# lmfe_sram_arb

==> lmfe_sram_arb/placed.png <==
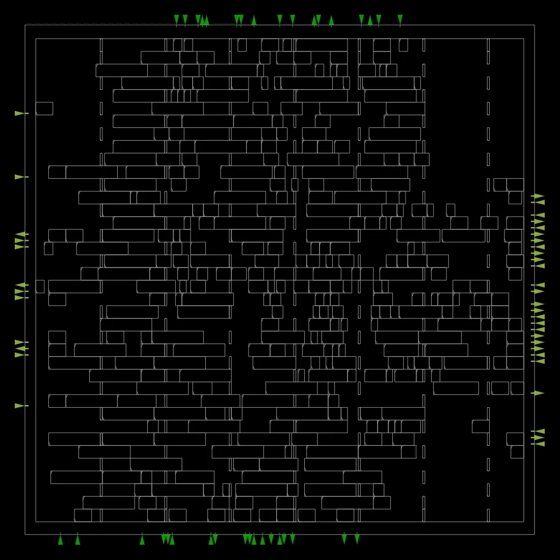

**src/rtl/lmfe_sram_arb.sv**
```systemverilog
// LMFE line-SRAM arbiter: write FIFO + read stream onto one single-port SRAM.
// Define LMFE_ARB_STAT_EN to add the STALL_CNT/HAZ_CNT statistics ports.
module lmfe_sram_arb #(
   parameter int WF_DEPTH    = 4,
   parameter int WR_WAIT_MAX = 3
) (
   input  logic        clk,
   input  logic        RST_N,
   input  logic        WREQ,
   input  logic [9:0]  WA,
   input  logic [7:0]  WD,
   output logic        WFULL,
   output logic        WEMPTY,
   input  logic        RREQ,
   input  logic [9:0]  RA,
   output logic        RGNT,
   output logic        RVLD,
   output logic [7:0]  RQ,
   input  logic        FLUSH,
   output logic        FDONE,
   output logic [9:0]  A,
   output logic [7:0]  D,
   output logic        CEN,
   output logic        WEN,
   input  logic [7:0]  Q
`ifdef LMFE_ARB_STAT_EN
   ,
   output logic [15:0] STALL_CNT,
   output logic [15:0] HAZ_CNT
`endif
);

   localparam int PW = $clog2(WF_DEPTH);
   localparam int WW = $clog2(WR_WAIT_MAX + 1);
   localparam logic [PW:0]   FULL_CNT = (PW+1)'(WF_DEPTH);
   localparam logic [WW-1:0] WAIT_MAX = WW'(WR_WAIT_MAX);

   localparam logic [1:0] S_NORM  = 2'd0;
   localparam logic [1:0] S_DRAIN = 2'd1;
   localparam logic [1:0] S_DONE  = 2'd2;

   logic [9:0]    fa_q [WF_DEPTH];
   logic [7:0]    fd_q [WF_DEPTH];
   logic [PW-1:0] wp_q, wp_d;
   logic [PW-1:0] rp_q, rp_d;
   logic [PW:0]   cnt_q, cnt_d;
   logic [WW-1:0] wait_q, wait_d;
   logic [1:0]    st_q, st_d;
   logic          wfull_q, wempty_q, rvld_q;

   logic          push, pop, ne, hazard, force_wr, rd_gnt;
   logic [PW-1:0] off;

   assign ne   = (cnt_q != '0);
   assign push = WREQ && !wfull_q;

   // A read matching any queued address must wait until that entry is written
   always_comb begin
      hazard = 1'b0;
      off    = '0;
      for (int i = 0; i < WF_DEPTH; i++) begin
         off = PW'(i) - rp_q;
         if (({1'b0, off} < cnt_q) && (fa_q[i] == RA))
            hazard = 1'b1;
      end
      hazard = hazard && RREQ;
   end

   assign force_wr = ne && ((st_q == S_DRAIN) || wfull_q ||
                            (wait_q == WAIT_MAX) || hazard);
   assign pop      = ne && (force_wr || !RREQ);
   assign rd_gnt   = RREQ && !force_wr;

   always_comb begin
      CEN = 1'b1;
      WEN = 1'b1;
      A   = '0;
      D   = '0;
      if (RST_N && pop) begin
         CEN = 1'b0;
         WEN = 1'b0;
         A   = fa_q[rp_q];
         D   = fd_q[rp_q];
      end else if (RST_N && rd_gnt) begin
         CEN = 1'b0;
         A   = RA;
      end
   end

   assign RGNT   = RST_N && rd_gnt;
   assign RVLD   = rvld_q;
   assign RQ     = Q;
   assign WFULL  = wfull_q;
   assign WEMPTY = wempty_q;
   assign FDONE  = (st_q == S_DONE);

   assign cnt_d = cnt_q + (PW+1)'(push) - (PW+1)'(pop);
   assign wp_d  = wp_q + PW'(push);
   assign rp_d  = rp_q + PW'(pop);

   always_comb begin
      wait_d = wait_q;
      if (!ne || pop)
         wait_d = '0;
      else if (wait_q != WAIT_MAX)
         wait_d = wait_q + 1'b1;
   end

   always_comb begin
      st_d = st_q;
      case (st_q)
         S_NORM:  if (FLUSH) st_d = S_DRAIN;
         S_DRAIN: if (!ne && !push) st_d = S_DONE;
         S_DONE:  st_d = S_NORM;
         default: st_d = S_NORM;
      endcase
   end

   always_ff @(posedge clk) begin
      if (push) begin
         fa_q[wp_q] <= WA;
         fd_q[wp_q] <= WD;
      end
   end

   always_ff @(posedge clk or negedge RST_N) begin
      if (!RST_N) begin
         wp_q     <= '0;
         rp_q     <= '0;
         cnt_q    <= '0;
         wait_q   <= '0;
         st_q     <= S_NORM;
         wfull_q  <= 1'b0;
         wempty_q <= 1'b1;
         rvld_q   <= 1'b0;
      end else begin
         wp_q     <= wp_d;
         rp_q     <= rp_d;
         cnt_q    <= cnt_d;
         wait_q   <= wait_d;
         st_q     <= st_d;
         wfull_q  <= (cnt_d == FULL_CNT);
         wempty_q <= (cnt_d == '0);
         rvld_q   <= rd_gnt;
      end
   end

`ifdef LMFE_ARB_STAT_EN
   logic [15:0] stall_q, haz_q;

   always_ff @(posedge clk or negedge RST_N) begin
      if (!RST_N) begin
         stall_q <= '0;
         haz_q   <= '0;
      end else if (FDONE) begin
         stall_q <= '0;
         haz_q   <= '0;
      end else begin
         if (RREQ && !rd_gnt && stall_q != 16'hFFFF)
            stall_q <= stall_q + 1'b1;
         if (hazard && haz_q != 16'hFFFF)
            haz_q <= haz_q + 1'b1;
      end
   end

   assign STALL_CNT = stall_q;
   assign HAZ_CNT   = haz_q;
`endif

endmodule
```
**config.mk**
```make
export PLATFORM = sky130hd
export DESIGN_NAME = lmfe_sram_arb
export DESIGN_NICKNAME = d
export VERILOG_FILES = /design/src/rtl/lmfe_sram_arb.sv
export SDC_FILE = /design/constraint.sdc
export NUM_CORES = 1
export LEC_CHECK = 0
export ABC_CLOCK_PERIOD_IN_PS = 8600
export CAP_MARGIN = 40
export CORE_MARGIN = 2
export CORE_UTILIZATION = 38
export DETAILED_ROUTE_END_ITERATION = 16
export GPL_TIMING_DRIVEN = 0
export PLACE_DENSITY = 0.58
export SLEW_MARGIN = 10
export SYNTH_ARGS = -nofsm -noshare
export SYNTH_HDL_FRONTEND = slang
export SYNTH_SLANG_ARGS = --single-unit
```
**constraint.sdc**
```tcl
create_clock -name clk -period 8.6 [get_ports clk]
set_input_delay 1.29 -clock clk [delete_from_list [all_inputs] [get_ports clk]]
set_output_delay 1.29 -clock clk [all_outputs]
set_load 0.05 [all_outputs]
```
# piso_serializer

File: config.mk
export PLATFORM = sky130hd
export DESIGN_NAME = piso_serializer
export DESIGN_NICKNAME = d
export VERILOG_FILES = /design/src/rtl/serial_pkg.sv /design/src/rtl/piso_hold_buf.sv /design/src/rtl/piso_serializer.sv
export SDC_FILE = /design/constraint.sdc
export NUM_CORES = 1
export LEC_CHECK = 0
export ABC_AREA = 0
export CAP_MARGIN = 20
export CORE_UTILIZATION = 53
export CTS_BUF_LIST = sky130_fd_sc_hd__clkbuf_16
export DETAILED_ROUTE_END_ITERATION = 7
export MAX_ROUTING_LAYER = met4
export PLACE_DENSITY = 0.77
export SLEW_MARGIN = 25
export SYNTH_ARGS = -nofsm -noshare
export SYNTH_HDL_FRONTEND = slang
export SYNTH_SLANG_ARGS = --single-unit
File: constraint.sdc
create_clock -name clk -period 2.4 [get_ports clk]
set_clock_uncertainty 0.2 [all_clocks]
set_input_delay 0.36 -clock clk [delete_from_list [all_inputs] [get_ports clk]]
set_output_delay 0.36 -clock clk [all_outputs]
set_load 0.01 [all_outputs]
File: src/rtl/serial_pkg.sv
// ---------------------------------------------------------------------------
// serial_pkg
//   Definitions shared by both ends of the serial link: the piso_serializer
//   transmitter and the shift_reg deserializer on the receiving side.
//
//   Contents:
//     ser_state_t        transmitter FSM state (idle / shifting a word)
//     SER_DEFAULT_WIDTH  default link word size in bits
//     ser_cnt_width()    width of a bit-position counter for a given word
//                        size, never less than one bit
// ---------------------------------------------------------------------------
package serial_pkg;

    typedef enum logic {
        SER_IDLE  = 1'b0,
        SER_SHIFT = 1'b1
    } ser_state_t;

    localparam int unsigned SER_DEFAULT_WIDTH = 8;

    // $clog2(1) is 0. That would give a zero-width counter, so clamp it to 1.
    function automatic int unsigned ser_cnt_width(input int unsigned w);
        return (w > 1) ? $clog2(w) : 1;
    endfunction

endpackage

File: src/rtl/piso_hold_buf.sv
// ---------------------------------------------------------------------------
// piso_hold_buf
//   Single-entry holding buffer for the serializer. It parks one word that
//   arrives while the shift register is busy. This lets the next word start
//   with no idle bit when the current word ends.
//
//   Ports:
//     clk         rising-edge clock
//     reset       asynchronous, active-high reset
//     wr_en       store wr_data; the entry becomes full
//     wr_data     word to store
//     pop         release the stored word; the entry becomes empty
//     hold        stored word
//     hold_full   entry holds a word that has not been sent
//     load_ready  the buffer can take a word (!hold_full)
//
//   The owner never asserts wr_en and pop in the same cycle. A write needs
//   an empty entry and a pop needs a full one. The write branch still has
//   priority, so the entry behaviour does not depend on that rule.
// ---------------------------------------------------------------------------
module piso_hold_buf
    import serial_pkg::*;
#(
    parameter int unsigned width = SER_DEFAULT_WIDTH
) (
    input  logic             clk,
    input  logic             reset,
    input  logic             wr_en,
    input  logic [width-1:0] wr_data,
    input  logic             pop,
    output logic [width-1:0] hold,
    output logic             hold_full,
    output logic             load_ready
);

    // NOTE: sequential state uses non-blocking assignments (<=). Every flop
    // then samples values from before the edge, so the order of flops
    // inside the block does not matter.
    always_ff @(posedge clk or posedge reset) begin
        if (reset) begin
            // NOTE: the data word is reset as well as the flag. It is a
            // single register, not a RAM, so the reset is cheap. It also
            // keeps hold at a known value in waveforms after reset.
            hold      <= '0;
            hold_full <= 1'b0;
        end else if (wr_en) begin
            hold      <= wr_data;
            hold_full <= 1'b1;
        end else if (pop) begin
            hold_full <= 1'b0;
        end
    end

    // Driven only from a flop, so the handshake has no path from load_valid
    // back to load_ready.
    assign load_ready = !hold_full;

endmodule

File: src/rtl/piso_serializer.sv
// ---------------------------------------------------------------------------
// piso_serializer
//   Parallel-in, serial-out transmitter. It accepts a width-bit word over a
//   valid/ready handshake and sends it LSB-first, one bit per cycle in which
//   shift_en is high. A one-word holding buffer lets back-to-back words run
//   with no gap. Feed the same shift_en to the shift_reg receiver's enable;
//   after width enabled cycles the receiver holds the word.
//
//   Ports:
//     clk           rising-edge clock
//     reset         asynchronous, active-high reset
//     load_valid    load_data holds a word to send
//     load_data     word to serialize
//     load_ready    a word can be accepted this cycle (!hold_full)
//     shift_en      the link takes serial_out at this rising edge
//     serial_out    current bit (shreg[0]); registered, 0 when idle
//     serial_valid  serial_out carries a payload bit (state is SHIFT)
//     done          one-cycle pulse after the last bit of a word is taken
// ---------------------------------------------------------------------------
module piso_serializer
    import serial_pkg::*;
#(
    parameter int unsigned width = SER_DEFAULT_WIDTH
) (
    input  logic             clk,
    input  logic             reset,
    input  logic             load_valid,
    input  logic [width-1:0] load_data,
    output logic             load_ready,
    input  logic             shift_en,
    output logic             serial_out,
    output logic             serial_valid,
    output logic             done
);

    localparam int unsigned      CNT_W    = ser_cnt_width(width);
    localparam logic [CNT_W-1:0] LAST_CNT = CNT_W'(width - 1);

    ser_state_t       state;
    logic [width-1:0] shreg;
    logic [CNT_W-1:0] cnt;

    logic [width-1:0] hold;
    logic             hold_full;

    logic             accept;       // handshake completes at this edge
    logic             last_bit;     // this edge takes the final bit of a word
    logic             hold_pop;     // parked word moves into shreg
    logic             direct_load;  // incoming word goes straight into shreg
    logic             hold_wr;      // incoming word is parked in hold

    // At the last-bit edge a parked word has priority over an incoming one.
    // Sending the incoming word first would reorder the stream. An incoming
    // word is parked only when it cannot go straight into shreg.
    always_comb begin
        // NOTE: every signal gets a default before any condition. No path
        // then leaves a signal unassigned, so no latch can be inferred.
        accept      = 1'b0;
        last_bit    = 1'b0;
        hold_pop    = 1'b0;
        direct_load = 1'b0;
        hold_wr     = 1'b0;

        accept   = load_valid && load_ready;
        last_bit = (state == SER_SHIFT) && shift_en && (cnt == LAST_CNT);

        if (last_bit && hold_full) begin
            hold_pop = 1'b1;
        end
        if (last_bit && !hold_full && accept) begin
            direct_load = 1'b1;
        end
        if ((state == SER_SHIFT) && accept && !direct_load) begin
            hold_wr = 1'b1;
        end
    end

    piso_hold_buf #(
        .width (width)
    ) u_hold_buf (
        .clk        (clk),
        .reset      (reset),
        .wr_en      (hold_wr),
        .wr_data    (load_data),
        .pop        (hold_pop),
        .hold       (hold),
        .hold_full  (hold_full),
        .load_ready (load_ready)
    );

    always_ff @(posedge clk or posedge reset) begin
        if (reset) begin
            state <= SER_IDLE;
            shreg <= '0;
            cnt   <= '0;
            done  <= 1'b0;
        end else begin
            // done is high only in the cycle after a last-bit edge.
            done <= last_bit;

            case (state)
                SER_IDLE: begin
                    // shift_en is ignored here. shreg is already 0, so the
                    // line stays low.
                    if (accept) begin
                        shreg <= load_data;
                        cnt   <= '0;
                        state <= SER_SHIFT;
                    end
                end

                SER_SHIFT: begin
                    // Without shift_en all state holds and the bit stays on
                    // the line.
                    if (shift_en) begin
                        if (!last_bit) begin
                            shreg <= shreg >> 1;
                            cnt   <= cnt + CNT_W'(1);
                        end else if (hold_full) begin
                            shreg <= hold;
                            cnt   <= '0;
                        end else if (accept) begin
                            shreg <= load_data;
                            cnt   <= '0;
                        end else begin
                            shreg <= '0;
                            cnt   <= '0;
                            state <= SER_IDLE;
                        end
                    end
                end

                default: begin
                    state <= SER_IDLE;
                end
            endcase
        end
    end

    assign serial_out   = shreg[0];
    assign serial_valid = (state == SER_SHIFT);

endmodule

# fifo_rr_drain_flat

==> src/rtl/fifo_rr_drain_if.sv <==
// Bundle between the round-robin drain and its source FIFO read ports and downstream consumer.
// master: the drain itself; slave: the FIFOs plus consumer side.
interface fifo_rr_drain_if #(
  parameter int N    = 4,
  parameter int BITS = 32
);
  localparam int SW = (N > 1) ? $clog2(N) : 1;

  logic [N-1:0]      src_pndng;
  logic [N*BITS-1:0] src_dout;
  logic [N-1:0]      src_pop;
  logic [N-1:0]      src_en;
  logic              out_valid;
  logic              out_ready;
  logic [BITS-1:0]   out_data;
  logic [SW-1:0]     out_src;

  modport master (
    input  src_pndng, src_dout, src_en, out_ready,
    output src_pop, out_valid, out_data, out_src
  );

  modport slave (
    output src_pndng, src_dout, src_en, out_ready,
    input  src_pop, out_valid, out_data, out_src
  );
endinterface

==> src/rtl/fifo_rr_drain.sv <==
// Round-robin drain of N sync FIFO read ports into one registered, source-tagged
// valid/ready stream, with a per-grant burst quantum.
module fifo_rr_drain #(
  parameter int N     = 4,
  parameter int BITS  = 32,
  parameter int BURST = 4
) (
  input  logic           clk,
  input  logic           rst_n,
  fifo_rr_drain_if.master bus
);
  localparam int SW = $clog2(N);
  localparam int CW = $clog2(BURST + 1);
  localparam logic [CW-1:0] CNT_LAST = CW'(BURST - 1);
  localparam logic [SW-1:0] IDX_LAST = SW'(N - 1);

  typedef enum logic {IDLE, SERVE} state_t;

  state_t          state, state_nxt;
  logic [SW-1:0]   rr_ptr, gnt, pick, gnt_inc;
  logic [CW-1:0]   cnt;
  logic [N-1:0]    req;
  logic            req_any, load_en, pop, burst_end, found;
  logic [BITS-1:0] gnt_data;
  int unsigned     idx;

  assign req      = bus.src_pndng & bus.src_en;
  assign req_any  = |req;
  assign load_en  = !bus.out_valid || bus.out_ready;
  assign gnt_inc  = (gnt == IDX_LAST) ? '0 : gnt + 1'b1;
  assign gnt_data = bus.src_dout[int'(gnt)*BITS +: BITS];

  // A burst ends either on the last quantum pop or as soon as the granted source stops requesting.
  assign pop       = (state == SERVE) && load_en && req[gnt];
  assign burst_end = (state == SERVE) && load_en && (!req[gnt] || (cnt == CNT_LAST));

  // First requesting source at or above rr_ptr, wrapping modulo N.
  always_comb begin
    pick  = '0;
    found = 1'b0;
    idx   = 0;
    for (int unsigned k = 0; k < N; k++) begin
      idx = (rr_ptr + k) % N;
      if (!found && req[idx]) begin
        pick  = SW'(idx);
        found = 1'b1;
      end
    end
  end

  always_ff @(posedge clk or negedge rst_n) begin
    if (!rst_n) state <= IDLE;
    else        state <= state_nxt;
  end

  always_comb begin
    state_nxt = state;
    case (state)
      IDLE:    if (req_any)   state_nxt = SERVE;
      SERVE:   if (burst_end) state_nxt = IDLE;
      default: state_nxt = IDLE;
    endcase
  end

  always_comb begin
    bus.src_pop = '0;
    if (pop) bus.src_pop[gnt] = 1'b1;
  end

  always_ff @(posedge clk or negedge rst_n) begin
    if (!rst_n) begin
      rr_ptr        <= '0;
      gnt           <= '0;
      cnt           <= '0;
      bus.out_valid <= 1'b0;
      bus.out_data  <= '0;
      bus.out_src   <= '0;
    end else begin
      if ((state == IDLE) && req_any) begin
        gnt <= pick;
        cnt <= '0;
      end else if (pop) begin
        cnt <= (cnt == CNT_LAST) ? '0 : cnt + 1'b1;
      end

      if (burst_end) rr_ptr <= gnt_inc;

      if (pop) begin
        bus.out_data  <= gnt_data;
        bus.out_src   <= gnt;
        bus.out_valid <= 1'b1;
      end else if (bus.out_valid && bus.out_ready) begin
        bus.out_valid <= 1'b0;
      end
    end
  end
endmodule

==> src/flat_wrapper.sv <==
// flat-port wrapper written by rule: the top's interface ports become plain ports
module fifo_rr_drain_flat 
#(
  parameter int N     = 4,
  parameter int BITS  = 32,
  parameter int BURST = 4
)
  (clk, rst_n, bus_src_pndng, bus_src_dout, bus_src_en, bus_out_ready, bus_src_pop, bus_out_valid, bus_out_data, bus_out_src);
  fifo_rr_drain_if #(.N(N), .BITS(BITS)) bus_i ();
  input  logic clk;
  input  logic rst_n;
  input wire logic [$bits(bus_i.src_pndng)-1:0] bus_src_pndng;
  input wire logic [$bits(bus_i.src_dout)-1:0] bus_src_dout;
  input wire logic [$bits(bus_i.src_en)-1:0] bus_src_en;
  input wire logic [$bits(bus_i.out_ready)-1:0] bus_out_ready;
  output wire logic [$bits(bus_i.src_pop)-1:0] bus_src_pop;
  output wire logic [$bits(bus_i.out_valid)-1:0] bus_out_valid;
  output wire logic [$bits(bus_i.out_data)-1:0] bus_out_data;
  output wire logic [$bits(bus_i.out_src)-1:0] bus_out_src;
  assign bus_i.src_pndng = bus_src_pndng;
  assign bus_i.src_dout = bus_src_dout;
  assign bus_i.src_en = bus_src_en;
  assign bus_i.out_ready = bus_out_ready;
  assign bus_src_pop = bus_i.src_pop;
  assign bus_out_valid = bus_i.out_valid;
  assign bus_out_data = bus_i.out_data;
  assign bus_out_src = bus_i.out_src;
  fifo_rr_drain #(.N(N), .BITS(BITS), .BURST(BURST)) u_core (.clk(clk), .rst_n(rst_n), .bus(bus_i));
endmodule
==> config.mk <==
export PLATFORM = sky130hd
export DESIGN_NAME = fifo_rr_drain_flat
export DESIGN_NICKNAME = d
export VERILOG_FILES = /design/src/rtl/fifo_rr_drain_if.sv /design/src/rtl/fifo_rr_drain.sv /design/src/flat_wrapper.sv
export SDC_FILE = /design/constraint.sdc
export NUM_CORES = 1
export LEC_CHECK = 0
export ABC_CLOCK_PERIOD_IN_PS = 2100
export CORE_AREA = 4 4 93 95
export CTS_CLUSTER_DIAMETER = 80
export CTS_CLUSTER_SIZE = 10
export DETAILED_ROUTE_END_ITERATION = 12
export DIE_AREA = 0 0 97 99
export HOLD_SLACK_MARGIN = 0.03
export PLACE_DENSITY = 0.78
export SLEW_MARGIN = 20
export SYNTH_ARGS = -nofsm -noshare
export SYNTH_HDL_FRONTEND = slang
export SYNTH_SLANG_ARGS = --single-unit
==> constraint.sdc <==
create_clock -name clk -period 2.1 [get_ports clk]
set_clock_uncertainty 0.2 [all_clocks]
set_input_delay 0.42 -clock clk [delete_from_list [all_inputs] [get_ports clk]]
set_output_delay 0.42 -clock clk [all_outputs]
set_load 0.01 [all_outputs]

==> notes/layouts.md <==
Pictures saved along the way, in no particular order.

Placement by cell class.
Fill, decap, tap and diode cells in grey.
shot_01.png
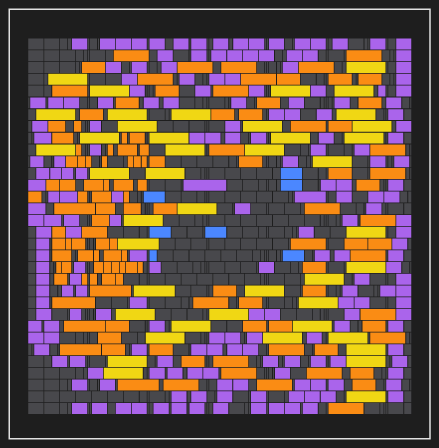
shot_02.png
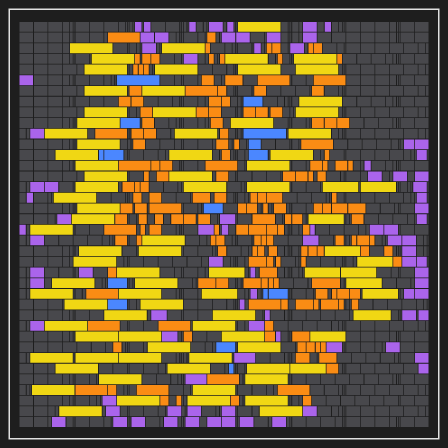
shot_03.png
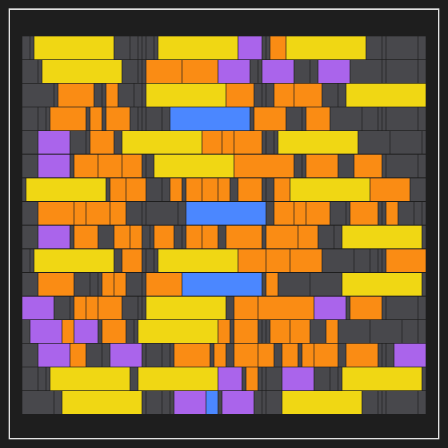
lmfe_sram_arb: shot_02.png
fifo_rr_drain_flat: shot_01.png
piso_serializer: shot_03.png
- most sequential cells: shot_02.png
- lowest utilization: shot_02.png

==> piso_serializer/route_heat.png <==
Bar = 10 um. 10 x 10 tiles, from black (low) to pale yellow (high), scaled to the fullest tile. Values are wire area over tile area, all layers added.
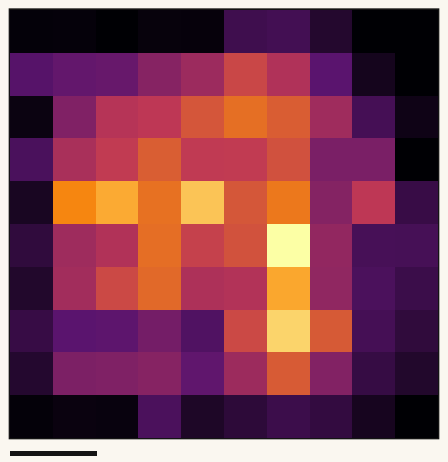
- emptiest ninth of the die: top right
- fullest tile: 0.46
- mean over tiles: 0.15

==> Implementation_results.wiki, piso_serializer <==
== Implementation results ==
{| class="wikitable"
! Metric !! Value
|-
| Clock tree root buffer cell || clkbuf_16
|-
| Count of final max-slew check failures || 0
|-
| Maximum number of pins on one net before global-route repair || 23
|-
| Largest incremental delay on the critical path || 0.62 ns
|-
| Detailed-placement wirelength estimate || 1730 um
|-
| Crit path time final || 2.05 ns
|-
| Hold violation count in the final report || 0
|-
| Worst-path cell with the longest stage delay || clkdlybuf4s50_1
|-
| Capture point of the worst reg-to-reg path || u_hold_buf.hold[6]$_DFFE_PP0P_
|-
| Latest clock arrival within the worst-skew pair || 0.25 ns
|-
| Setup fix buffers added after clock tree synthesis || 0
|-
| CTS tree || yes
|-
| Largest family of logic cells by area || simple AND/OR/NAND/NOR gates
|-
| Clock tree buffer depth || 2
|-
| Register share after synthesis || 46.6%
|-
| Result of the run || finished clean
|-
| Most common cell in the netlist || dfrtp_1
|-
| Yosys cell count || 111
|-
| Maximum capacitance violations || 0
|-
| Switching Power || 0.524 mW
|-
| Commonest Layout Cell || dfrtp_1
|-
| Post-route worst setup slack || 0.355 ns
|-
| Cell count after synthesis || 111
|-
| Primary flip-flop cell chosen by synthesis mapping || dfrtp_1
|}
==> piso_serializer: state kept, by name, indices dropped and copies added, names as in the netlist <==
register              flops
serial_valid              1
done                      1
u_hold_buf.hold_full      1
u_hold_buf.hold           8
cnt                       3
shreg                     8
==> piso_serializer: power groups by stage <==
stage	logic (mW)	registers, mW	clock network [mW]
final	0.555	0.680	0.353
after global routing	0.620	0.697	0.368
after CTS	0.560	0.680	0.360
after detailed placement	0.558	0.684	0
after global placement	0.533	0.676	0
after floorplan	0.448	0.630	0
==> piso_serializer: cell type report <==
cell class	count	area, um2	area share, %
tap	27	33.8	2.36
multi-input combinational	79	578	40.5
inverter	4	15.0	1.05
clock buffer	3	75.1	5.25
clock inverter	1	3.75	0.263
sequential	22	551	38.5
timing repair buffer	18	173	12.1
==> piso_serializer: layer usage <==
metal / routed length, um / part of all wire (%) / vias to the layer above / global-route usage [%]
li1: - / - / 444 / -
met1: 1110 / 47 / 459 / 27.3
met2: 1170 / 49 / 17 / 37.2
met3: 49 / 2.1 / 7 / 2.80
met4: 46 / 1.9 / 0 / 10.3
met5: 0 / 0 / - / -
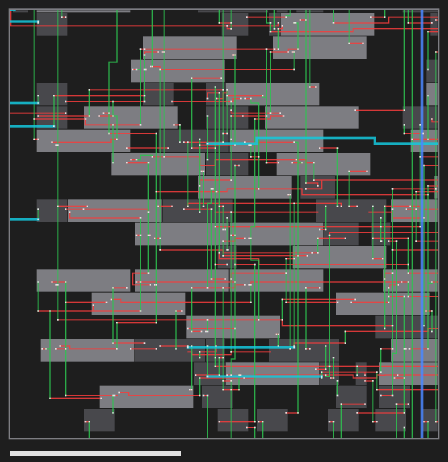
(lmfe_sram_arb/closeup.png)
Bar = 20 um. Window x 2 to 52, y 2 to 52 um. Cells in grey, sequential cells in the stronger grey; small squares are vias.
- M3: cyan
- M1: red
- M2: green
- M4: blue
- cells with their middle in the window: 64
- netlist names of flops here include: fd_q (25), fa_q (4)
- sequential cells in the window: 29
- most frequent: edfxtp_1 (29), clkdlybuf4s50_1 (15)

## Picture notes: lmfe_sram_arb/placed.png
Core Footprint: 10800 um2
Seq Cell Count: 86
post-layout instance count excluding filler cells: 505
number of cell rows: 38

==> Implementation_results.wiki, lmfe_sram_arb <==
== Implementation results ==
{| class="wikitable"
! Metric !! Value
|-
| Result of the run || finished clean
|-
| Critical path's top delay family || buffers and inverters
|-
| Multi-input gate count || 166
|-
| Met1 Use GR || 22.6%
|-
| Post-route worst setup slack || 3.02 ns
|-
| Dominant cell area share || 51.6%
|-
| Largest fanout on the critical path || 11
|-
| Average cell area after synthesis || 14.5 um2
|-
| Post-layout instance area || 5210 um2
|-
| Commonest Layout Cell || edfxtp_1
|-
| Effective utilization at floorplan || 38.8%
|-
| Overall global routing resource usage || 17.0%
|-
| Detailed-placement wirelength estimate || 6800 um
|-
| Comb gate area || 1480 um2
|-
| MUX area fraction || 9.94%
|-
| Post-route clock period utilization || 64.9%
|-
| Synthesis area per yosys || 4190 um2
|-
| Maximum capacitance violations || 0
|-
| Detail Route met2 WL || 4640 um
|-
| Antenna violations before repair || 0
|}
-- lmfe_sram_arb: worst paths after layout --
kind	cells after the start	end	start
max reg2reg	17	WFULL$_DFF_PN0_	rp_q[0]$_DFF_PN0_
min	1	st_q[0]$_DFFE_PN0P_	st_q[1]$_DFFE_PN0P_
min in group asynchronous	1	cnt_q[2]$_DFF_PN0_	RST_N
max in group asynchronous	1	wp_q[1]$_DFF_PN0_	RST_N
max	11	D[5]	rp_q[0]$_DFF_PN0_
min reg2reg	1	st_q[0]$_DFFE_PN0P_	st_q[1]$_DFFE_PN0P_
-- lmfe_sram_arb: where the power goes --
part | internal (mW) | switching, mW
Combinational | 0.326 | 0.473
Clock | 0.162 | 0.136
Sequential | 0.552 | 0.0547
-- lmfe_sram_arb: cell usage after synthesis, drive strengths merged (2+ instances only) --
cell type and count:
a21oi 3, and3 12, buf 24, clkbuf 3
dfrtp 13, edfxtp 72, ha 9, inv 9
mux4 18, nand2 24, nand2b 3, nand4 4
nor2 5, nor2b 2, nor3 5, nor3b 2
nor4 6, o21ai 5, o22ai 10, xnor2 20
xor2 26
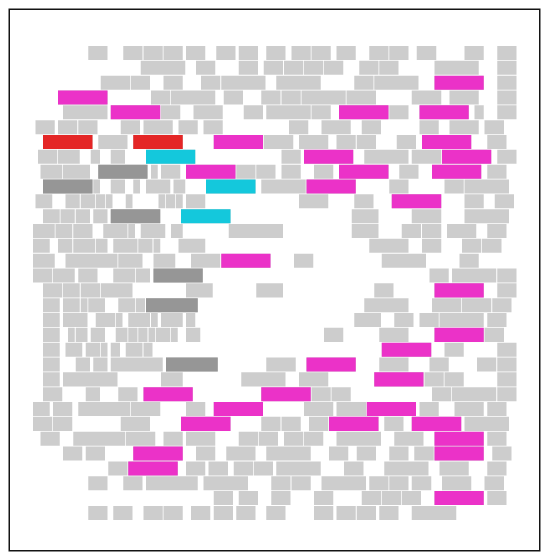
(fifo_rr_drain_flat/ff_map.png)
Other sequential cells in the stronger grey, the rest of the logic in the fainter grey.
- u_core.bus.out_src: red (placed flops 2)
- u_core.cnt: cyan (placed flops 3)
- u_core.bus.out_data: magenta (placed flops 32)

==> Implementation_results.wiki, fifo_rr_drain_flat <==
== Implementation results ==
{| class="wikitable"
! Metric !! Value
|-
| Result of the run || finished, violations left
|-
| Dominant kind of cell || buffers
|-
| Warning total across the stage logs || 31
|-
| Vias in the first global route || 2562
|-
| Average cell area after synthesis || 16.2 um2
|-
| Effective utilization at floorplan || 36.9%
|-
| Worst reg2reg path depth || 6
|-
| Area of the chip || 9600 um2
|-
| Post-synth tally of flip-flops with integrated enable || 0
|-
| End point of the critical path || bus_src_pop[2]
|-
| Register share after synthesis || 37.8%
|-
| Setup slack on the worst flop-to-flop path || -0.02 ns
|-
| Antenna violation net count after detailed routing || 0
|-
| Min-Delay Path Class || flip-flop to flip-flop
|-
| Final number of setup-violating endpoints || 24
|-
| Dominant cell area share || 37.8%
|-
| Clock Buffer Count || 6
|-
| Endpoint of the worst hold-timing path || u_core.bus.out_data[26]$_DFFE_PN0P_
|-
| Failing checks || setup timing
|-
| Hold_sp || u_core.bus.out_data[26]$_DFFE_PN0P_
|-
| Cell variety after synth || 30
|-
| Flip-flop and latch share of the layout cell area || 21.9%
|-
| Number of hold buffers added after cts || 1
|-
| Overall global routing resource usage || 17.5%
|-
| Primary flip-flop cell chosen by synthesis mapping || dfrtp_1
|-
| Post-route worst setup slack || -0.0341 ns
|-
| # clock sinks || 43
|}
fifo_rr_drain_flat: critical path, delay by kind of cell, from the launching register on:
family        cells  cell delay [ns]
flops             1             0.46
buf+inv           1             0.09
simple gates      4             0.69
fifo_rr_drain_flat: report_power, final:
part | switching (mW) | total [mW] | internal, mW
registers | 0.265 | 1.51 | 1.24
logic | 1.20 | 3.44 | 2.23
clock network | 0.262 | 0.520 | 0.258
total | 1.73 | 5.47 | 3.74
fifo_rr_drain_flat: routing by layer:
layer  vias to the layer above  global-route usage, %  share of wire (%)
met1                      1143                   20.4                 41
met2                        80                   32.6                 54
met3                         4                   4.32                5.2
li1                       1076                      -                  -
met4                         0                   3.13               0.48
met5                         -                      0                  0
fifo_rr_drain_flat: metrics by stage:
stage	TNS [ns]	hold WS (ns)	util [%]
2_1_floorplan	0	-0.0756	-
3_3_place_gp	-13.74	0.224	61.2
3_5_place_dp	-15.84	0.230	61.2
4_1_cts	-0.259	0.317	63.2
5_1_grt	-1.97	0.327	63.8
6_report	-0.349	0.313	63.8

# timer_irq_source

==> timer_irq_source/route_heat.png <==
Bar = 20 um. 21 x 21 tiles, from black (low) to pale yellow (high), scaled to the fullest tile. Values are wire area over tile area, all layers added.
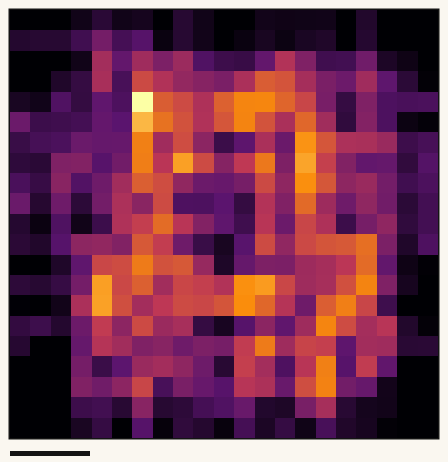

$ cat config.mk
export PLATFORM = sky130hd
export DESIGN_NAME = timer_irq_source
export DESIGN_NICKNAME = d
export VERILOG_FILES = /design/src/rtl/timer_irq_source.sv
export SDC_FILE = /design/constraint.sdc
export NUM_CORES = 1
export LEC_CHECK = 0
export CAP_MARGIN = 20
export CORE_UTILIZATION = 35
export DETAILED_ROUTE_END_ITERATION = 8
export PLACE_DENSITY_LB_ADDON = 0.15
export SLEW_MARGIN = 30
export SYNTH_ARGS = -nofsm -noshare
export SYNTH_HDL_FRONTEND = slang
export SYNTH_SLANG_ARGS = --single-unit
$ cat constraint.sdc
create_clock -name clk -period 2.37 [get_ports clk]
set_input_delay 0.5925 -clock clk [delete_from_list [all_inputs] [get_ports clk]]
set_output_delay 0.5925 -clock clk [all_outputs]
set_load 0.1 [all_outputs]
$ cat src/rtl/timer_irq_source.sv
// timer_irq_source: memory-mapped countdown timer raising HWInt[2]; define TIMER_PRESCALE_EN to add the PRESCALE register
module timer_irq_source #(
  parameter int COUNT_W = 32,
  parameter int PSC_W = 8
) (
  input  logic        clk,
  input  logic        reset,
  input  logic [1:0]  addr,
  input  logic        we,
  input  logic [31:0] wdata,
  output logic [31:0] rdata,
  input  logic        int_ack,
  output logic        irq
);
  localparam logic [1:0] IDLE = 2'd0, LOAD = 2'd1, CNT = 2'd2, INT = 2'd3;
  logic [1:0] state;
  logic [3:0] ctrl;
  logic [COUNT_W-1:0] preset, count;
  logic [PSC_W-1:0] prescale;
  logic pend, tick, ctrl_wr, zero_hit;
  assign ctrl_wr = we && addr == 2'd0;
  assign zero_hit = state == CNT && ctrl[0] && tick && count == '0;
  assign irq = pend & ctrl[3];
  assign rdata = addr == 2'd0 ? {28'd0, ctrl} : addr == 2'd1 ? 32'(preset) : addr == 2'd2 ? 32'(count) : 32'(prescale);
`ifdef TIMER_PRESCALE_EN
  logic [PSC_W-1:0] psc;
  assign tick = psc == prescale;
  always_ff @(posedge clk)
    if (!reset) begin
      prescale <= '0;
      psc <= '0;
    end else begin
      if (we && addr == 2'd3) prescale <= wdata[PSC_W-1:0];
      psc <= state == LOAD ? '0 : state == CNT ? (tick ? '0 : psc + 1'b1) : psc;
    end
`else
  assign prescale = '0;
  assign tick = 1'b1;
`endif
  always_ff @(posedge clk)
    if (!reset) begin
      state <= IDLE;
      ctrl <= '0;
      preset <= '0;
      count <= '0;
      pend <= 1'b0;
    end else begin
      if (we && addr == 2'd1) preset <= wdata[COUNT_W-1:0];
      case (state)
        IDLE: if (ctrl[0]) state <= LOAD;
        LOAD: begin
          count <= preset;
          state <= CNT;
        end
        CNT: if (!ctrl[0]) state <= IDLE;
          else if (tick && count != '0) count <= count - 1'b1;
          else if (tick) state <= INT;
        default: begin
          state <= ctrl[2:1] == 2'b01 ? LOAD : IDLE;
          if (ctrl[2:1] != 2'b01) ctrl[0] <= 1'b0;
        end
      endcase
      // a CTRL write lands after the FSM so its EN beats the one-shot auto-clear
      if (ctrl_wr) ctrl <= wdata[3:0];
      pend <= zero_hit | (pend & ~ctrl_wr & ~int_ack);
    end
endmodule

# digit_window_scroller

**src/rtl/digit_window_scroller.sv**
```systemverilog
// digit_window_scroller: holds a double-buffered window of NDIG consecutive
// digits starting at a scrolling base index. Digits are pulled one at a time
// from an external source, and the visible window is replaced in a single
// cycle once every digit of the new window has arrived.
//
// Handshake (fetch_req/fetch_ack): a digit is transferred on any cycle where
// fetch_req && fetch_ack. While fetch_req is high, fetch_idx is held until
// that transfer happens. fetch_digit is sampled only on the transfer cycle.
// The source may wait any number of cycles before acknowledging.
module digit_window_scroller #(
  parameter int NDIG       = 8,
  parameter int IDX_W      = 24,
  parameter int MAXN       = 66346,
  parameter int SCROLL_DIV = 33554432
) (
  input  logic                 clk,
  input  logic                 rst,
  input  logic                 run,
  input  logic                 step,
  output logic                 fetch_req,
  output logic [IDX_W-1:0]     fetch_idx,
  input  logic                 fetch_ack,
  input  logic [3:0]           fetch_digit,
  output logic [4*NDIG-1:0]    digits,
  output logic [IDX_W-1:0]     base,
  output logic                 busy,
  output logic                 frame_valid
);

  localparam int TW = $clog2(SCROLL_DIV);
  localparam int SW = (NDIG > 1) ? $clog2(NDIG) : 1;

  localparam logic [TW-1:0]    TIMER_LAST = TW'(SCROLL_DIV - 1);
  localparam logic [SW-1:0]    SLOT_LAST  = SW'(NDIG - 1);
  localparam logic [IDX_W-1:0] MAXN_V     = IDX_W'(MAXN);

  typedef enum logic [1:0] {
    IDLE   = 2'd0,
    FETCH  = 2'd1,
    COMMIT = 2'd2
  } state_t;

  state_t              state;
  state_t              state_next;
  logic [TW-1:0]       timer;
  logic                pending;
  logic                reload;
  logic [SW-1:0]       slot;
  logic [IDX_W-1:0]    work_base;
  logic [IDX_W-1:0]    next_base;
  logic [4*NDIG-1:0]   shadow;
  logic                expire;
  logic                xfer;
  logic                take_reload;
  logic                take_step;

  // A timer expiry happens on the cycle the running timer sits at its last value.
  assign expire    = run && (timer == TIMER_LAST);
  assign xfer      = (state == FETCH) && fetch_ack;
  assign next_base = (base == MAXN_V) ? '0 : base + IDX_W'(1);
  assign fetch_idx = work_base + IDX_W'(slot);
  assign busy      = (state != IDLE);

  // Next-state and handshake outputs; reload wins over a pending advance.
  always_comb begin
    state_next  = state;
    take_reload = 1'b0;
    take_step   = 1'b0;
    fetch_req   = 1'b0;
    frame_valid = 1'b0;
    case (state)
      IDLE: begin
        if (reload) begin
          take_reload = 1'b1;
          state_next  = FETCH;
        end else if (pending) begin
          take_step  = 1'b1;
          state_next = FETCH;
        end
      end
      FETCH: begin
        fetch_req = 1'b1;
        if (fetch_ack && (slot == SLOT_LAST)) begin
          state_next = COMMIT;
        end
      end
      COMMIT: begin
        frame_valid = 1'b1;
        state_next  = IDLE;
      end
      default: state_next = IDLE;
    endcase
  end

  // State register.
  always_ff @(posedge clk) begin
    if (rst) begin
      state <= IDLE;
    end else begin
      state <= state_next;
    end
  end

  // Scroll timer and single-entry advance request; events arriving while a
  // request is already outstanding (or being consumed) are dropped.
  always_ff @(posedge clk) begin
    if (rst) begin
      timer   <= '0;
      pending <= 1'b0;
    end else begin
      if (run) begin
        timer <= expire ? '0 : timer + TW'(1);
      end
      if (take_step) begin
        pending <= 1'b0;
      end else if (step || expire) begin
        pending <= 1'b1;
      end
    end
  end

  // Working window: chooses the base to fetch and collects digits into shadow.
  always_ff @(posedge clk) begin
    if (rst) begin
      reload    <= 1'b1;
      slot      <= '0;
      work_base <= '0;
      shadow    <= '0;
    end else begin
      if (take_reload) begin
        reload    <= 1'b0;
        work_base <= base;
        slot      <= '0;
      end else if (take_step) begin
        work_base <= next_base;
        slot      <= '0;
      end else if (xfer) begin
        shadow[{slot, 2'b00} +: 4] <= fetch_digit;
        if (slot != SLOT_LAST) begin
          slot <= slot + SW'(1);
        end
      end
    end
  end

  // Committed window: replaced in one cycle so the display never sees a mix.
  always_ff @(posedge clk) begin
    if (rst) begin
      digits <= '0;
      base   <= '0;
    end else if (state == COMMIT) begin
      digits <= shadow;
      base   <= work_base;
    end
  end

endmodule

```
**config.mk**
```make
export PLATFORM = sky130hd
export DESIGN_NAME = digit_window_scroller
export DESIGN_NICKNAME = d
export VERILOG_FILES = /design/src/rtl/digit_window_scroller.sv
export SDC_FILE = /design/constraint.sdc
export NUM_CORES = 1
export LEC_CHECK = 0
export ABC_AREA = 0
export CAP_MARGIN = 0
export CORE_MARGIN = 5
export CORE_UTILIZATION = 48
export DETAILED_ROUTE_END_ITERATION = 8
export PLACE_DENSITY = 0.72
export SETUP_SLACK_MARGIN = 0.2
export SLEW_MARGIN = 15
export SYNTH_ARGS = -nofsm -noshare
export SYNTH_HDL_FRONTEND = slang
export SYNTH_SLANG_ARGS = --single-unit
export TNS_END_PERCENT = 50
```
**constraint.sdc**
```tcl
create_clock -name clk -period 6.2 [get_ports clk]
set_input_delay 0.62 -clock clk [delete_from_list [all_inputs] [get_ports clk]]
set_output_delay 0.62 -clock clk [all_outputs]
set_load 0.01 [all_outputs]
```
==> timer_irq_source/closeup.png <==
Bar = 20 um. Window x 2 to 52, y 2 to 52 um. Cells in grey, sequential cells in the stronger grey; small squares are vias.
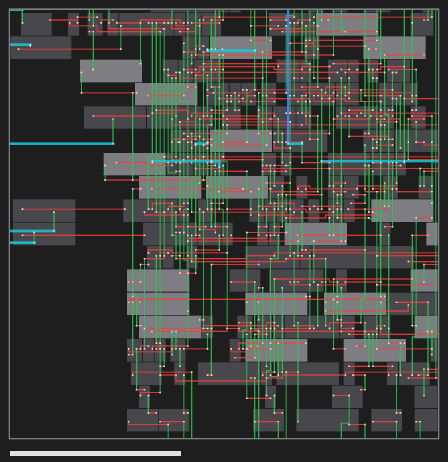
- M3: cyan
- M1: red
- M4: blue
- M2: green
- sequential cells in the window: 18
- netlist names of flops here include: count (10), preset (8)
- cells with their middle in the window: 144
- most frequent: nand2_1 (34), a21oi_1 (20), dfxtp_1 (18)

## Picture notes: timer_irq_source/route_heat.png
- fullest tile: 0.55
- nearly empty tiles: 13%
- densest ninth of the die: middle
- tiles over half the peak: 20%
- mean over tiles: 0.16

==> Implementation_results.wiki, timer_irq_source <==
== Implementation results ==
{| class="wikitable"
! Metric !! Value
|-
| Setup repair after global routing missed its margin || false
|-
| Count of buffers inserted at the top-level ports || 70
|-
| Overall global routing resource usage || 21.5%
|-
| Cells along the critical path || clkdlybuf4s15_1, buf_6, nor2b_4, buf_6, clkbuf_16, a22o_4, buf_12
|-
| Most common cell in the netlist || nand2_1
|-
| Dominant cell area share || 37.0%
|-
| Antenna violations before repair || 0
|-
| Chip Height || 107 um
|-
| Average wire per cell in the routed design || 15.6 um
|-
| Die Width || 107 um
|-
| Arithmetic-cell share of the synthesized area counting full adders, half adders and majority gates || 0.326%
|-
| Primary flip-flop cell chosen by synthesis mapping || dfxtp_1
|-
| Final core area utilization || 55.9%
|-
| Largest family of logic cells by area || AND-OR/OR-AND gates
|-
| Clock power share || 34.0%
|-
| Total power after layout || 2.57 mW
|-
| Result of the run || finished clean
|}
timer_irq_source: what timing repair did:
action | in CTS | in global routing
endpoints found under the hold margin | 0 | 0
gates cloned | 1 | 1
pin swaps | 0 | 1
gates resized | 3 | 9
buffers inserted | 6 | 0
endpoints found under the setup margin | 32 | 28
timer_irq_source: worst min path at each step:
stage / start / endpoint / slack (ns) / cells after the start
after global routing: preset[15]$_SDFFE_PN0P_ / preset[15]$_SDFFE_PN0P_ / 0.50 / 2
after CTS: preset[4]$_SDFFE_PN0P_ / preset[4]$_SDFFE_PN0P_ / 0.48 / 2
after floorplan: preset[3]$_SDFFE_PN0P_ / preset[3]$_SDFFE_PN0P_ / 0.44 / 2
after detailed placement: preset[4]$_SDFFE_PN0P_ / preset[4]$_SDFFE_PN0P_ / 0.47 / 2
final: preset[4]$_SDFFE_PN0P_ / preset[4]$_SDFFE_PN0P_ / 0.48 / 2
after global placement: preset[4]$_SDFFE_PN0P_ / preset[4]$_SDFFE_PN0P_ / 0.47 / 2
timer_irq_source: registers in the layout, summed over array words and instances, names as in the netlist:
register / cells
count: 32
preset: 32
ctrl: 4
state: 2
pend: 1
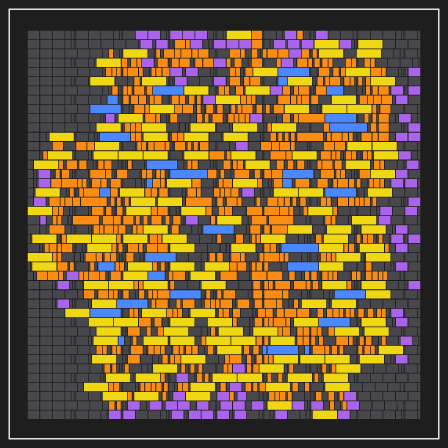
(digit_window_scroller/class_map.png)
Fill, decap, tap and diode cells in grey.
- clock drivers and dummy loads: blue (cells 31)
- registers: yellow (cells 144)
- remaining buffers and delay cells: purple (cells 93)
- remaining logic cells: orange (cells 591)

==> Implementation_results.wiki, digit_window_scroller <==
== Implementation results ==
{| class="wikitable"
! Metric !! Value
|-
| Area of the chip || 15800 um2
|-
| Post-route clock period utilization || 63.8%
|-
| Result of the run || finished clean
|-
| Initial drt markers || 465
|-
| Antenna Diode Count || 0
|-
| Largest family of logic cells by area || simple AND/OR/NAND/NOR gates
|-
| Synthesis-stage register bit count || 144
|-
| Fin nets || 868
|-
| Yosys warning total || 0
|-
| Met1 Use GR || 24.9%
|-
| Average wire per cell in the routed design || 15.3 um
|-
| Total negative slack || 0 ns
|-
| Met3 capacity usage during global routing || 5.17%
|-
| Logic depth of the worst path, buffers included || 8
|-
| Detailed-placement wirelength estimate || 10800 um
|-
| Critical Path End Type || primary output
|-
| Met3 wire length || 929 um
|-
| Final number of setup-violating endpoints || 0
|-
| First-pass iteration count of the detailed router || 6
|-
| Cell Pwr Density || 257 nW/um2
|-
| Worst hold path stage count || 2
|}
==> digit_window_scroller: report_power, final <==
| part | switching [mW] | internal, mW | total (mW) |
|---|---|---|---|
| Clock | 0.379 | 0.662 | 1.04 |
| Combinational | 0.0491 | 0.0244 | 0.0735 |
| Sequential | 0.00801 | 0.931 | 0.939 |
| Total | 0.436 | 1.62 | 2.05 |
==> digit_window_scroller: cell type report <==
cell class              count  share of cell area [%]
multi-input cells         580                    41.6
flip-flops and latches    144                    36.0
repair buffers             93                    11.5
clock buffers              22                    5.93
well taps                 176                    2.75
clock inverters             9                    1.66
inverters                  11                   0.516
==> digit_window_scroller: state kept, by name (all words and copies together) (netlist names) <==
register / flops
shadow: 32
slot: 3
reload: 1
work_base: 24
state: 2
timer: 25
base: 24
digits: 32
pending: 1
==> digit_window_scroller: worst paths after layout <==
check | from | endpoint | slack [ns]
max | slot[0]$_SDFFE_PP0P_ | fetch_idx[14] | 2.24
min | shadow[12]$_SDFFE_PP0P_ | digits[12]$_SDFFE_PP0P_ | 0.45
max reg2reg | slot[0]$_SDFFE_PP0P_ | shadow[10]$_SDFFE_PP0P_ | 3.55
min reg2reg | shadow[12]$_SDFFE_PP0P_ | digits[12]$_SDFFE_PP0P_ | 0.45

# i2s_tx_sequencer

## config.mk

```make
export PLATFORM = sky130hd
export DESIGN_NAME = i2s_tx_sequencer
export DESIGN_NICKNAME = d
export VERILOG_FILES = /design/src/rtl/i2s_tx_sequencer.sv
export SDC_FILE = /design/constraint.sdc
export NUM_CORES = 1
export LEC_CHECK = 0
export ABC_AREA = 0
export CAP_MARGIN = 40
export CORE_MARGIN = 5
export CORE_UTILIZATION = 30
export CTS_CLUSTER_SIZE = 8
export DETAILED_ROUTE_END_ITERATION = 10
export GPL_TIMING_DRIVEN = 0
export PLACE_DENSITY_LB_ADDON = 0.3
export SYNTH_ARGS = -nofsm -noshare
export SYNTH_HDL_FRONTEND = slang
export SYNTH_SLANG_ARGS = --single-unit
```

## constraint.sdc

```tcl
create_clock -name s_clk -period 2.2 [get_ports s_clk]
set_clock_uncertainty 0.15 [all_clocks]
set_input_delay 0.44 -clock s_clk [delete_from_list [all_inputs] [get_ports s_clk]]
set_output_delay 0.44 -clock s_clk [all_outputs]
set_load 0.05 [all_outputs]
```

## src/rtl/i2s_tx_sequencer.sv

```systemverilog
// Frame scheduler for i2s_transmitter: arbitrates two stereo requesters into a one-pair
// hold buffer and sequences LEFT/RIGHT slots. Optional macro ARB_RR_EN selects round-robin.
module i2s_tx_sequencer #(
  parameter int SAMPLE_W  = 12,
  parameter int SLOT_BITS = 16
) (
  input  logic                s_clk,
  input  logic                reset,
  input  logic                enable,
  input  logic [SAMPLE_W-1:0] silence,
  input  logic                req0_valid,
  input  logic [SAMPLE_W-1:0] req0_left,
  input  logic [SAMPLE_W-1:0] req0_right,
  output logic                req0_ready,
  input  logic                req1_valid,
  input  logic [SAMPLE_W-1:0] req1_left,
  input  logic [SAMPLE_W-1:0] req1_right,
  output logic                req1_ready,
  output logic [SAMPLE_W-1:0] tx_sound_in,
  output logic                tx_load,
  output logic                word_select,
  output logic                underrun,
  output logic                active
);
  localparam int CW = $clog2(SLOT_BITS);
  localparam logic [CW-1:0] LAST = CW'(SLOT_BITS - 1);

  localparam logic [1:0] IDLE  = 2'd0;
  localparam logic [1:0] LEFT  = 2'd1;
  localparam logic [1:0] RIGHT = 2'd2;

  logic [1:0]          state;
  logic [CW-1:0]       bit_cnt;
  logic                hold_full;
  logic [SAMPLE_W-1:0] hold_l, hold_r, cur_l, cur_r;
  logic                open, grant0, grant1;
  logic                slot_end, frame_start, right_start, go_idle;

  // Accepts are blocked while in reset so no pair is silently swallowed.
  assign open = enable && !hold_full && !reset;

`ifdef ARB_RR_EN
  logic last_grant;
  assign grant0 = open && req0_valid && (!req1_valid || last_grant);
  assign grant1 = open && req1_valid && (!req0_valid || !last_grant);
`else
  assign grant0 = open && req0_valid;
  assign grant1 = open && req1_valid && !req0_valid;
`endif

  assign req0_ready  = grant0;
  assign req1_ready  = grant1;
  assign active      = (state != IDLE);

  assign slot_end    = (bit_cnt == LAST);
  assign frame_start = enable && ((state == IDLE) || (state == RIGHT && slot_end));
  assign right_start = (state == LEFT) && slot_end;
  assign go_idle     = !enable && ((state == IDLE) || (state == RIGHT && slot_end));

  always_ff @(posedge s_clk) begin
    if (reset) begin
      state       <= IDLE;
      bit_cnt     <= '0;
      hold_full   <= 1'b0;
      hold_l      <= '0;
      hold_r      <= '0;
      cur_l       <= '0;
      cur_r       <= '0;
      tx_sound_in <= '0;
      tx_load     <= 1'b0;
      word_select <= 1'b0;
      underrun    <= 1'b0;
    end else begin
      tx_load  <= 1'b0;
      underrun <= 1'b0;
      if (frame_start) begin
        state       <= LEFT;
        bit_cnt     <= '0;
        tx_load     <= 1'b1;
        word_select <= 1'b0;
        // Frame content is frozen here; a pair accepted this same cycle waits a frame.
        if (hold_full) begin
          cur_l       <= hold_l;
          cur_r       <= hold_r;
          tx_sound_in <= hold_l;
          hold_full   <= 1'b0;
        end else begin
          cur_l       <= silence;
          cur_r       <= silence;
          tx_sound_in <= silence;
          underrun    <= 1'b1;
        end
      end else if (right_start) begin
        state       <= RIGHT;
        bit_cnt     <= '0;
        tx_load     <= 1'b1;
        word_select <= 1'b1;
        tx_sound_in <= cur_r;
      end else if (go_idle) begin
        state       <= IDLE;
        bit_cnt     <= '0;
        word_select <= 1'b0;
        tx_sound_in <= silence;
      end else begin
        bit_cnt <= bit_cnt + CW'(1);
      end

      // Grants require an empty hold, so they never collide with the consume above.
      if (grant0) begin
        hold_l    <= req0_left;
        hold_r    <= req0_right;
        hold_full <= 1'b1;
      end else if (grant1) begin
        hold_l    <= req1_left;
        hold_r    <= req1_right;
        hold_full <= 1'b1;
      end
    end
  end

`ifdef ARB_RR_EN
  always_ff @(posedge s_clk) begin
    if (reset)       last_grant <= 1'b1;
    else if (grant0) last_grant <= 1'b0;
    else if (grant1) last_grant <= 1'b1;
  end
`endif

endmodule
```

# pipelined_subtractor

==> config.mk <==
export PLATFORM = sky130hd
export DESIGN_NAME = pipelined_subtractor
export DESIGN_NICKNAME = d
export VERILOG_FILES = /design/src/rtl/arith_pkg.sv /design/src/rtl/pipelined_subtractor_stage.sv /design/src/rtl/pipelined_subtractor.sv
export SDC_FILE = /design/constraint.sdc
export NUM_CORES = 1
export LEC_CHECK = 0
export ABC_AREA = 1
export CORE_ASPECT_RATIO = 1.75
export CORE_MARGIN = 2
export CORE_UTILIZATION = 57
export CTS_CLUSTER_SIZE = 12
export DETAILED_ROUTE_END_ITERATION = 8
export PLACE_DENSITY = 0.92
export SLEW_MARGIN = 25
export SYNTH_ARGS = -nofsm -noshare
export SYNTH_HDL_FRONTEND = slang
export SYNTH_SLANG_ARGS = --single-unit
==> constraint.sdc <==
create_clock -name clock -period 4.9 [get_ports clock]
set_clock_uncertainty 0.15 [all_clocks]
set_input_delay 0.735 -clock clock [delete_from_list [all_inputs] [get_ports clock]]
set_output_delay 0.735 -clock clock [all_outputs]
set_load 0.05 [all_outputs]
==> src/rtl/arith_pkg.sv <==
// Shared helpers for the multi-cycle arithmetic blocks.
// Chunk geometry and the combinational ready-chain depth limit.
package arith_pkg;

  localparam int MAX_ARITH_LATENCY = 8;

  function automatic int chunk_lo(
    input int k,
    input int width,
    input int latency
  );
    return k * (width / latency);
  endfunction

  // The last chunk absorbs the remainder bits.
  function automatic int chunk_width(
    input int k,
    input int width,
    input int latency
  );
    int base;
    base = width / latency;
    if (k < latency - 1) begin
      return base;
    end
    return width - (latency - 1) * base;
  endfunction

endpackage

==> src/rtl/pipelined_subtractor_stage.sv <==
// One pipeline slot: register, chunk subtraction, load/hold.
// Ports: clock/reset, load, in_* (upstream), registered outputs.
module pipelined_subtractor_stage
  import arith_pkg::*;
#(
  parameter int width = 32,
  parameter int lo = 0,
  parameter int cw = 32,
  parameter type metadata_type = logic,
  parameter metadata_type default_metadata = '0
) (
  input  logic             clock,
  input  logic             reset,
  input  logic             load,
  input  logic             in_valid,
  input  logic [width-1:0] in_lhs,
  input  logic [width-1:0] in_rhs,
  input  logic [width-1:0] in_res,
  input  logic             in_borrow,
  input  metadata_type     in_meta,
  output logic             valid,
  output logic [width-1:0] lhs,
  output logic [width-1:0] rhs,
  output logic [width-1:0] res,
  output logic             borrow,
  output metadata_type     meta
);

  logic [cw-1:0]    a;
  logic [cw-1:0]    b;
  logic [cw-1:0]    d;
  logic             c;
  logic [width-1:0] part;

  assign a = in_lhs[lo +: cw];
  assign b = in_rhs[lo +: cw];

  // a - b - borrow == a + ~b + !borrow; carry-out low means borrow.
  assign {c, d} = {1'b0, a}
                + {1'b0, ~b}
                + {{cw{1'b0}}, ~in_borrow};

  always_comb begin
    part = '0;
    part[lo +: cw] = d;
  end

  always_ff @(posedge clock) begin
    if (reset) begin
      valid  <= 1'b0;
      lhs    <= '0;
      rhs    <= '0;
      res    <= '0;
      borrow <= 1'b0;
      meta   <= default_metadata;
    end else if (load) begin
      valid  <= in_valid;
      lhs    <= in_lhs;
      rhs    <= in_rhs;
      res    <= in_res | part;
      borrow <= ~c;
      meta   <= in_meta;
    end
  end

endmodule

==> src/rtl/pipelined_subtractor.sv <==
// Streaming res = lhs - rhs - iborrow, chunked over latency stages.
// Ports: clock/reset, ivalid/iready/imeta/lhs/rhs/iborrow in,
//        ovalid/oready/ometa/res/oborrow/ozero/ooverflow out.
module pipelined_subtractor
  import arith_pkg::*;
#(
  parameter int width = 32,
  parameter int latency = 2,
  parameter type metadata_type = logic,
  parameter metadata_type default_metadata = '0
) (
  input  logic             clock,
  input  logic             reset,
  input  logic             ivalid,
  output logic             iready,
  input  metadata_type     imeta,
  input  logic [width-1:0] lhs,
  input  logic [width-1:0] rhs,
  input  logic             iborrow,
  output logic             ovalid,
  input  logic             oready,
  output metadata_type     ometa,
  output logic [width-1:0] res,
  output logic             oborrow,
  output logic             ozero,
  output logic             ooverflow
);

  localparam int L = latency - 1;

  logic [latency-1:0] valid;
  logic [latency:0]   load;
  logic [width-1:0]   lhs_q [latency];
  logic [width-1:0]   rhs_q [latency];
  logic [width-1:0]   res_q [latency];
  logic [latency-1:0] borrow_q;
  metadata_type       meta_q [latency];

  // A slot may load when it is empty or its successor moves,
  // which lets bubbles collapse under a stalled output.
  assign load[latency] = oready;
  assign iready = load[0] && !reset;

  for (genvar k = 0; k < latency; k++) begin : g_stage
    logic             in_valid;
    logic [width-1:0] in_lhs;
    logic [width-1:0] in_rhs;
    logic [width-1:0] in_res;
    logic             in_borrow;
    metadata_type     in_meta;

    assign load[k] = !valid[k] || load[k+1];

    if (k == 0) begin : g_head
      assign in_valid  = ivalid && iready;
      assign in_lhs    = lhs;
      assign in_rhs    = rhs;
      assign in_res    = '0;
      assign in_borrow = iborrow;
      assign in_meta   = imeta;
    end else begin : g_body
      assign in_valid  = valid[k-1];
      assign in_lhs    = lhs_q[k-1];
      assign in_rhs    = rhs_q[k-1];
      assign in_res    = res_q[k-1];
      assign in_borrow = borrow_q[k-1];
      assign in_meta   = meta_q[k-1];
    end

    pipelined_subtractor_stage #(
      .width           (width),
      .lo              (chunk_lo(k, width, latency)),
      .cw              (chunk_width(k, width, latency)),
      .metadata_type   (metadata_type),
      .default_metadata(default_metadata)
    ) u_stage (
      .clock    (clock),
      .reset    (reset),
      .load     (load[k]),
      .in_valid (in_valid),
      .in_lhs   (in_lhs),
      .in_rhs   (in_rhs),
      .in_res   (in_res),
      .in_borrow(in_borrow),
      .in_meta  (in_meta),
      .valid    (valid[k]),
      .lhs      (lhs_q[k]),
      .rhs      (rhs_q[k]),
      .res      (res_q[k]),
      .borrow   (borrow_q[k]),
      .meta     (meta_q[k])
    );
  end

  logic [width-1:0] fin;
  logic             lmsb;
  logic             rmsb;

  assign fin  = res_q[L];
  assign lmsb = lhs_q[L][width-1];
  assign rmsb = rhs_q[L][width-1];

  // Outputs are forced quiet during reset, before the
  // registers have taken their cleared values.
  assign ovalid    = valid[L] && !reset;
  assign res       = reset ? '0 : fin;
  assign oborrow   = !reset && borrow_q[L];
  assign ozero     = !reset && (fin == '0);
  assign ooverflow = !reset && (lmsb != rmsb)
                  && (fin[width-1] != lmsb);
  assign ometa     = reset ? default_metadata : meta_q[L];

endmodule

# cpu_fetch

File: config.mk
export PLATFORM = sky130hd
export DESIGN_NAME = cpu_fetch
export DESIGN_NICKNAME = d
export VERILOG_FILES = /design/src/rtl/cpu_pkg.sv /design/src/rtl/fetch_mem.sv /design/src/rtl/cpu_fetch.sv
export SDC_FILE = /design/constraint.sdc
export NUM_CORES = 1
export LEC_CHECK = 0
export ABC_AREA = 1
export CAP_MARGIN = 20
export CORE_MARGIN = 2
export CORE_UTILIZATION = 60
export CTS_CLUSTER_SIZE = 30
export DETAILED_ROUTE_END_ITERATION = 8
export HOLD_SLACK_MARGIN = 0.12
export PLACE_DENSITY_LB_ADDON = 0.3
export SLEW_MARGIN = 20
export SYNTH_ARGS = -nofsm -noshare
export SYNTH_HDL_FRONTEND = slang
export SYNTH_HIERARCHICAL = 1
export SYNTH_SLANG_ARGS = --single-unit
File: constraint.sdc
create_clock -name clk -period 6.05 [get_ports clk]
set_input_delay 0.605 -clock clk [delete_from_list [all_inputs] [get_ports clk]]
set_output_delay 0.605 -clock clk [all_outputs]
set_load 0.02 [all_outputs]
File: src/rtl/cpu_pkg.sv
// Shared constants for the fetch unit: opcodes, widths and state encoding.
// Imported by fetch_mem and cpu_fetch.
package cpu_pkg;

  localparam int INSTR_W = 16;
  localparam int DATA_W  = 4;
  localparam int OP_W    = 4;

  localparam logic [OP_W-1:0] OP_HALT = 4'h0;
  localparam logic [OP_W-1:0] OP_LDI  = 4'h1;
  localparam logic [OP_W-1:0] OP_MOV  = 4'h2;
  localparam logic [OP_W-1:0] OP_ADD  = 4'h3;

  localparam logic [1:0] ST_IDLE = 2'd0;
  localparam logic [1:0] ST_RUN  = 2'd1;
  localparam logic [1:0] ST_DONE = 2'd2;

endpackage

File: src/rtl/fetch_mem.sv
// Program store: 2**ADDR_W words, one synchronous write port and one
// combinational read port. Contents are never reset.
// Ports: clk, we/waddr/wdata (write), raddr/rdata (read).
module fetch_mem
  import cpu_pkg::*;
#(
  parameter int ADDR_W = 4
) (
  input  logic               clk,
  input  logic               we,
  input  logic [ADDR_W-1:0]  waddr,
  input  logic [INSTR_W-1:0] wdata,
  input  logic [ADDR_W-1:0]  raddr,
  output logic [INSTR_W-1:0] rdata
);

  logic [INSTR_W-1:0] mem [2**ADDR_W];

  always_ff @(posedge clk) begin
    if (we) begin
      mem[waddr] <= wdata;
    end
  end

  assign rdata = mem[raddr];

endmodule

File: src/rtl/cpu_fetch.sv
// Instruction fetch sequencer: IDLE/RUN/DONE FSM issuing program words.
// Ports: clk, clr (async high), load_en/load_addr/load_data (program write),
//   start, stall in; code, code_valid, pc, busy, done out.
// Optional macro FETCH_LOOP_EN: pc wraps to 0 instead of ending the run.
module cpu_fetch
  import cpu_pkg::*;
#(
  parameter int                 ADDR_W   = 4,
  parameter logic [OP_W-1:0]    HALT_OP  = OP_HALT,
  parameter logic [INSTR_W-1:0] NOP_CODE = 16'h0000
) (
  input  logic               clk,
  input  logic               clr,
  input  logic               load_en,
  input  logic [ADDR_W-1:0]  load_addr,
  input  logic [INSTR_W-1:0] load_data,
  input  logic               start,
  input  logic               stall,
  output logic [INSTR_W-1:0] code,
  output logic               code_valid,
  output logic [ADDR_W-1:0]  pc,
  output logic               busy,
  output logic               done
);

  logic [1:0]         state_q, state_d;
  logic [ADDR_W-1:0]  pc_q, pc_d;
  logic [INSTR_W-1:0] code_q, code_d;
  logic               valid_q, valid_d;
  logic               last_q, last_d;
  logic [INSTR_W-1:0] rd_word;
  logic               mem_we;
  logic               is_halt;

  assign mem_we  = load_en && (state_q != ST_RUN);
  assign is_halt = rd_word[INSTR_W-1 -: OP_W] == HALT_OP;

  fetch_mem #(
    .ADDR_W(ADDR_W)
  ) u_mem (
    .clk  (clk),
    .we   (mem_we),
    .waddr(load_addr),
    .wdata(load_data),
    .raddr(pc_q),
    .rdata(rd_word)
  );

`ifndef FETCH_LOOP_EN
  logic at_end;
  assign at_end = &pc_q;
`endif

  always_comb begin
    state_d = state_q;
    pc_d    = pc_q;
    code_d  = code_q;
    valid_d = valid_q;
    last_d  = last_q;
    unique case (state_q)
      ST_RUN: begin
        if (!stall) begin
          if (last_q || is_halt) begin
            state_d = ST_DONE;
            code_d  = NOP_CODE;
            valid_d = 1'b0;
            last_d  = 1'b0;
          end else begin
            code_d  = rd_word;
            valid_d = 1'b1;
            pc_d    = pc_q + 1'b1;
`ifndef FETCH_LOOP_EN
            // Top word issued: park pc there and end next edge.
            if (at_end) begin
              pc_d   = pc_q;
              last_d = 1'b1;
            end
`endif
          end
        end
      end
      default: begin
        // A write in the same cycle wins over start.
        if (start && !load_en) begin
          state_d = ST_RUN;
          pc_d    = '0;
          code_d  = NOP_CODE;
          valid_d = 1'b0;
          last_d  = 1'b0;
        end
      end
    endcase
  end

  always_ff @(posedge clk or posedge clr) begin
    if (clr) begin
      state_q <= ST_IDLE;
      pc_q    <= '0;
      code_q  <= NOP_CODE;
      valid_q <= 1'b0;
      last_q  <= 1'b0;
    end else begin
      state_q <= state_d;
      pc_q    <= pc_d;
      code_q  <= code_d;
      valid_q <= valid_d;
      last_q  <= last_d;
    end
  end

  assign code       = code_q;
  assign code_valid = valid_q;
  assign pc         = pc_q;
  assign busy       = state_q == ST_RUN;
  assign done       = state_q == ST_DONE;

endmodule

# instr_queue_flat

`src/rtl/instr_queue_if.sv`:
```
// Handshake and status bundle between the instruction source, the instruction queue
// and the controller that drains it.
interface instr_queue_if #(
    parameter int unsigned DATA_WIDTH = 64,
    parameter int unsigned ADDR_WIDTH = 6
);
    logic                  flush;
    logic                  in_valid;
    logic [DATA_WIDTH-1:0] in_data;
    logic                  in_ready;
    logic                  out_valid;
    logic [DATA_WIDTH-1:0] out_data;
    logic                  out_ready;
    logic [ADDR_WIDTH:0]   count;
    logic                  full;
    logic                  empty;
    logic                  almost_full;
    logic                  overflow;

    // Producer/consumer side drives the handshake inputs and observes the status.
    modport master (
        output flush, in_valid, in_data, out_ready,
        input  in_ready, out_valid, out_data, count, full, empty, almost_full, overflow
    );

    modport slave (
        input  flush, in_valid, in_data, out_ready,
        output in_ready, out_valid, out_data, count, full, empty, almost_full, overflow
    );
endinterface

```
`src/rtl/instr_queue.sv`:
```
// Single-clock first-word-fall-through instruction FIFO with flush, occupancy,
// almost-full reporting and a sticky overflow flag.
module instr_queue #(
    parameter int unsigned DATA_WIDTH   = 64,
    parameter int unsigned DEPTH        = 64,
    parameter int unsigned ADDR_WIDTH   = 6,
    parameter int unsigned AFULL_THRESH = 56
) (
    input  logic          clk,
    input  logic          rst,
    instr_queue_if.slave  q
);
    localparam int unsigned CNT_WIDTH = ADDR_WIDTH + 1;

    logic [DATA_WIDTH-1:0] mem [DEPTH];
    logic [ADDR_WIDTH-1:0] wr_ptr;
    logic [ADDR_WIDTH-1:0] rd_ptr;
    logic [CNT_WIDTH-1:0]  count_q;
    logic                  overflow_q;

    logic full_c;
    logic empty_c;
    logic push_c;
    logic pop_c;

    // Status decodes straight from the occupancy register.
    assign full_c  = (count_q == CNT_WIDTH'(DEPTH));
    assign empty_c = (count_q == '0);

    // Flush swallows any handshake that happens in the same cycle.
    assign push_c = q.in_valid  && !full_c  && !q.flush;
    assign pop_c  = q.out_ready && !empty_c && !q.flush;

    assign q.in_ready    = !full_c;
    assign q.out_valid   = !empty_c;
    assign q.out_data    = mem[rd_ptr];
    assign q.count       = count_q;
    assign q.full        = full_c;
    assign q.empty       = empty_c;
    assign q.almost_full = (count_q >= CNT_WIDTH'(AFULL_THRESH));
    assign q.overflow    = overflow_q;

    // Storage is never reset or cleared; only pointers define validity.
    always_ff @(posedge clk) begin
        if (push_c) begin
            mem[wr_ptr] <= q.in_data;
        end
    end

    always_ff @(posedge clk or negedge rst) begin
        if (!rst) begin
            wr_ptr     <= '0;
            rd_ptr     <= '0;
            count_q    <= '0;
            overflow_q <= 1'b0;
        end else if (q.flush) begin
            wr_ptr     <= '0;
            rd_ptr     <= '0;
            count_q    <= '0;
            overflow_q <= 1'b0;
        end else begin
            if (push_c) begin
                wr_ptr <= wr_ptr + ADDR_WIDTH'(1);
            end
            if (pop_c) begin
                rd_ptr <= rd_ptr + ADDR_WIDTH'(1);
            end
            if (push_c && !pop_c) begin
                count_q <= count_q + CNT_WIDTH'(1);
            end else if (pop_c && !push_c) begin
                count_q <= count_q - CNT_WIDTH'(1);
            end
            if (q.in_valid && full_c) begin
                overflow_q <= 1'b1;
            end
        end
    end
endmodule

```
`src/flat_wrapper.sv`:
```
// flat-port wrapper written by rule: the top's interface ports become plain ports
module instr_queue_flat 
#(
    parameter int unsigned DATA_WIDTH   = 64,
    parameter int unsigned DEPTH        = 64,
    parameter int unsigned ADDR_WIDTH   = 6,
    parameter int unsigned AFULL_THRESH = 56
)
  (clk, rst, q_flush, q_in_valid, q_in_data, q_out_ready, q_in_ready, q_out_valid, q_out_data, q_count, q_full, q_empty, q_almost_full, q_overflow);
  instr_queue_if #(.DATA_WIDTH(DATA_WIDTH), .ADDR_WIDTH(ADDR_WIDTH)) q_i ();
  input  logic clk;
  input  logic rst;
  input wire logic [$bits(q_i.flush)-1:0] q_flush;
  input wire logic [$bits(q_i.in_valid)-1:0] q_in_valid;
  input wire logic [$bits(q_i.in_data)-1:0] q_in_data;
  input wire logic [$bits(q_i.out_ready)-1:0] q_out_ready;
  output wire logic [$bits(q_i.in_ready)-1:0] q_in_ready;
  output wire logic [$bits(q_i.out_valid)-1:0] q_out_valid;
  output wire logic [$bits(q_i.out_data)-1:0] q_out_data;
  output wire logic [$bits(q_i.count)-1:0] q_count;
  output wire logic [$bits(q_i.full)-1:0] q_full;
  output wire logic [$bits(q_i.empty)-1:0] q_empty;
  output wire logic [$bits(q_i.almost_full)-1:0] q_almost_full;
  output wire logic [$bits(q_i.overflow)-1:0] q_overflow;
  assign q_i.flush = q_flush;
  assign q_i.in_valid = q_in_valid;
  assign q_i.in_data = q_in_data;
  assign q_i.out_ready = q_out_ready;
  assign q_in_ready = q_i.in_ready;
  assign q_out_valid = q_i.out_valid;
  assign q_out_data = q_i.out_data;
  assign q_count = q_i.count;
  assign q_full = q_i.full;
  assign q_empty = q_i.empty;
  assign q_almost_full = q_i.almost_full;
  assign q_overflow = q_i.overflow;
  instr_queue #(.DATA_WIDTH(DATA_WIDTH), .DEPTH(DEPTH), .ADDR_WIDTH(ADDR_WIDTH), .AFULL_THRESH(AFULL_THRESH)) u_core (.clk(clk), .rst(rst), .q(q_i));
endmodule
```
`config.mk`:
```
export PLATFORM = sky130hd
export DESIGN_NAME = instr_queue_flat
export DESIGN_NICKNAME = d
export VERILOG_FILES = /design/src/rtl/instr_queue_if.sv /design/src/rtl/instr_queue.sv /design/src/flat_wrapper.sv
export SDC_FILE = /design/constraint.sdc
export NUM_CORES = 2
export LEC_CHECK = 0
export CAP_MARGIN = 20
export CORE_ASPECT_RATIO = 1.4
export CORE_MARGIN = 1
export CORE_UTILIZATION = 56
export CTS_CLUSTER_DIAMETER = 100
export DETAILED_ROUTE_END_ITERATION = 8
export GPL_TIMING_DRIVEN = 0
export PLACE_DENSITY = 0.75
export SYNTH_ARGS = -nofsm -noshare
export SYNTH_HDL_FRONTEND = slang
export SYNTH_SLANG_ARGS = --single-unit
```
`constraint.sdc`:
```
create_clock -name clk -period 4.6 [get_ports clk]
set_input_delay 0.69 -clock clk [delete_from_list [all_inputs] [get_ports clk]]
set_output_delay 0.69 -clock clk [all_outputs]
set_load 0.02 [all_outputs]
```
# sseg_scan_ctrl

## config.mk

```make
export PLATFORM = sky130hd
export DESIGN_NAME = sseg_scan_ctrl
export DESIGN_NICKNAME = d
export VERILOG_FILES = /design/src/rtl/sseg_pkg.sv /design/src/rtl/sseg_slot_counter.sv /design/src/rtl/sseg_scan_ctrl.sv
export SDC_FILE = /design/constraint.sdc
export NUM_CORES = 1
export LEC_CHECK = 0
export CAP_MARGIN = 30
export CORE_MARGIN = 5
export CORE_UTILIZATION = 55
export CTS_CLUSTER_SIZE = 14
export DETAILED_ROUTE_END_ITERATION = 12
export PLACE_DENSITY = 0.91
export SLEW_MARGIN = 25
export SYNTH_ARGS = -nofsm -noshare
export SYNTH_HDL_FRONTEND = slang
export SYNTH_SLANG_ARGS = --single-unit
```

## constraint.sdc

```tcl
create_clock -name clk -period 3.74 [get_ports clk]
set_input_delay 0.748 -clock clk [delete_from_list [all_inputs] [get_ports clk]]
set_output_delay 0.748 -clock clk [all_outputs]
set_load 0.01 [all_outputs]
```

## src/rtl/sseg_pkg.sv

```systemverilog
// Shared types and constants for the seven-segment scan controller.
// Anode enables are active-low, so "all off" is all ones.
package sseg_pkg;

    typedef logic [2:0] digit_idx_t;
    typedef logic [7:0] anode_t;

    typedef enum logic {
        BLANK = 1'b0,
        SHOW  = 1'b1
    } scan_state_t;

    localparam anode_t ANODES_OFF = 8'hFF;

    // One-hot-low anode pattern for a digit, or all off when the digit is dark
    function automatic anode_t anode_decode(input digit_idx_t idx, input logic lit);
        anode_t a;
        a = ANODES_OFF;
        if (lit) begin
            a[idx] = 1'b0;
        end else begin
            a = ANODES_OFF;
        end
        return a;
    endfunction

endpackage

```

## src/rtl/sseg_slot_counter.sv

```systemverilog
// Modulo-CLK_DIV slot counter with hold enable and synchronous reset.
// Flags the last blanking cycle and the last cycle of the slot.
module sseg_slot_counter #(
    parameter int CLK_DIV      = 50000,
    parameter int BLANK_CYCLES = 500,
    parameter int CNT_W        = $clog2(CLK_DIV)
) (
    input  logic             clk,
    input  logic             reset,
    input  logic             en,
    output logic [CNT_W-1:0] cnt,
    output logic             blank_done,
    output logic             slot_done
);

    localparam logic [CNT_W-1:0] CNT_LAST   = CNT_W'(CLK_DIV - 1);
    localparam logic [CNT_W-1:0] BLANK_LAST = CNT_W'(BLANK_CYCLES - 1);
    localparam logic [CNT_W-1:0] CNT_ZERO   = {CNT_W{1'b0}};
    localparam logic [CNT_W-1:0] CNT_ONE    = CNT_W'(1);

    logic [CNT_W-1:0] cnt_r;

    // Slot position register: wraps at CLK_DIV-1, frozen while en is low
    always_ff @(posedge clk) begin
        if (reset) begin
            cnt_r <= CNT_ZERO;
        end else if (en) begin
            if (cnt_r == CNT_LAST) begin
                cnt_r <= CNT_ZERO;
            end else begin
                cnt_r <= cnt_r + CNT_ONE;
            end
        end else begin
            cnt_r <= cnt_r;
        end
    end

    assign cnt        = cnt_r;
    assign blank_done = (cnt_r == BLANK_LAST);
    assign slot_done  = (cnt_r == CNT_LAST);

endmodule

```

## src/rtl/sseg_scan_ctrl.sv

```systemverilog
// Eight-digit seven-segment scan controller: BLANK/SHOW slot FSM with
// outputs decoded from next-state values so they line up with the slot.
module sseg_scan_ctrl
    import sseg_pkg::*;
#(
    parameter int CLK_DIV      = 50000,
    parameter int BLANK_CYCLES = 500
) (
    input  logic       clk,
    input  logic       reset,
    input  logic       en,
    input  logic [7:0] digit_mask,
    input  logic [7:0] dp_in,
    output logic [2:0] sel,
    output logic [7:0] an,
    output logic       dp,
    output logic       frame_tick
);

    localparam int CNT_W = $clog2(CLK_DIV);

    logic [CNT_W-1:0] slot_cnt_unused_s;
    logic             blank_done_s;
    logic             slot_done_s;

    scan_state_t state_r, state_s;
    digit_idx_t  sel_r, sel_s;
    anode_t      an_r, an_s;
    logic        dp_r, dp_s;
    logic        frame_tick_r, frame_tick_s;

    sseg_slot_counter #(
        .CLK_DIV      (CLK_DIV),
        .BLANK_CYCLES (BLANK_CYCLES),
        .CNT_W        (CNT_W)
    ) u_slot_counter (
        .clk        (clk),
        .reset      (reset),
        .en         (en),
        .cnt        (slot_cnt_unused_s),
        .blank_done (blank_done_s),
        .slot_done  (slot_done_s)
    );

    // Next-state, next-digit and output decode for the cycle after this edge
    always_comb begin
        state_s      = state_r;
        sel_s        = sel_r;
        an_s         = ANODES_OFF;
        dp_s         = 1'b1;
        frame_tick_s = 1'b0;
        if (en) begin
            case (state_r)
                BLANK: begin
                    if (blank_done_s) begin
                        state_s = SHOW;
                    end else begin
                        state_s = BLANK;
                    end
                end
                SHOW: begin
                    if (slot_done_s) begin
                        state_s      = BLANK;
                        sel_s        = sel_r + 3'd1;
                        frame_tick_s = (sel_r == 3'd7);
                    end else begin
                        state_s = SHOW;
                    end
                end
                default: begin
                    state_s = BLANK;
                end
            endcase
            // Decoding from sel_s/state_s makes the first SHOW cycle already lit
            if (state_s == SHOW) begin
                an_s = anode_decode(sel_s, digit_mask[sel_s]);
                dp_s = ~(digit_mask[sel_s] & dp_in[sel_s]);
            end else begin
                an_s = ANODES_OFF;
                dp_s = 1'b1;
            end
        end else begin
            an_s         = ANODES_OFF;
            dp_s         = 1'b1;
            frame_tick_s = 1'b0;
        end
    end

    // State and registered display outputs
    always_ff @(posedge clk) begin
        if (reset) begin
            state_r      <= BLANK;
            sel_r        <= 3'd0;
            an_r         <= ANODES_OFF;
            dp_r         <= 1'b1;
            frame_tick_r <= 1'b0;
        end else begin
            state_r      <= state_s;
            sel_r        <= sel_s;
            an_r         <= an_s;
            dp_r         <= dp_s;
            frame_tick_r <= frame_tick_s;
        end
    end

    assign sel        = sel_r;
    assign an         = an_r;
    assign dp         = dp_r;
    assign frame_tick = frame_tick_r;

endmodule

```

==> sseg_scan_ctrl/ff_map.png <==
Other sequential cells in the stronger grey, the rest of the logic in the fainter grey.
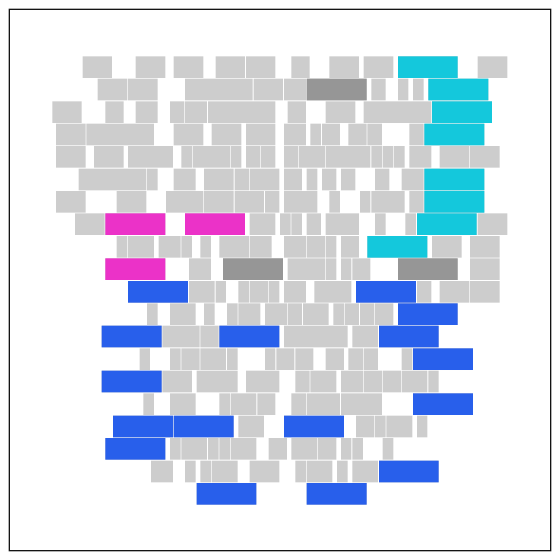
- an: cyan (placed flops 8)
- u_slot_counter.cnt: blue (placed flops 16)
- sel: magenta (placed flops 3)

==> Implementation_results.wiki, sseg_scan_ctrl <==
== Implementation results ==
{| class="wikitable"
! Metric !! Value
|-
| M2 GR Usage || 31.4%
|-
| Largest family of logic cells by area || simple AND/OR/NAND/NOR gates
|-
| Most common library cells after synthesis || dfxtp_1, nor2_1, nand2_1
|-
| Number of gates resized after CTS || 0
|-
| Final RePlAce weighted congestion || 0.889
|-
| Total routed wire length on the met1 layer || 1620 um
|-
| Critical Path End Type || flip-flop
|-
| Met1 Use GR || 23.0%
|-
| Core Footprint || 3000 um2
|-
| Fin nets || 237
|-
| Detailed-placement wirelength estimate || 2620 um
|-
| Average cell area after synthesis || 9.17 um2
|-
| Hold_sp || u_slot_counter.cnt[0]$_SDFFE_PP0P_
|-
| Area overhead of the layout relative to synthesis || 21.4%
|-
| Result of the run || finished clean
|-
| Largest area contributor in the synthesized netlist || dfxtp_1
|-
| Number of hold buffers added after cts || 0
|-
| Initial drt markers || 81
|-
| Met3 capacity usage during global routing || 4.62%
|-
| Worst reg2reg path startpoint || u_slot_counter.cnt[0]$_SDFFE_PP0P_
|-
| Max rail drop VDD || 154 uV
|}
-- sseg_scan_ctrl: power by group --
group | switching [mW] | internal (mW) | leakage [nW]
Combinational | 0.0203 | 0.0306 | 0.428
Sequential | 0.00359 | 0.322 | 0.243
Clock | 0.117 | 0.0909 | 0.0353
Total | 0.141 | 0.444 | 0.706
-- sseg_scan_ctrl: placed cells by master (no fill, tap or decap), types with 5 or more instances in the layout --
cell	synthesis	routed
clkdlybuf4s50_1	0	31
nor2_1	27	27
nand3_1	9	9
a211oi_1	6	6
xor2_1	10	10
nand2_1	18	18
mux2i_1	5	5
clkbuf_4	0	5
dfxtp_1	30	30
nand4_1	8	8
-- sseg_scan_ctrl: cell type report --
type                    count  share of cell area (%)
flip-flops and latches     30                    29.3
clock buffers               7                    2.69
inverters                   3                   0.549
well taps                  33                    2.01
repair buffers             32                    15.5
clock inverters             1                   0.244
multi-input cells         143                    49.7
-- sseg_scan_ctrl: critical path: stages --
cell	delay (ns)
clkdlybuf4s50_1	0.72
nand4_1	0.21
nor2_1	0.28
nand3_1	0.21
or3_1	0.38
a21oi_1	0.14
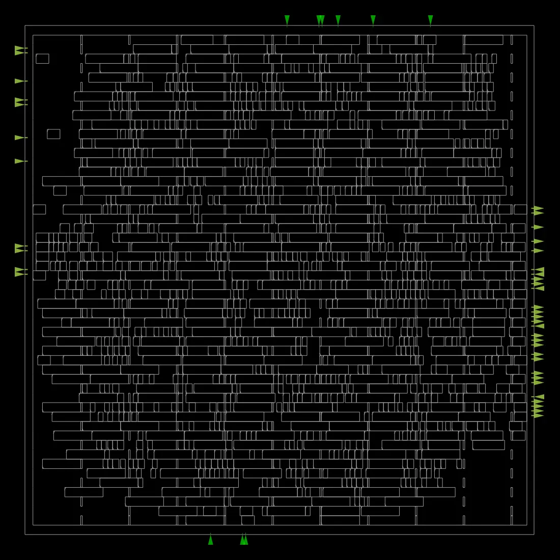
(cpu_fetch/placed.png)
number of cell rows: 52
post-layout instance count excluding filler cells: 1523
Seq Cell Count: 280

==> Implementation_results.wiki, cpu_fetch <==
== Implementation results ==
{| class="wikitable"
! Metric !! Value
|-
| Result of the run || finished clean
|-
| M2 GR Usage || 41.5%
|-
| Count of buffers inserted at the top-level ports || 47
|-
| Warning total across the stage logs || 26
|-
| Area of all sequential standard cells || 8290 um2
|-
| Vias after detailed routing || 8329
|-
| Final Skew || 0.0148 ns
|-
| Antenna Diode Count || 0
|-
| Crit path time final || 3.14 ns
|-
| Antenna violation net count after detailed routing || 0
|-
| Capture point of the worst reg-to-reg path || code[14]$_DFFE_PP0P_
|-
| Clk slew on worst S/H paths || 0.06 ns
|-
| Post-route clock period utilization || 52.0%
|-
| End point of the critical path || code[14]$_DFFE_PP0P_
|-
| Die Width || 147 um
|}
[cpu_fetch: state kept, by name, indices dropped and copies added (netlist names)]
| name | flops |
|---|---|
| pc | 4 |
| code_valid | 1 |
| state_q | 2 |
| u_mem/mem | 256 |
| last_q | 1 |
| code | 16 |
[cpu_fetch: through the flow]
stage | std cells | instance area [um2] | hold slack (ns) | total power [mW] | utilization [%]
after global routing | 1523 | 13700 | 0.550 | 5.80 | 68.0
final | 1523 | 13700 | 0.519 | 5.51 | 68.0
after global placement | 1476 | 13000 | 0.491 | 4.02 | 64.2
after floorplan | 1190 | 12300 | 0.536 | 3.58 | -
after detailed placement | 1476 | 13000 | 0.507 | 4.06 | 64.2
after CTS | 1523 | 13700 | 0.523 | 5.52 | 68.0
[cpu_fetch: logic make-up after synthesis]
| group | after synthesis | synth area share, % |
|---|---|---|
| DFF | 280 | 67.6 |
| buffers and inverters | 279 | 9.66 |
| and+or+nand+nor | 610 | 21.5 |
| AOI/OAI and AO/OA | 19 | 1.05 |
| xor gates and xnor gates | 1 | 0.0714 |
| adders and majority gates | 1 | 0.102 |
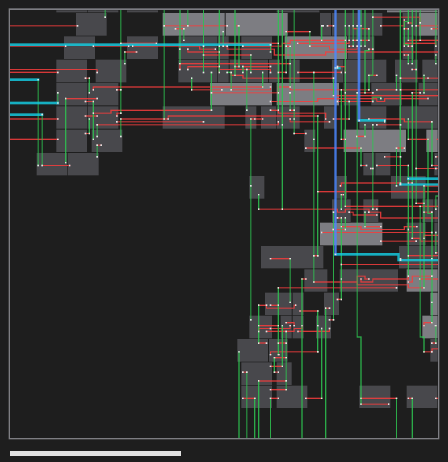
(i2s_tx_sequencer/closeup.png)
Bar = 20 um. Window x 2 to 52, y 2 to 52 um. Cells in grey, sequential cells in the stronger grey; small squares are vias.
- M1: red
- M3: cyan
- M2: green
- M4: blue
- most frequent: clkdlybuf4s50_1 (16), nor2_1 (8), dfxtp_1 (8)
- cells with their middle in the window: 78
- sequential cells in the window: 8
- netlist names of flops here include: hold_r (3), hold_l (2), tx_sound_in (2)

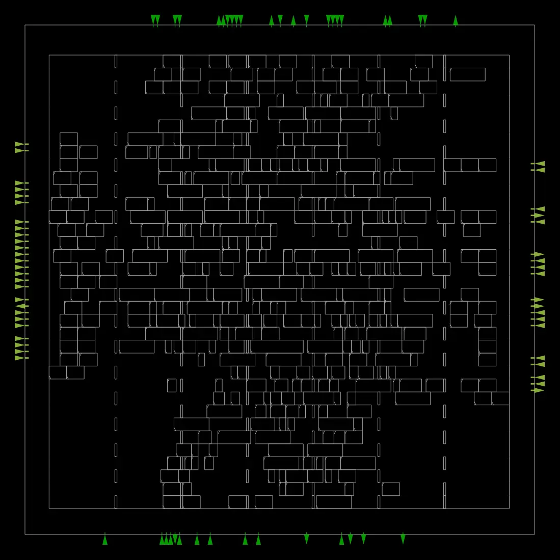
(i2s_tx_sequencer/placed.png)
number of cell rows: 35
post-layout instance count excluding filler cells: 495
Core Footprint: 9200 um2

==> Implementation_results.wiki, i2s_tx_sequencer <==
== Implementation results ==
{| class="wikitable"
! Metric !! Value
|-
| Buffer and inverter count on the worst path || 3
|-
| Origin of the worst setup path || hold_full$_SDFFE_PP0P_
|-
| Area overhead of the layout relative to synthesis || 39.3%
|-
| Detailed-placement wirelength estimate || 5740 um
|-
| Overall global routing resource usage || 13.8%
|-
| Setup repair after global routing missed its margin || false
|-
| Antenna violations before repair || 0
|-
| Number of hold buffers added after cts || 0
|-
| Synthesis-stage register bit count || 57
|-
| Global-route wire length before repair || 12100 um
|-
| Final number of setup-violating endpoints || 0
|-
| Latest clock arrival within the worst-skew pair || 0.33 ns
|-
| Post-layout instance area || 3930 um2
|-
| Critical Path End Type || primary output
|-
| Primary flip-flop cell chosen by synthesis mapping || dfxtp_1
|-
| First-pass iteration count of the detailed router || 4
|-
| Largest incremental delay on the critical path || 0.31 ns
|-
| Result of the run || finished clean
|-
| Count of final max-slew check failures || 0
|-
| Setup Crit Path Kind || flip-flop to primary output
|-
| AO/OA Area Share || 24.0%
|-
| Synthesis area per yosys || 2820 um2
|-
| Share of post-route cells with drive strength above 1 || 17.4%
|-
| Largest fanout on the critical path || 15
|-
| Total negative slack || 0 ns
|-
| Cell count after synthesis || 290
|}
## i2s_tx_sequencer: cell usage in the layout (no fill, tap or decap), types with 2 or more instances in the layout
cell             synthesis  layout
a211oi_1                16      16
a211oi_2                19      19
a21o_1                   3       3
a21oi_1                 15      15
and3_1                   2       2
buf_12                   3       3
buf_2                    7       8
buf_4                    5       5
buf_6                    2       2
clkbuf_1                 7       7
clkbuf_2                 0       2
clkbuf_8                 0      10
clkdlybuf4s50_1          0      77
clkinv_2                 0       3
dfxtp_1                 57      57
inv_1                   16      16
mux2i_1                 35      35
nand2_1                  3       3
nand2b_1                 2       2
nor2_1                  54      54
nor3_1                  12      12
o21ai_0                  3       3
o32ai_1                  5       5
o32ai_2                  6       6
## i2s_tx_sequencer: area by class of cell
class,count,area (um2),area share [%]
clock inverter,4,45.0,1.15
timing repair buffer,81,806,20.5
tap,111,139,3.54
sequential,57,1140,29.1
multi-input combinational,193,1440,36.6
inverter,16,60.1,1.53
clock buffer,10,138,3.50
buffer,23,161,4.11
## i2s_tx_sequencer: report_power, final
group          switching, mW  leakage (nW)  internal [mW]
Sequential            0.0447         0.469           1.11
Clock                  0.394        0.0978          0.535
Combinational          0.323         0.857          0.292
Total                  0.761          1.42           1.94
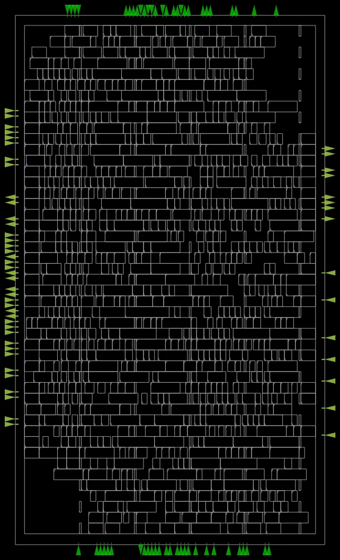
(pipelined_subtractor/placed.png)
final core area utilization: 73.0%
well tap count: 122
post-layout instance count excluding filler cells: 1074

==> Implementation_results.wiki, pipelined_subtractor <==
== Implementation results ==
{| class="wikitable"
! Metric !! Value
|-
| Share of power burned in combinational logic || 28.9%
|-
| Biggest register || g_stage.u_stage.res
|-
| Synthesis area per yosys || 5430 um2
|-
| Cells along the critical path || clkdlybuf4s50_1, nor2_4, buf_4, inv_2, nor2_4, inv_2, nand2_1, inv_1, buf_4
|-
| Post-route clock period utilization || 71.6%
|-
| Result of the run || finished clean
|-
| Crit path time final || 3.51 ns
|-
| Global-route wire length before repair || 23600 um
|-
| Yosys warning total || 0
|-
| Largest fanout on the critical path || 40
|-
| MUX area fraction || 0%
|-
| Grt ovf || 0
|-
| Register share after synthesis || 32.5%
|-
| Largest incremental delay on the critical path || 0.50 ns
|-
| Leakage power || 3.53 nW
|-
| Setup Crit Path Kind || primary input to primary output
|-
| Endpoint required time on the critical path || 4.01 ns
|-
| Worst Tran Pin Value || 0.902 ns
|-
| Antenna violations before repair || 0
|-
| Pwr top || sequential cells
|-
| Core Footprint || 9350 um2
|-
| Post-route worst setup slack || 1.39 ns
|-
| Total wire length || 14400 um
|-
| Synthesis-stage register bit count || 88
|-
| Latest clock arrival within the worst-skew pair || 0.35 ns
|}
==> pipelined_subtractor: Yosys cell counts, types with 3 or more instances <==
master and number:
inv_2 3, nand4_1 5, xnor2_1 3, nand3_1 42, nand2_1 177, nor4_1 8
o21ai_1 17, a21oi_2 4, buf_1 4, nor3_1 9, clkbuf_1 8, inv_1 184
buf_2 13, fa_1 4, dfxtp_1 88, o21ai_0 43, xor2_1 8, a211oi_1 11
buf_6 3, nor2_1 113, a21oi_1 64, ha_1 30
==> pipelined_subtractor: through the flow <==
| step | cells | util (%) | cell area, um2 | total power [mW] |
|---|---|---|---|---|
| global route | 1074 | 73.0 | 6820 | 2.26 |
| global placement | 1058 | 69.7 | 6520 | 1.44 |
| detailed placement | 1058 | 69.7 | 6520 | 1.45 |
| floorplan | 855 | - | 5430 | 1.25 |
| finish | 1074 | 73.0 | 6820 | 2.15 |
| CTS | 1074 | 73.0 | 6820 | 2.15 |
==> pipelined_subtractor: area by class of cell <==
type	count	area (um2)
clock buffers	10	239
repair buffers	112	1100
multi-input cells	549	2800
well taps	122	153
flip-flops and latches	88	1760
fillers	735	2530
clock inverters	6	65.1
inverters	187	702
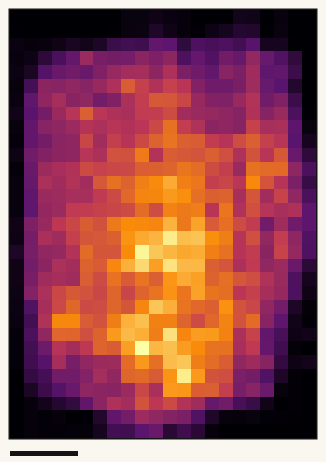
(instr_queue_flat/route_heat.png)
Bar = 100 um. 22 x 31 tiles, from black (low) to pale yellow (high), scaled to the fullest tile. Values are wire area over tile area, all layers added.
- densest ninth of the die: middle
- tiles over half the peak: 36%
- fullest tile: 0.89

==> Implementation_results.wiki, instr_queue_flat <==
== Implementation results ==
{| class="wikitable"
! Metric !! Value
|-
| Result of the run || finished, violations left
|-
| Failing checks || setup timing
|-
| Maximum number of pins on one net before global-route repair || 65
|-
| Most used routing layer in global routing || met2
|-
| Hold violation count in the final report || 0
|-
| Post-detailed-route via-to-cell ratio || 7.51
|-
| Endpoint of the worst hold-timing path || u_core.mem[50][21]$_DFFE_PP_
|-
| Critical path's top delay family || buffers and inverters
|-
| Total wire length || 523000 um
|-
| Commonest Layout Cell || edfxtp_1
|-
| Number of gates resized after CTS || 867
|-
| Fin nets || 7470
|-
| Top routing layer in use || met5
|-
| Final number of setup-violating endpoints || 50
|-
| Number of hold buffers added after cts || 4
|-
| Dominant cell area share || 79.0%
|-
| M2 GR Usage || 57.1%
|-
| CTS tree || yes
|-
| Chip Height || 626 um
|-
| Post-route worst setup slack || -0.201 ns
|-
| Cells along the critical path || clkbuf_4, nor2b_2, clkbuf_4, a221oi_4, dlygate4sd2_1
|-
| Rel. slew slack || 17.4%
|-
| Post-Synth XOR/XNOR Area || 0.0619%
|}
## instr_queue_flat: stage by stage
stage | cell area [um2] | std cells | power (mW)
6_report | 183000 | 11400 | 87.9
5_1_grt | 183000 | 11400 | 89.3
4_1_cts | 182000 | 11300 | 86.7
3_5_place_dp | 168000 | 10700 | 56.0
3_3_place_gp | 162000 | 10400 | 55.7
2_1_floorplan | 156000 | 6580 | 50.9
## instr_queue_flat: cells in the mapped netlist (24+ instances only)
library cell  number
clkbuf_1         169
buf_4             41
o221ai_1          87
mux4_2          1024
nor2b_1           24
buf_2            106
a21oi_1          195
a221oi_1         128
mux2i_1          131
edfxtp_1        4096
o22ai_1           84
buf_1             49
nor2_1           122
a22o_1            76
nand2_1           31
o21ai_0           41
## instr_queue_flat: sequential cells by signal (all words and copies together), names as in the netlist
| signal | flops |
|---|---|
| u_core.mem | 4096 |
| u_core.q.count | 7 |
| u_core.q.overflow | 1 |
| u_core.rd_ptr | 6 |
| u_core.wr_ptr | 6 |

# gate_exerciser

==> gate_exerciser/layers.png <==
Bar = 20 um. Only two layers are drawn.
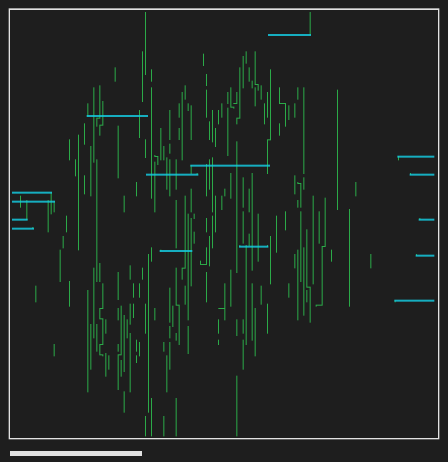

===== src/rtl/gate_exerciser.sv =====
// Drives all four {a,b} vectors into a 2-input gate and checks y against TRUTH.
// Latency: one pass is 4*(SETTLE+1) busy cycles followed by a one-cycle done pulse.
// Backpressure: start is accepted only in IDLE and is never queued.
module gate_exerciser #(
    parameter logic [3:0]  TRUTH  = 4'b1000,
    parameter int unsigned SETTLE = 1
) (
    input  logic       clk,
    input  logic       rst,
    input  logic       start,
    input  logic       y,
    output logic       a,
    output logic       b,
    output logic       busy,
    output logic       done,
    output logic       pass,
    output logic [2:0] err_count,
    output logic [3:0] fail_vec
);

    typedef enum logic [1:0] {IDLE, DRIVE, SAMPLE, DONE} state_t;

    localparam logic [3:0] SETTLE_LAST = 4'(SETTLE - 1);

    state_t     state, state_nxt;
    logic [1:0] idx, idx_nxt;
    logic [3:0] cnt, cnt_nxt;
    logic [2:0] err_nxt;
    logic [3:0] fail_nxt;
    logic       pass_nxt;
    logic       mismatch;

    always_ff @(posedge clk or posedge rst) begin
        if (rst) begin
            state     <= IDLE;
            idx       <= 2'd0;
            cnt       <= 4'd0;
            err_count <= 3'd0;
            fail_vec  <= 4'd0;
            pass      <= 1'b0;
        end else begin
            state     <= state_nxt;
            idx       <= idx_nxt;
            cnt       <= cnt_nxt;
            err_count <= err_nxt;
            fail_vec  <= fail_nxt;
            pass      <= pass_nxt;
        end
    end

    always_comb begin
        state_nxt = state;
        idx_nxt   = idx;
        cnt_nxt   = cnt;
        err_nxt   = err_count;
        fail_nxt  = fail_vec;
        pass_nxt  = pass;
        mismatch  = (y != TRUTH[idx]);
        case (state)
            IDLE: begin
                if (start) begin
                    state_nxt = DRIVE;
                    idx_nxt   = 2'd0;
                    cnt_nxt   = 4'd0;
                    err_nxt   = 3'd0;
                    fail_nxt  = 4'd0;
                    pass_nxt  = 1'b0;
                end
            end
            DRIVE: begin
                if (cnt == SETTLE_LAST) begin
                    state_nxt = SAMPLE;
                end else begin
                    cnt_nxt = cnt + 4'd1;
                end
            end
            SAMPLE: begin
                // y is only ever looked at here, on the edge leaving SAMPLE
                if (mismatch) begin
                    if (err_count != 3'd4) begin
                        err_nxt = err_count + 3'd1;
                    end
                    fail_nxt[idx] = 1'b1;
                end
                if (idx == 2'd3) begin
                    state_nxt = DONE;
                    pass_nxt  = (err_nxt == 3'd0);
                end else begin
                    state_nxt = DRIVE;
                    idx_nxt   = idx + 2'd1;
                    cnt_nxt   = 4'd0;
                end
            end
            DONE: begin
                state_nxt = IDLE;
            end
            default: begin
                state_nxt = IDLE;
            end
        endcase
    end

    // idx keeps its last value after a pass, so gate the pins with busy
    assign busy = (state == DRIVE) || (state == SAMPLE);
    assign done = (state == DONE);
    assign a    = busy & idx[1];
    assign b    = busy & idx[0];

endmodule

===== config.mk =====
export PLATFORM = sky130hd
export DESIGN_NAME = gate_exerciser
export DESIGN_NICKNAME = d
export VERILOG_FILES = /design/src/rtl/gate_exerciser.sv
export SDC_FILE = /design/constraint.sdc
export NUM_CORES = 1
export LEC_CHECK = 0
export ABC_AREA = 1
export CORE_UTILIZATION = 28
export CTS_BUF_LIST = sky130_fd_sc_hd__clkbuf_8
export CTS_CLUSTER_DIAMETER = 50
export DETAILED_ROUTE_END_ITERATION = 10
export PLACE_DENSITY = 0.59
export SYNTH_ARGS = -nofsm -noshare
export SYNTH_HDL_FRONTEND = slang
export SYNTH_SLANG_ARGS = --single-unit

===== constraint.sdc =====
create_clock -name clk -period 1.5 [get_ports clk]
set_input_delay 0.3 -clock clk [delete_from_list [all_inputs] [get_ports clk]]
set_output_delay 0.3 -clock clk [all_outputs]
set_load 0.01 [all_outputs]

# fifo_rd_out_stage

--- config.mk ---
export PLATFORM = sky130hd
export DESIGN_NAME = fifo_rd_out_stage
export DESIGN_NICKNAME = d
export VERILOG_FILES = /design/src/rtl/fifo_rd_pkg.sv /design/src/rtl/fifo_rd_obuf.sv /design/src/rtl/fifo_rd_out_stage.sv
export SDC_FILE = /design/constraint.sdc
export NUM_CORES = 1
export LEC_CHECK = 0
export CORE_MARGIN = 4
export CORE_UTILIZATION = 45
export CTS_CLUSTER_SIZE = 10
export DETAILED_ROUTE_END_ITERATION = 8
export PLACE_DENSITY = 0.84
export SLEW_MARGIN = 20
export SYNTH_ARGS = -nofsm -noshare
export SYNTH_HDL_FRONTEND = slang
export SYNTH_HIERARCHICAL = 1
export SYNTH_SLANG_ARGS = --single-unit
--- constraint.sdc ---
create_clock -name rclk -period 2.5 [get_ports rclk]
set_input_delay 0.625 -clock rclk [delete_from_list [all_inputs] [get_ports rclk]]
set_output_delay 0.625 -clock rclk [all_outputs]
set_load 0.005 [all_outputs]
--- src/rtl/fifo_rd_pkg.sv ---
// fifo_rd_pkg: shared types for the async FIFO read-side output stage.
// Provides the output-buffer occupancy encoding and buffer depth.
package fifo_rd_pkg;

    typedef enum logic [1:0] {
        OCC_EMPTY = 2'd0,
        OCC_ONE   = 2'd1,
        OCC_TWO   = 2'd2
    } occ_t;

    localparam int OBUF_DEPTH = 2;

endpackage

--- src/rtl/fifo_rd_obuf.sv ---
// fifo_rd_obuf: 2-entry FIFO-ordered output buffer.
// Ports: rclk/rrst clock and sync reset; push/wdata write the tail;
//        pop advances the head; rdata is the head; occ the fill level.
module fifo_rd_obuf
    import fifo_rd_pkg::*;
#(
    parameter int DSIZE = 8
) (
    input  logic             rclk,
    input  logic             rrst,
    input  logic             push,
    input  logic             pop,
    input  logic [DSIZE-1:0] wdata,
    output logic [DSIZE-1:0] rdata,
    output occ_t             occ
);

    logic [DSIZE-1:0] mem [OBUF_DEPTH];
    logic             wptr;
    logic             rptr;
    logic             wr_en;
    logic             rd_en;
    occ_t             occ_q;
    occ_t             occ_d;

    // A push into a full buffer is dropped; the credit logic
    // upstream keeps it from ever happening.
    assign wr_en = push & (occ_q != OCC_TWO);
    assign rd_en = pop & (occ_q != OCC_EMPTY);

    always_ff @(posedge rclk) begin
        if (rrst) begin
            occ_q <= OCC_EMPTY;
        end else begin
            occ_q <= occ_d;
        end
    end

    always_comb begin
        occ_d = occ_q;
        unique case (occ_q)
            OCC_EMPTY: begin
                if (wr_en) begin
                    occ_d = OCC_ONE;
                end
            end
            OCC_ONE: begin
                unique case ({wr_en, rd_en})
                    2'b10:   occ_d = OCC_TWO;
                    2'b01:   occ_d = OCC_EMPTY;
                    default: occ_d = OCC_ONE;
                endcase
            end
            OCC_TWO: begin
                if (rd_en) begin
                    occ_d = OCC_ONE;
                end
            end
            default: occ_d = OCC_EMPTY;
        endcase
    end

    always_ff @(posedge rclk) begin
        if (rrst) begin
            mem[0] <= '0;
            mem[1] <= '0;
            wptr   <= 1'b0;
            rptr   <= 1'b0;
        end else begin
            if (wr_en) begin
                mem[wptr] <= wdata;
                wptr      <= ~wptr;
            end
            if (rd_en) begin
                rptr <= ~rptr;
            end
        end
    end

    assign rdata = mem[rptr];
    assign occ   = occ_q;

endmodule

--- src/rtl/fifo_rd_out_stage.sv ---
// fifo_rd_out_stage: async FIFO read-side output stage (rclk domain).
// Ports: rclk/rrst clock and sync reset; rempty/rinc pointer handshake;
//        mem_rdata registered memory data; m_data/m_valid/m_ready
//        output stream; rd_count words accepted downstream.
module fifo_rd_out_stage
    import fifo_rd_pkg::*;
#(
    parameter int DSIZE = 8,
    parameter int CNTW  = 16
) (
    input  logic             rclk,
    input  logic             rrst,
    input  logic             rempty,
    output logic             rinc,
    input  logic [DSIZE-1:0] mem_rdata,
    output logic [DSIZE-1:0] m_data,
    output logic             m_valid,
    input  logic             m_ready,
    output logic [CNTW-1:0]  rd_count
);

    logic       inflight;
    logic       pop;
    logic [2:0] credit;
    occ_t       occ;

    assign m_valid = (occ != OCC_EMPTY);
    assign pop     = m_valid & m_ready;

    // Slots committed after this cycle; pop never exceeds occ,
    // so the subtraction cannot underflow.
    assign credit = 3'(occ) + 3'(inflight) - 3'(pop);

    // Issue a read only when a buffer slot is certain to be free
    // when the registered data arrives next cycle.
    assign rinc = ~rempty & ~rrst & (credit < 3'd2);

    always_ff @(posedge rclk) begin
        if (rrst) begin
            inflight <= 1'b0;
        end else begin
            inflight <= rinc;
        end
    end

    always_ff @(posedge rclk) begin
        if (rrst) begin
            rd_count <= '0;
        end else if (pop) begin
            rd_count <= rd_count + 1'b1;
        end
    end

    fifo_rd_obuf #(
        .DSIZE (DSIZE)
    ) u_obuf (
        .rclk  (rclk),
        .rrst  (rrst),
        .push  (inflight),
        .pop   (pop),
        .wdata (mem_rdata),
        .rdata (m_data),
        .occ   (occ)
    );

endmodule

# serial_tx

===== src/rtl/serial_tx.sv =====
`default_nettype none
// ============================================================================
//  Module   : serial_tx
//  Purpose  : Framed serial transmitter: start bit, DATA_W data bits
//             (MSB- or LSB-first), optional parity, one or two stop bits.
//  Revision : 1.0  initial release
// ============================================================================
module serial_tx #(
  parameter int DATA_W       = 8,
  parameter int CLKS_PER_BIT = 1,
  parameter int MSB_FIRST    = 1,
  parameter int PARITY       = 0,
  parameter int STOP_BITS    = 1
) (
  input  logic              clk,
  input  logic              rst,
  input  logic [DATA_W-1:0] tx_data,
  input  logic              tx_valid,
  output logic              tx_ready,
  output logic              txd,
  output logic              busy
);

  localparam int c_timer_w = $clog2(CLKS_PER_BIT + 1);
  localparam int c_cnt_w   = $clog2(DATA_W + 1);

  localparam logic [c_timer_w-1:0] c_timer_load = c_timer_w'(CLKS_PER_BIT - 1);
  localparam logic [c_timer_w-1:0] c_timer_one  = c_timer_w'(1);
  localparam logic [c_cnt_w-1:0]   c_last_bit   = c_cnt_w'(DATA_W - 1);
  localparam logic [c_cnt_w-1:0]   c_last_stop  = c_cnt_w'(STOP_BITS - 1);
  localparam logic [c_cnt_w-1:0]   c_cnt_one    = c_cnt_w'(1);

  typedef enum logic [2:0] {
    S_IDLE  = 3'd0,
    S_START = 3'd1,
    S_DATA  = 3'd2,
    S_PAR   = 3'd3,
    S_STOP  = 3'd4
  } state_t;

  state_t              r_state;
  logic [c_timer_w-1:0] r_timer;
  logic [c_cnt_w-1:0]   r_cnt;
  logic [DATA_W-1:0]    r_shreg;
  logic                 r_par;
  logic                 r_txd;

  state_t              w_state_nx;
  logic [c_timer_w-1:0] w_timer_nx;
  logic [c_cnt_w-1:0]   w_cnt_nx;
  logic [DATA_W-1:0]    w_shreg_nx;
  logic                 w_par_nx;
  logic                 w_txd_nx;

  logic                 w_timer_done;
  logic                 w_par_calc;
  logic [DATA_W-1:0]    w_shifted;
  logic                 w_bit_cur;
  logic                 w_bit_shifted;

  // The bit on the line always sits at the outgoing end of the shift register.
  generate
    if (MSB_FIRST != 0) begin : g_msb_first
      assign w_shifted     = r_shreg << 1;
      assign w_bit_cur     = r_shreg[DATA_W-1];
      assign w_bit_shifted = w_shifted[DATA_W-1];
    end else begin : g_lsb_first
      assign w_shifted     = r_shreg >> 1;
      assign w_bit_cur     = r_shreg[0];
      assign w_bit_shifted = w_shifted[0];
    end
  endgenerate

  generate
    if (PARITY == 2) begin : g_par_odd
      assign w_par_calc = ~^tx_data;
    end else begin : g_par_even
      assign w_par_calc = ^tx_data;
    end
  endgenerate

  assign w_timer_done = (r_timer == '0);

  always_comb begin
    w_state_nx = r_state;
    w_timer_nx = r_timer;
    w_cnt_nx   = r_cnt;
    w_shreg_nx = r_shreg;
    w_par_nx   = r_par;
    w_txd_nx   = r_txd;
    case (r_state)
      S_IDLE: begin
        w_txd_nx = 1'b1;
        if (tx_valid) begin
          w_state_nx = S_START;
          w_txd_nx   = 1'b0;
          w_timer_nx = c_timer_load;
          w_cnt_nx   = '0;
          w_shreg_nx = tx_data;
          w_par_nx   = w_par_calc;
        end
      end
      S_START: begin
        if (w_timer_done) begin
          w_state_nx = S_DATA;
          w_txd_nx   = w_bit_cur;
          w_timer_nx = c_timer_load;
          w_cnt_nx   = '0;
        end else begin
          w_timer_nx = r_timer - c_timer_one;
        end
      end
      S_DATA: begin
        if (w_timer_done) begin
          w_timer_nx = c_timer_load;
          if (r_cnt == c_last_bit) begin
            w_cnt_nx = '0;
            if (PARITY != 0) begin
              w_state_nx = S_PAR;
              w_txd_nx   = r_par;
            end else begin
              w_state_nx = S_STOP;
              w_txd_nx   = 1'b1;
            end
          end else begin
            w_shreg_nx = w_shifted;
            w_txd_nx   = w_bit_shifted;
            w_cnt_nx   = r_cnt + c_cnt_one;
          end
        end else begin
          w_timer_nx = r_timer - c_timer_one;
        end
      end
      S_PAR: begin
        if (w_timer_done) begin
          w_state_nx = S_STOP;
          w_txd_nx   = 1'b1;
          w_timer_nx = c_timer_load;
          w_cnt_nx   = '0;
        end else begin
          w_timer_nx = r_timer - c_timer_one;
        end
      end
      S_STOP: begin
        w_txd_nx = 1'b1;
        if (w_timer_done) begin
          // r_cnt is reused to count stop bits
          if (r_cnt == c_last_stop) begin
            w_state_nx = S_IDLE;
            w_cnt_nx   = '0;
          end else begin
            w_cnt_nx   = r_cnt + c_cnt_one;
            w_timer_nx = c_timer_load;
          end
        end else begin
          w_timer_nx = r_timer - c_timer_one;
        end
      end
      default: begin
        w_state_nx = S_IDLE;
        w_txd_nx   = 1'b1;
        w_timer_nx = '0;
        w_cnt_nx   = '0;
      end
    endcase
  end

  always_ff @(posedge clk) begin
    if (rst) begin
      r_state <= S_IDLE;
      r_timer <= '0;
      r_cnt   <= '0;
      r_shreg <= '0;
      r_par   <= 1'b0;
      r_txd   <= 1'b1;
    end else begin
      r_state <= w_state_nx;
      r_timer <= w_timer_nx;
      r_cnt   <= w_cnt_nx;
      r_shreg <= w_shreg_nx;
      r_par   <= w_par_nx;
      r_txd   <= w_txd_nx;
    end
  end

  assign tx_ready = (r_state == S_IDLE);
  assign busy     = ~tx_ready;
  assign txd      = r_txd;

endmodule
`default_nettype wire


===== config.mk =====
export PLATFORM = sky130hd
export DESIGN_NAME = serial_tx
export DESIGN_NICKNAME = d
export VERILOG_FILES = /design/src/rtl/serial_tx.sv
export SDC_FILE = /design/constraint.sdc
export NUM_CORES = 1
export LEC_CHECK = 0
export ABC_AREA = 1
export CAP_MARGIN = 20
export CELL_PAD_IN_SITES_DETAIL_PLACEMENT = 1
export CELL_PAD_IN_SITES_GLOBAL_PLACEMENT = 1
export CORE_ASPECT_RATIO = 1.75
export CORE_MARGIN = 2
export CORE_UTILIZATION = 38
export CTS_BUF_LIST = sky130_fd_sc_hd__clkbuf_8
export CTS_CLUSTER_SIZE = 30
export DETAILED_ROUTE_END_ITERATION = 8
export GPL_ROUTABILITY_DRIVEN = 0
export PLACE_DENSITY = 0.84
export SLEW_MARGIN = 20
export SYNTH_ARGS = -nofsm -noshare
export SYNTH_HDL_FRONTEND = slang
export SYNTH_SLANG_ARGS = --single-unit

===== constraint.sdc =====
create_clock -name clk -period 1.75 [get_ports clk]
set_input_delay 0.2625 -clock clk [delete_from_list [all_inputs] [get_ports clk]]
set_output_delay 0.2625 -clock clk [all_outputs]
set_load 0.01 [all_outputs]

==> fifo_rd_out_stage/layers.png <==
Bar = 20 um. Only two layers are drawn.
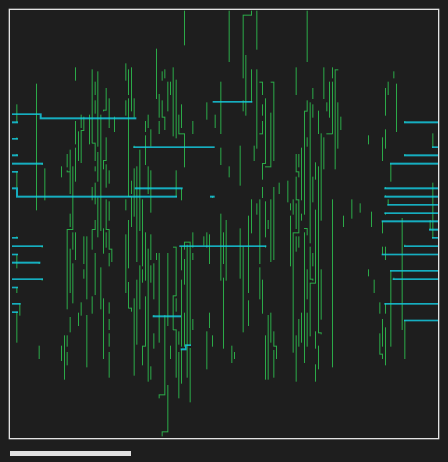
- M2: green (wire length 1600 um)
- M3: cyan (wire length 228 um)

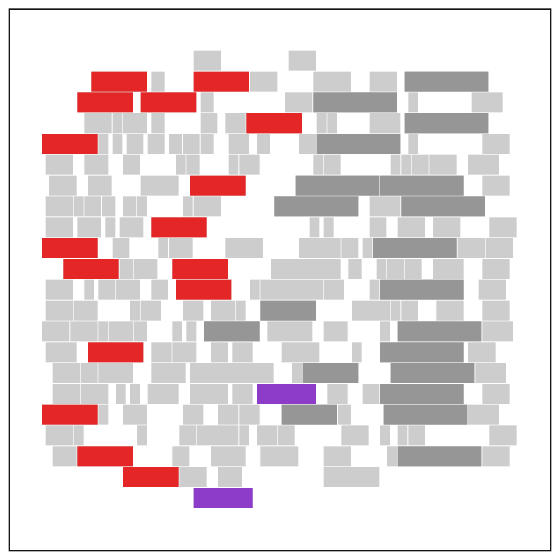
(fifo_rd_out_stage/ff_map.png)
Other sequential cells in the stronger grey, the rest of the logic in the fainter grey.
- u_obuf/occ: purple (placed flops 2)
- rd_count: red (placed flops 16)

==> Implementation_results.wiki, fifo_rd_out_stage <==
== Implementation results ==
{| class="wikitable"
! Metric !! Value
|-
| Result of the run || finished, violations left
|-
| Failing checks || setup timing
|-
| Number of buffers added by the clock tree synthesis step || 5
|-
| Hold_sp || rd_count[15]$_SDFFE_PP0P_
|-
| Number of cell rows || 22
|-
| Primary flip-flop cell chosen by synthesis mapping || dfxtp_1
|-
| Number of hold buffers added after cts || 0
|-
| Clk tree area frac || 4.48%
|-
| Most common library cells after synthesis || nor2_1, dfxtp_1, edfxtp_1
|-
| Endpoint of the worst hold-timing path || rd_count[15]$_SDFFE_PP0P_
|-
| Multi-input gate count || 120
|-
| First-pass iteration count of the detailed router || 4
|-
| # clock sinks || 38
|-
| Commonest Layout Cell || clkdlybuf4s50_1
|-
| Yosys cell count || 164
|-
| Arithmetic-cell share of the synthesized area counting full adders, half adders and majority gates || 3.27%
|-
| Max rail drop VDD || 292 uV
|-
| Comb gate area || 852 um2
|-
| Most common cell in the netlist || nor2_1
|-
| Final Skew || 0.00421 ns
|-
| Capture point of the worst reg-to-reg path || inflight$_SDFF_PP0_
|-
| Post-route worst setup slack || -0.181 ns
|-
| Yosys warning total || 6
|-
| Worst-path cell with the longest stage delay || fa_2
|-
| Warning total across the stage logs || 29
|-
| Global-route wire length before repair || 6080 um
|-
| Die Width || 70.5 um
|-
| Final number of setup-violating endpoints || 1
|}
[fifo_rd_out_stage: registers in the layout, summed over array words and instances (netlist names), named ones only]
register and cells:
u_obuf/mem 16, rd_count 16, inflight 1, u_obuf/wptr 1, u_obuf/rptr 1, u_obuf/occ 2
[fifo_rd_out_stage: report_power, final]
part	internal [mW]	switching, mW	total [mW]
clock network	0.298	0.199	0.497
registers	0.678	0.0138	0.692
logic	0.111	0.0841	0.195
total	1.09	0.297	1.38
[fifo_rd_out_stage: per-stage QoR]
| stage | hold WS (ns) | cell area [um2] | std cells | power (mW) | setup slack (ns) |
|---|---|---|---|---|---|
| CTS | 0.484 | 2370 | 260 | 1.40 | -0.201 |
| floorplan | 0.468 | 1810 | 164 | 0.808 | -0.0367 |
| global route | 0.509 | 2370 | 260 | 1.45 | -0.277 |
| global placement | 0.469 | 2270 | 252 | 0.894 | -1.06 |
| finish | 0.484 | 2370 | 260 | 1.38 | -0.181 |
| detailed placement | 0.475 | 2270 | 252 | 0.901 | -1.12 |
[fifo_rd_out_stage: repair_timing]
action | in CTS | in global routing
resized | 10 | 0
pin swaps | 3 | 0
setup endpoints to repair | 1 | 1
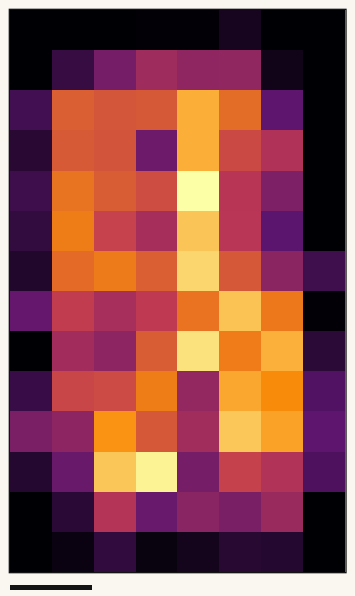
(serial_tx/route_heat.png)
Bar = 10 um. 8 x 14 tiles, from black (low) to pale yellow (high), scaled to the fullest tile. Values are wire area over tile area, all layers added.
- mean over tiles: 0.12
- fullest tile: 0.31
- densest ninth of the die: middle
- emptiest ninth of the die: top right
- nearly empty tiles: 17%

==> Implementation_results.wiki, serial_tx <==
== Implementation results ==
{| class="wikitable"
! Metric !! Value
|-
| Result of the run || finished clean
|-
| Setup Crit Path Kind || flip-flop to primary output
|-
| Largest family of logic cells by area || simple AND/OR/NAND/NOR gates
|-
| Hold_sp || r_shreg[7]$_SDFFE_PP0P_
|-
| Simple Share, Synth || 38.8%
|-
| Sequential logic power || 0.560 mW
|-
| Count of buffers inserted at the top-level ports || 13
|-
| Dominant kind of cell || logic gates
|-
| Worst hold path stage count || 2
|-
| Share of post-route cells with drive strength above 1 || 12.1%
|-
| Maximum number of pins on one net before global-route repair || 17
|-
| Clock tree buffer depth || 2
|-
| Top routing layer in use || met4
|-
| Average cell area after synthesis || 6.39 um2
|-
| Endpoint of the worst hold-timing path || txd$_SDFF_PP1_
|-
| Logic depth of the worst path, buffers included || 3
|-
| Antenna Diode Count || 0
|-
| Vias after detailed routing || 876
|-
| Final Skew || 0.00275 ns
|-
| Post-route clock period utilization || 94.9%
|-
| H-tree levels || 1
|}
==> serial_tx: per-stage QoR <==
step / total power, mW / instance area (um2) / setup WS, ns / std cells
after detailed placement: 1.43 / 1060 / 0.254 / 178
after global placement: 1.38 / 1060 / 0.291 / 178
after floorplan: 1.19 / 901 / 0.472 / 141
after global routing: 1.92 / 1120 / 0.0322 / 182
final: 1.76 / 1120 / 0.0889 / 182
after CTS: 1.78 / 1110 / 0.0000228 / 182
==> serial_tx: repair_timing <==
item,CTS,global route
cloned,0,0
pin swaps,1,0
buffers inserted,0,0
gates resized,2,2
endpoints found under the setup margin,1,1
==> serial_tx: cell usage after synthesis <==
master,count,area share [%]
inv_1,23,9.6
nand2_1,43,18
xor2_1,2,1.9
nand2_2,2,1.4
nor2_1,18,7.5
ha_1,2,2.8
inv_2,2,0.83
nor2_2,4,2.8
nand3_2,2,2.2
buf_2,2,1.1
buf_6,1,1.2
a21oi_1,3,1.7
o21ai_0,5,2.8
o21ai_1,4,2.2
nor3_1,2,1.1
a31oi_1,1,0.69
nand3_1,7,3.9
dfxtp_1,16,36
a211oi_1,1,0.83
nand3_4,1,1.9
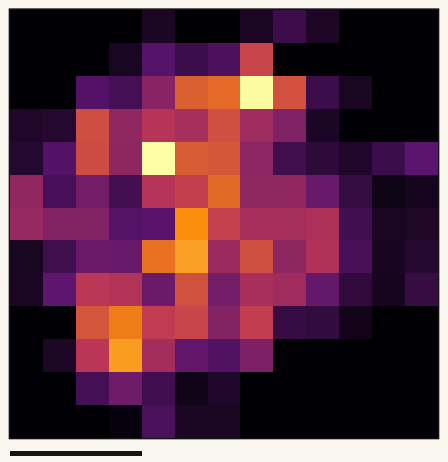
(gate_exerciser/route_heat.png)
Bar = 20 um. 13 x 13 tiles, from black (low) to pale yellow (high), scaled to the fullest tile. Values are wire area over tile area, all layers added.
- emptiest ninth of the die: bottom right
- tiles over half the peak: 15%
- fullest tile: 0.36

Notes on gate_exerciser/layers.png above:
- M3: cyan (wire length 79.3 um)
- M2: green (wire length 938 um)

==> Implementation_results.wiki, gate_exerciser <==
== Implementation results ==
{| class="wikitable"
! Metric !! Value
|-
| Clock power share || 16.4%
|-
| Met3 capacity usage during global routing || 3.70%
|-
| Rel. slew slack || 81.1%
|-
| Placement-stage worst setup slack || -0.116 ns
|-
| Cells along the critical path || clkdlybuf4s50_1
|-
| Number of hold buffers added after cts || 0
|-
| Post-synthesis async set-or-reset flop share || 100%
|-
| Result of the run || finished clean
|-
| Area of all sequential standard cells || 400 um2
|-
| Buffer share of cell area || 15.2%
|-
| Die Width || 64.6 um
|-
| Min-Delay Path Class || primary input to asynchronous set/reset pin
|-
| Highest attainable clock frequency || 0.691 GHz
|-
| Critical Path End Type || primary output
|-
| Switching Power || 0.949 mW
|-
| Clk slew on worst S/H paths || 0.06 ns
|-
| Final core area utilization || 39.9%
|-
| Met1 Use GR || 15.6%
|-
| Antenna violation net count after detailed routing || 0
|-
| Endpoint required time on the critical path || 1.20 ns
|-
| Nonclk inv count || 28
|-
| Clock tree buffer depth || 2
|-
| Post-layout instance count excluding filler cells || 222
|-
| Clock tree root buffer cell || clkbuf_8
|-
| Post-layout instance area || 1480 um2
|}
gate_exerciser: state kept, by name, indices dropped and copies added (netlist names):
signal	count
pass	1
fail_vec	4
err_count	3
state	2
idx	2
cnt	4
gate_exerciser: power groups by stage:
stage,clock network [mW],registers [mW],logic [mW]
floorplan,0,0.637,0.712
global placement,0,0.612,1.18
detailed placement,0,0.617,1.19
CTS,0.401,0.595,1.25
global route,0.417,0.620,1.54
finish,0.383,0.607,1.35
gate_exerciser: cell families (layout without fill, tap and decap cells):
family          after synthesis  in the layout  synth area share, %
mux                           1              1                0.911
xor+xnor                      1              1                0.797
flops                        16             16                 36.4
buf+inv                      28             58                 9.57
compound gates               13             13                 6.95
fa+ha+maj                    13             13                 14.8
simple gates                 72             72                 30.5
gate_exerciser: worst max-delay path by stage:
| stage | slack [ns] | end | cells after the start |
|---|---|---|---|
| floorplan | 0.12 | cnt[2]$_DFFE_PP0P_ | 8 |
| global placement | -0.10 | a | 5 |
| detailed placement | -0.12 | a | 5 |
| CTS | 0.004 | done | 3 |
| global route | -0.01 | a | 5 |
| finish | 0.05 | err_count[1] | 1 |

==> gallery <==
Placement by cell class.
Fill, decap, tap and diode cells in grey.
picture 1
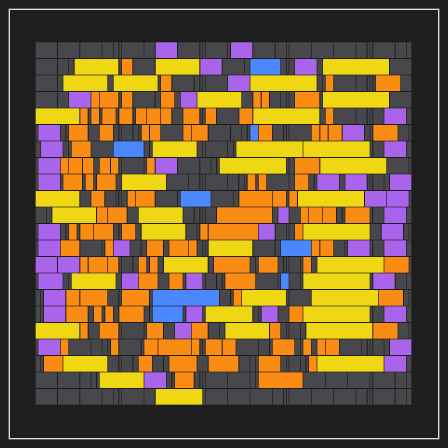
picture 2
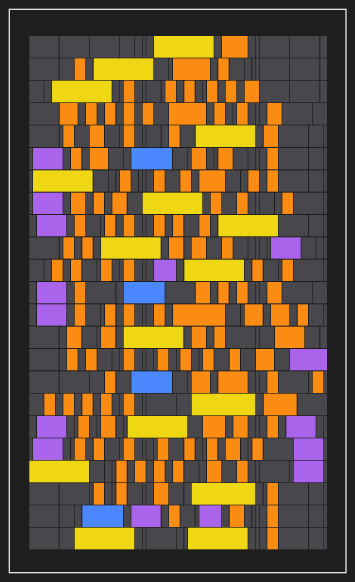
picture 3
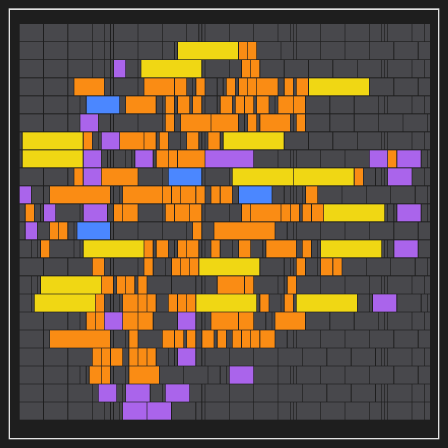
gate_exerciser: picture 3
serial_tx: picture 2
fifo_rd_out_stage: picture 1

Key to picture 2:
- registers: yellow (cells 16)
- clock drivers and dummy loads: blue (cells 4)
- remaining buffers and delay cells: purple (cells 15)
- remaining logic cells: orange (cells 122)



==> screenshots <==
Close-up of the layout.
(a)
Bar = 20 um. Window x 0 to 50, y 8 to 58 um. Cells in grey, sequential cells in the stronger grey; small squares are vias.
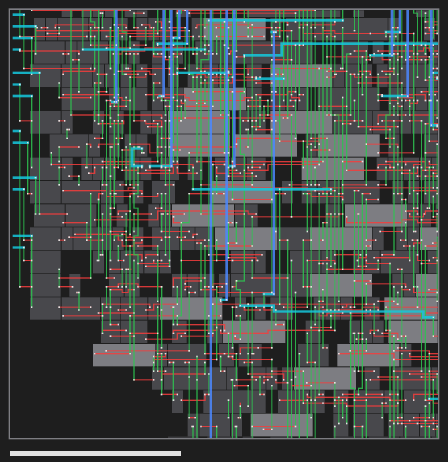
(b)
Bar = 20 um. Window x 12 to 62, y 12 to 62 um. Cells in grey, sequential cells in the stronger grey; small squares are vias.
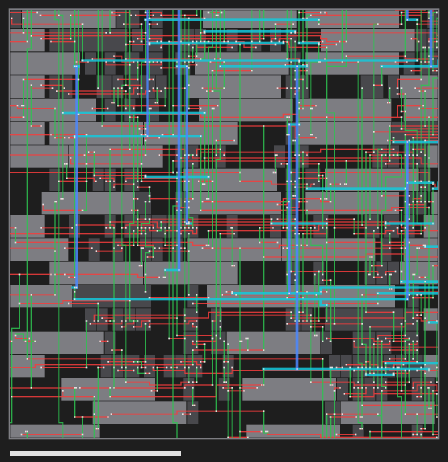
(c)
Bar = 20 um. Window x 87 to 137, y 131 to 181 um. Cells in grey, sequential cells in the stronger grey; small squares are vias.
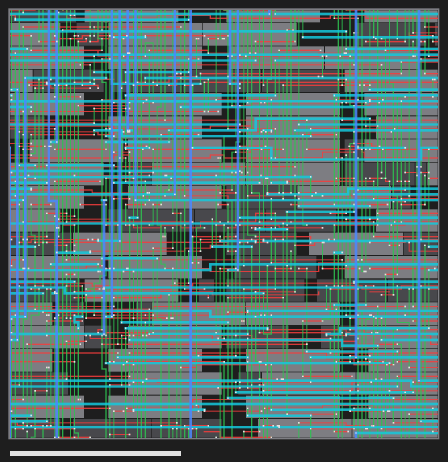
(d)
Bar = 20 um. Window x 0 to 50, y 0 to 50 um. Cells in grey, sequential cells in the stronger grey; small squares are vias.
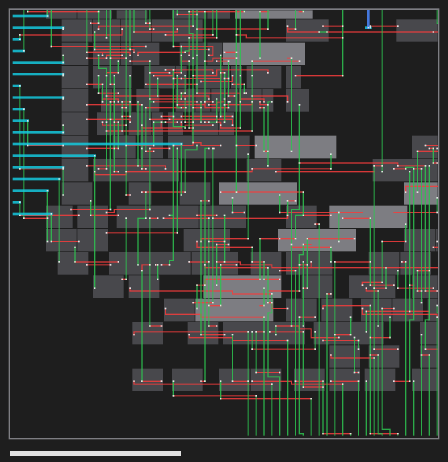
(e)
Bar = 20 um. Window x 6 to 56, y 6 to 56 um. Cells in grey, sequential cells in the stronger grey; small squares are vias.
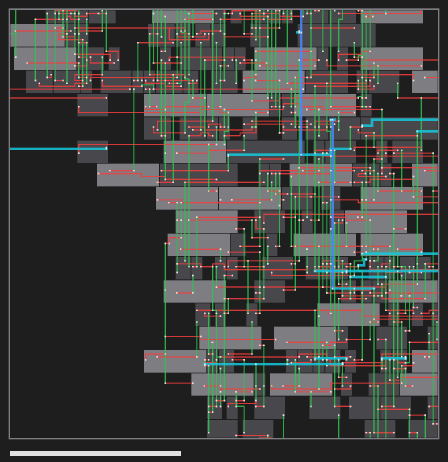
cpu_fetch -> (b)
digit_window_scroller -> (e)
fifo_rr_drain_flat -> (d)
instr_queue_flat -> (c)
pipelined_subtractor -> (a)

Key to (b):
- M4: blue
- M2: green
- M3: cyan
- M1: red
- most frequent: nand2_1 (61), edfxtp_1 (37)
- netlist names of flops here include: u_mem/mem (37)
- sequential cells in the window: 37
- cells with their middle in the window: 170


==> gallery <==
Placed standard cells.
Plate I
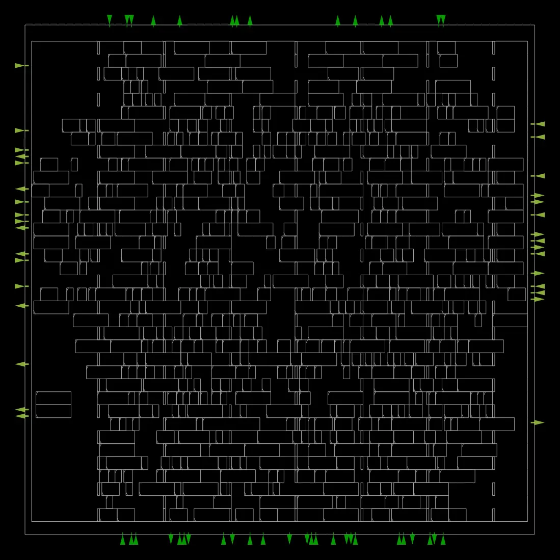
Plate II
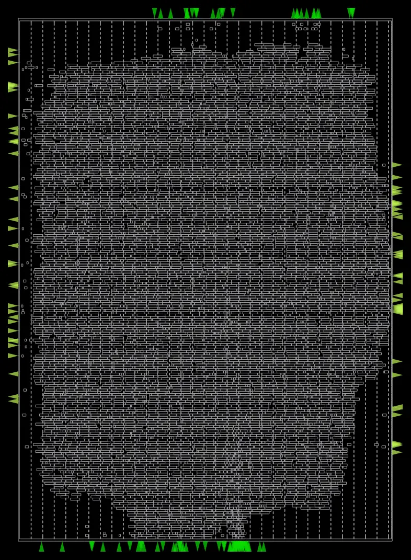
Plate III
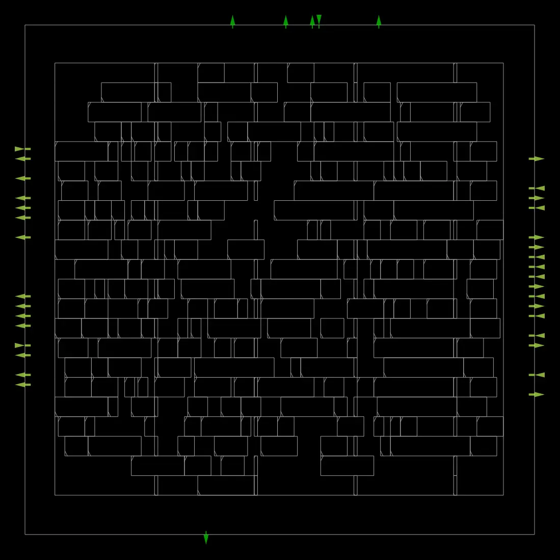
Plate IV
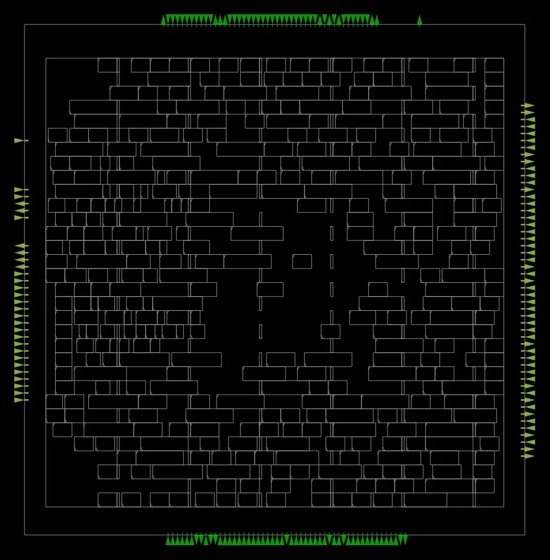
Plate V
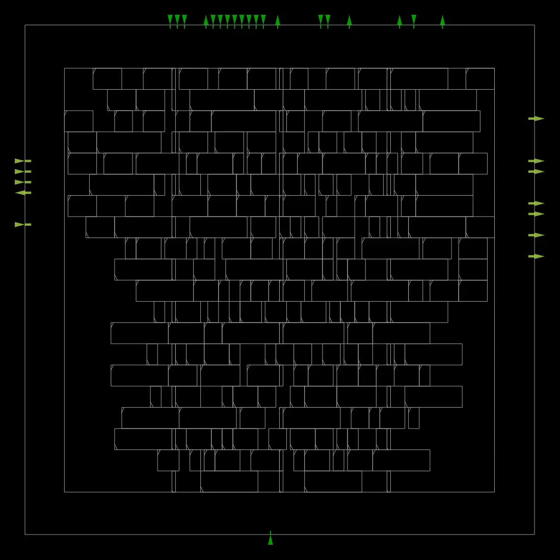
Plate VI
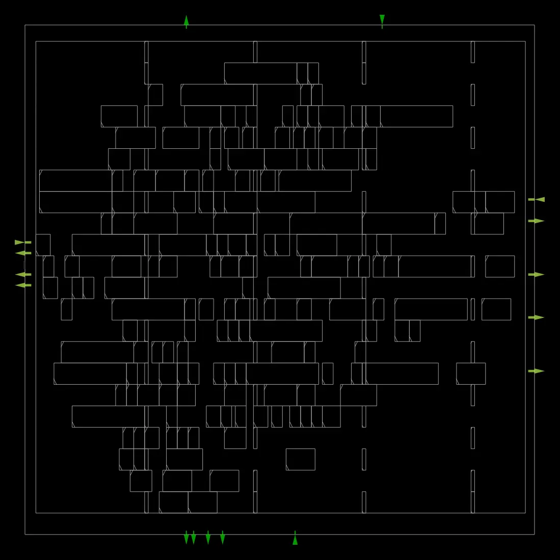
sseg_scan_ctrl is Plate V.
instr_queue_flat is Plate II.
gate_exerciser is Plate VI.
fifo_rr_drain_flat is Plate IV.
fifo_rd_out_stage is Plate III.
timer_irq_source is Plate I.
The one with the fewest sequential cells is Plate VI.
The one with the lowest utilization is Plate VI.

Power and IR drop assume default switching activity.
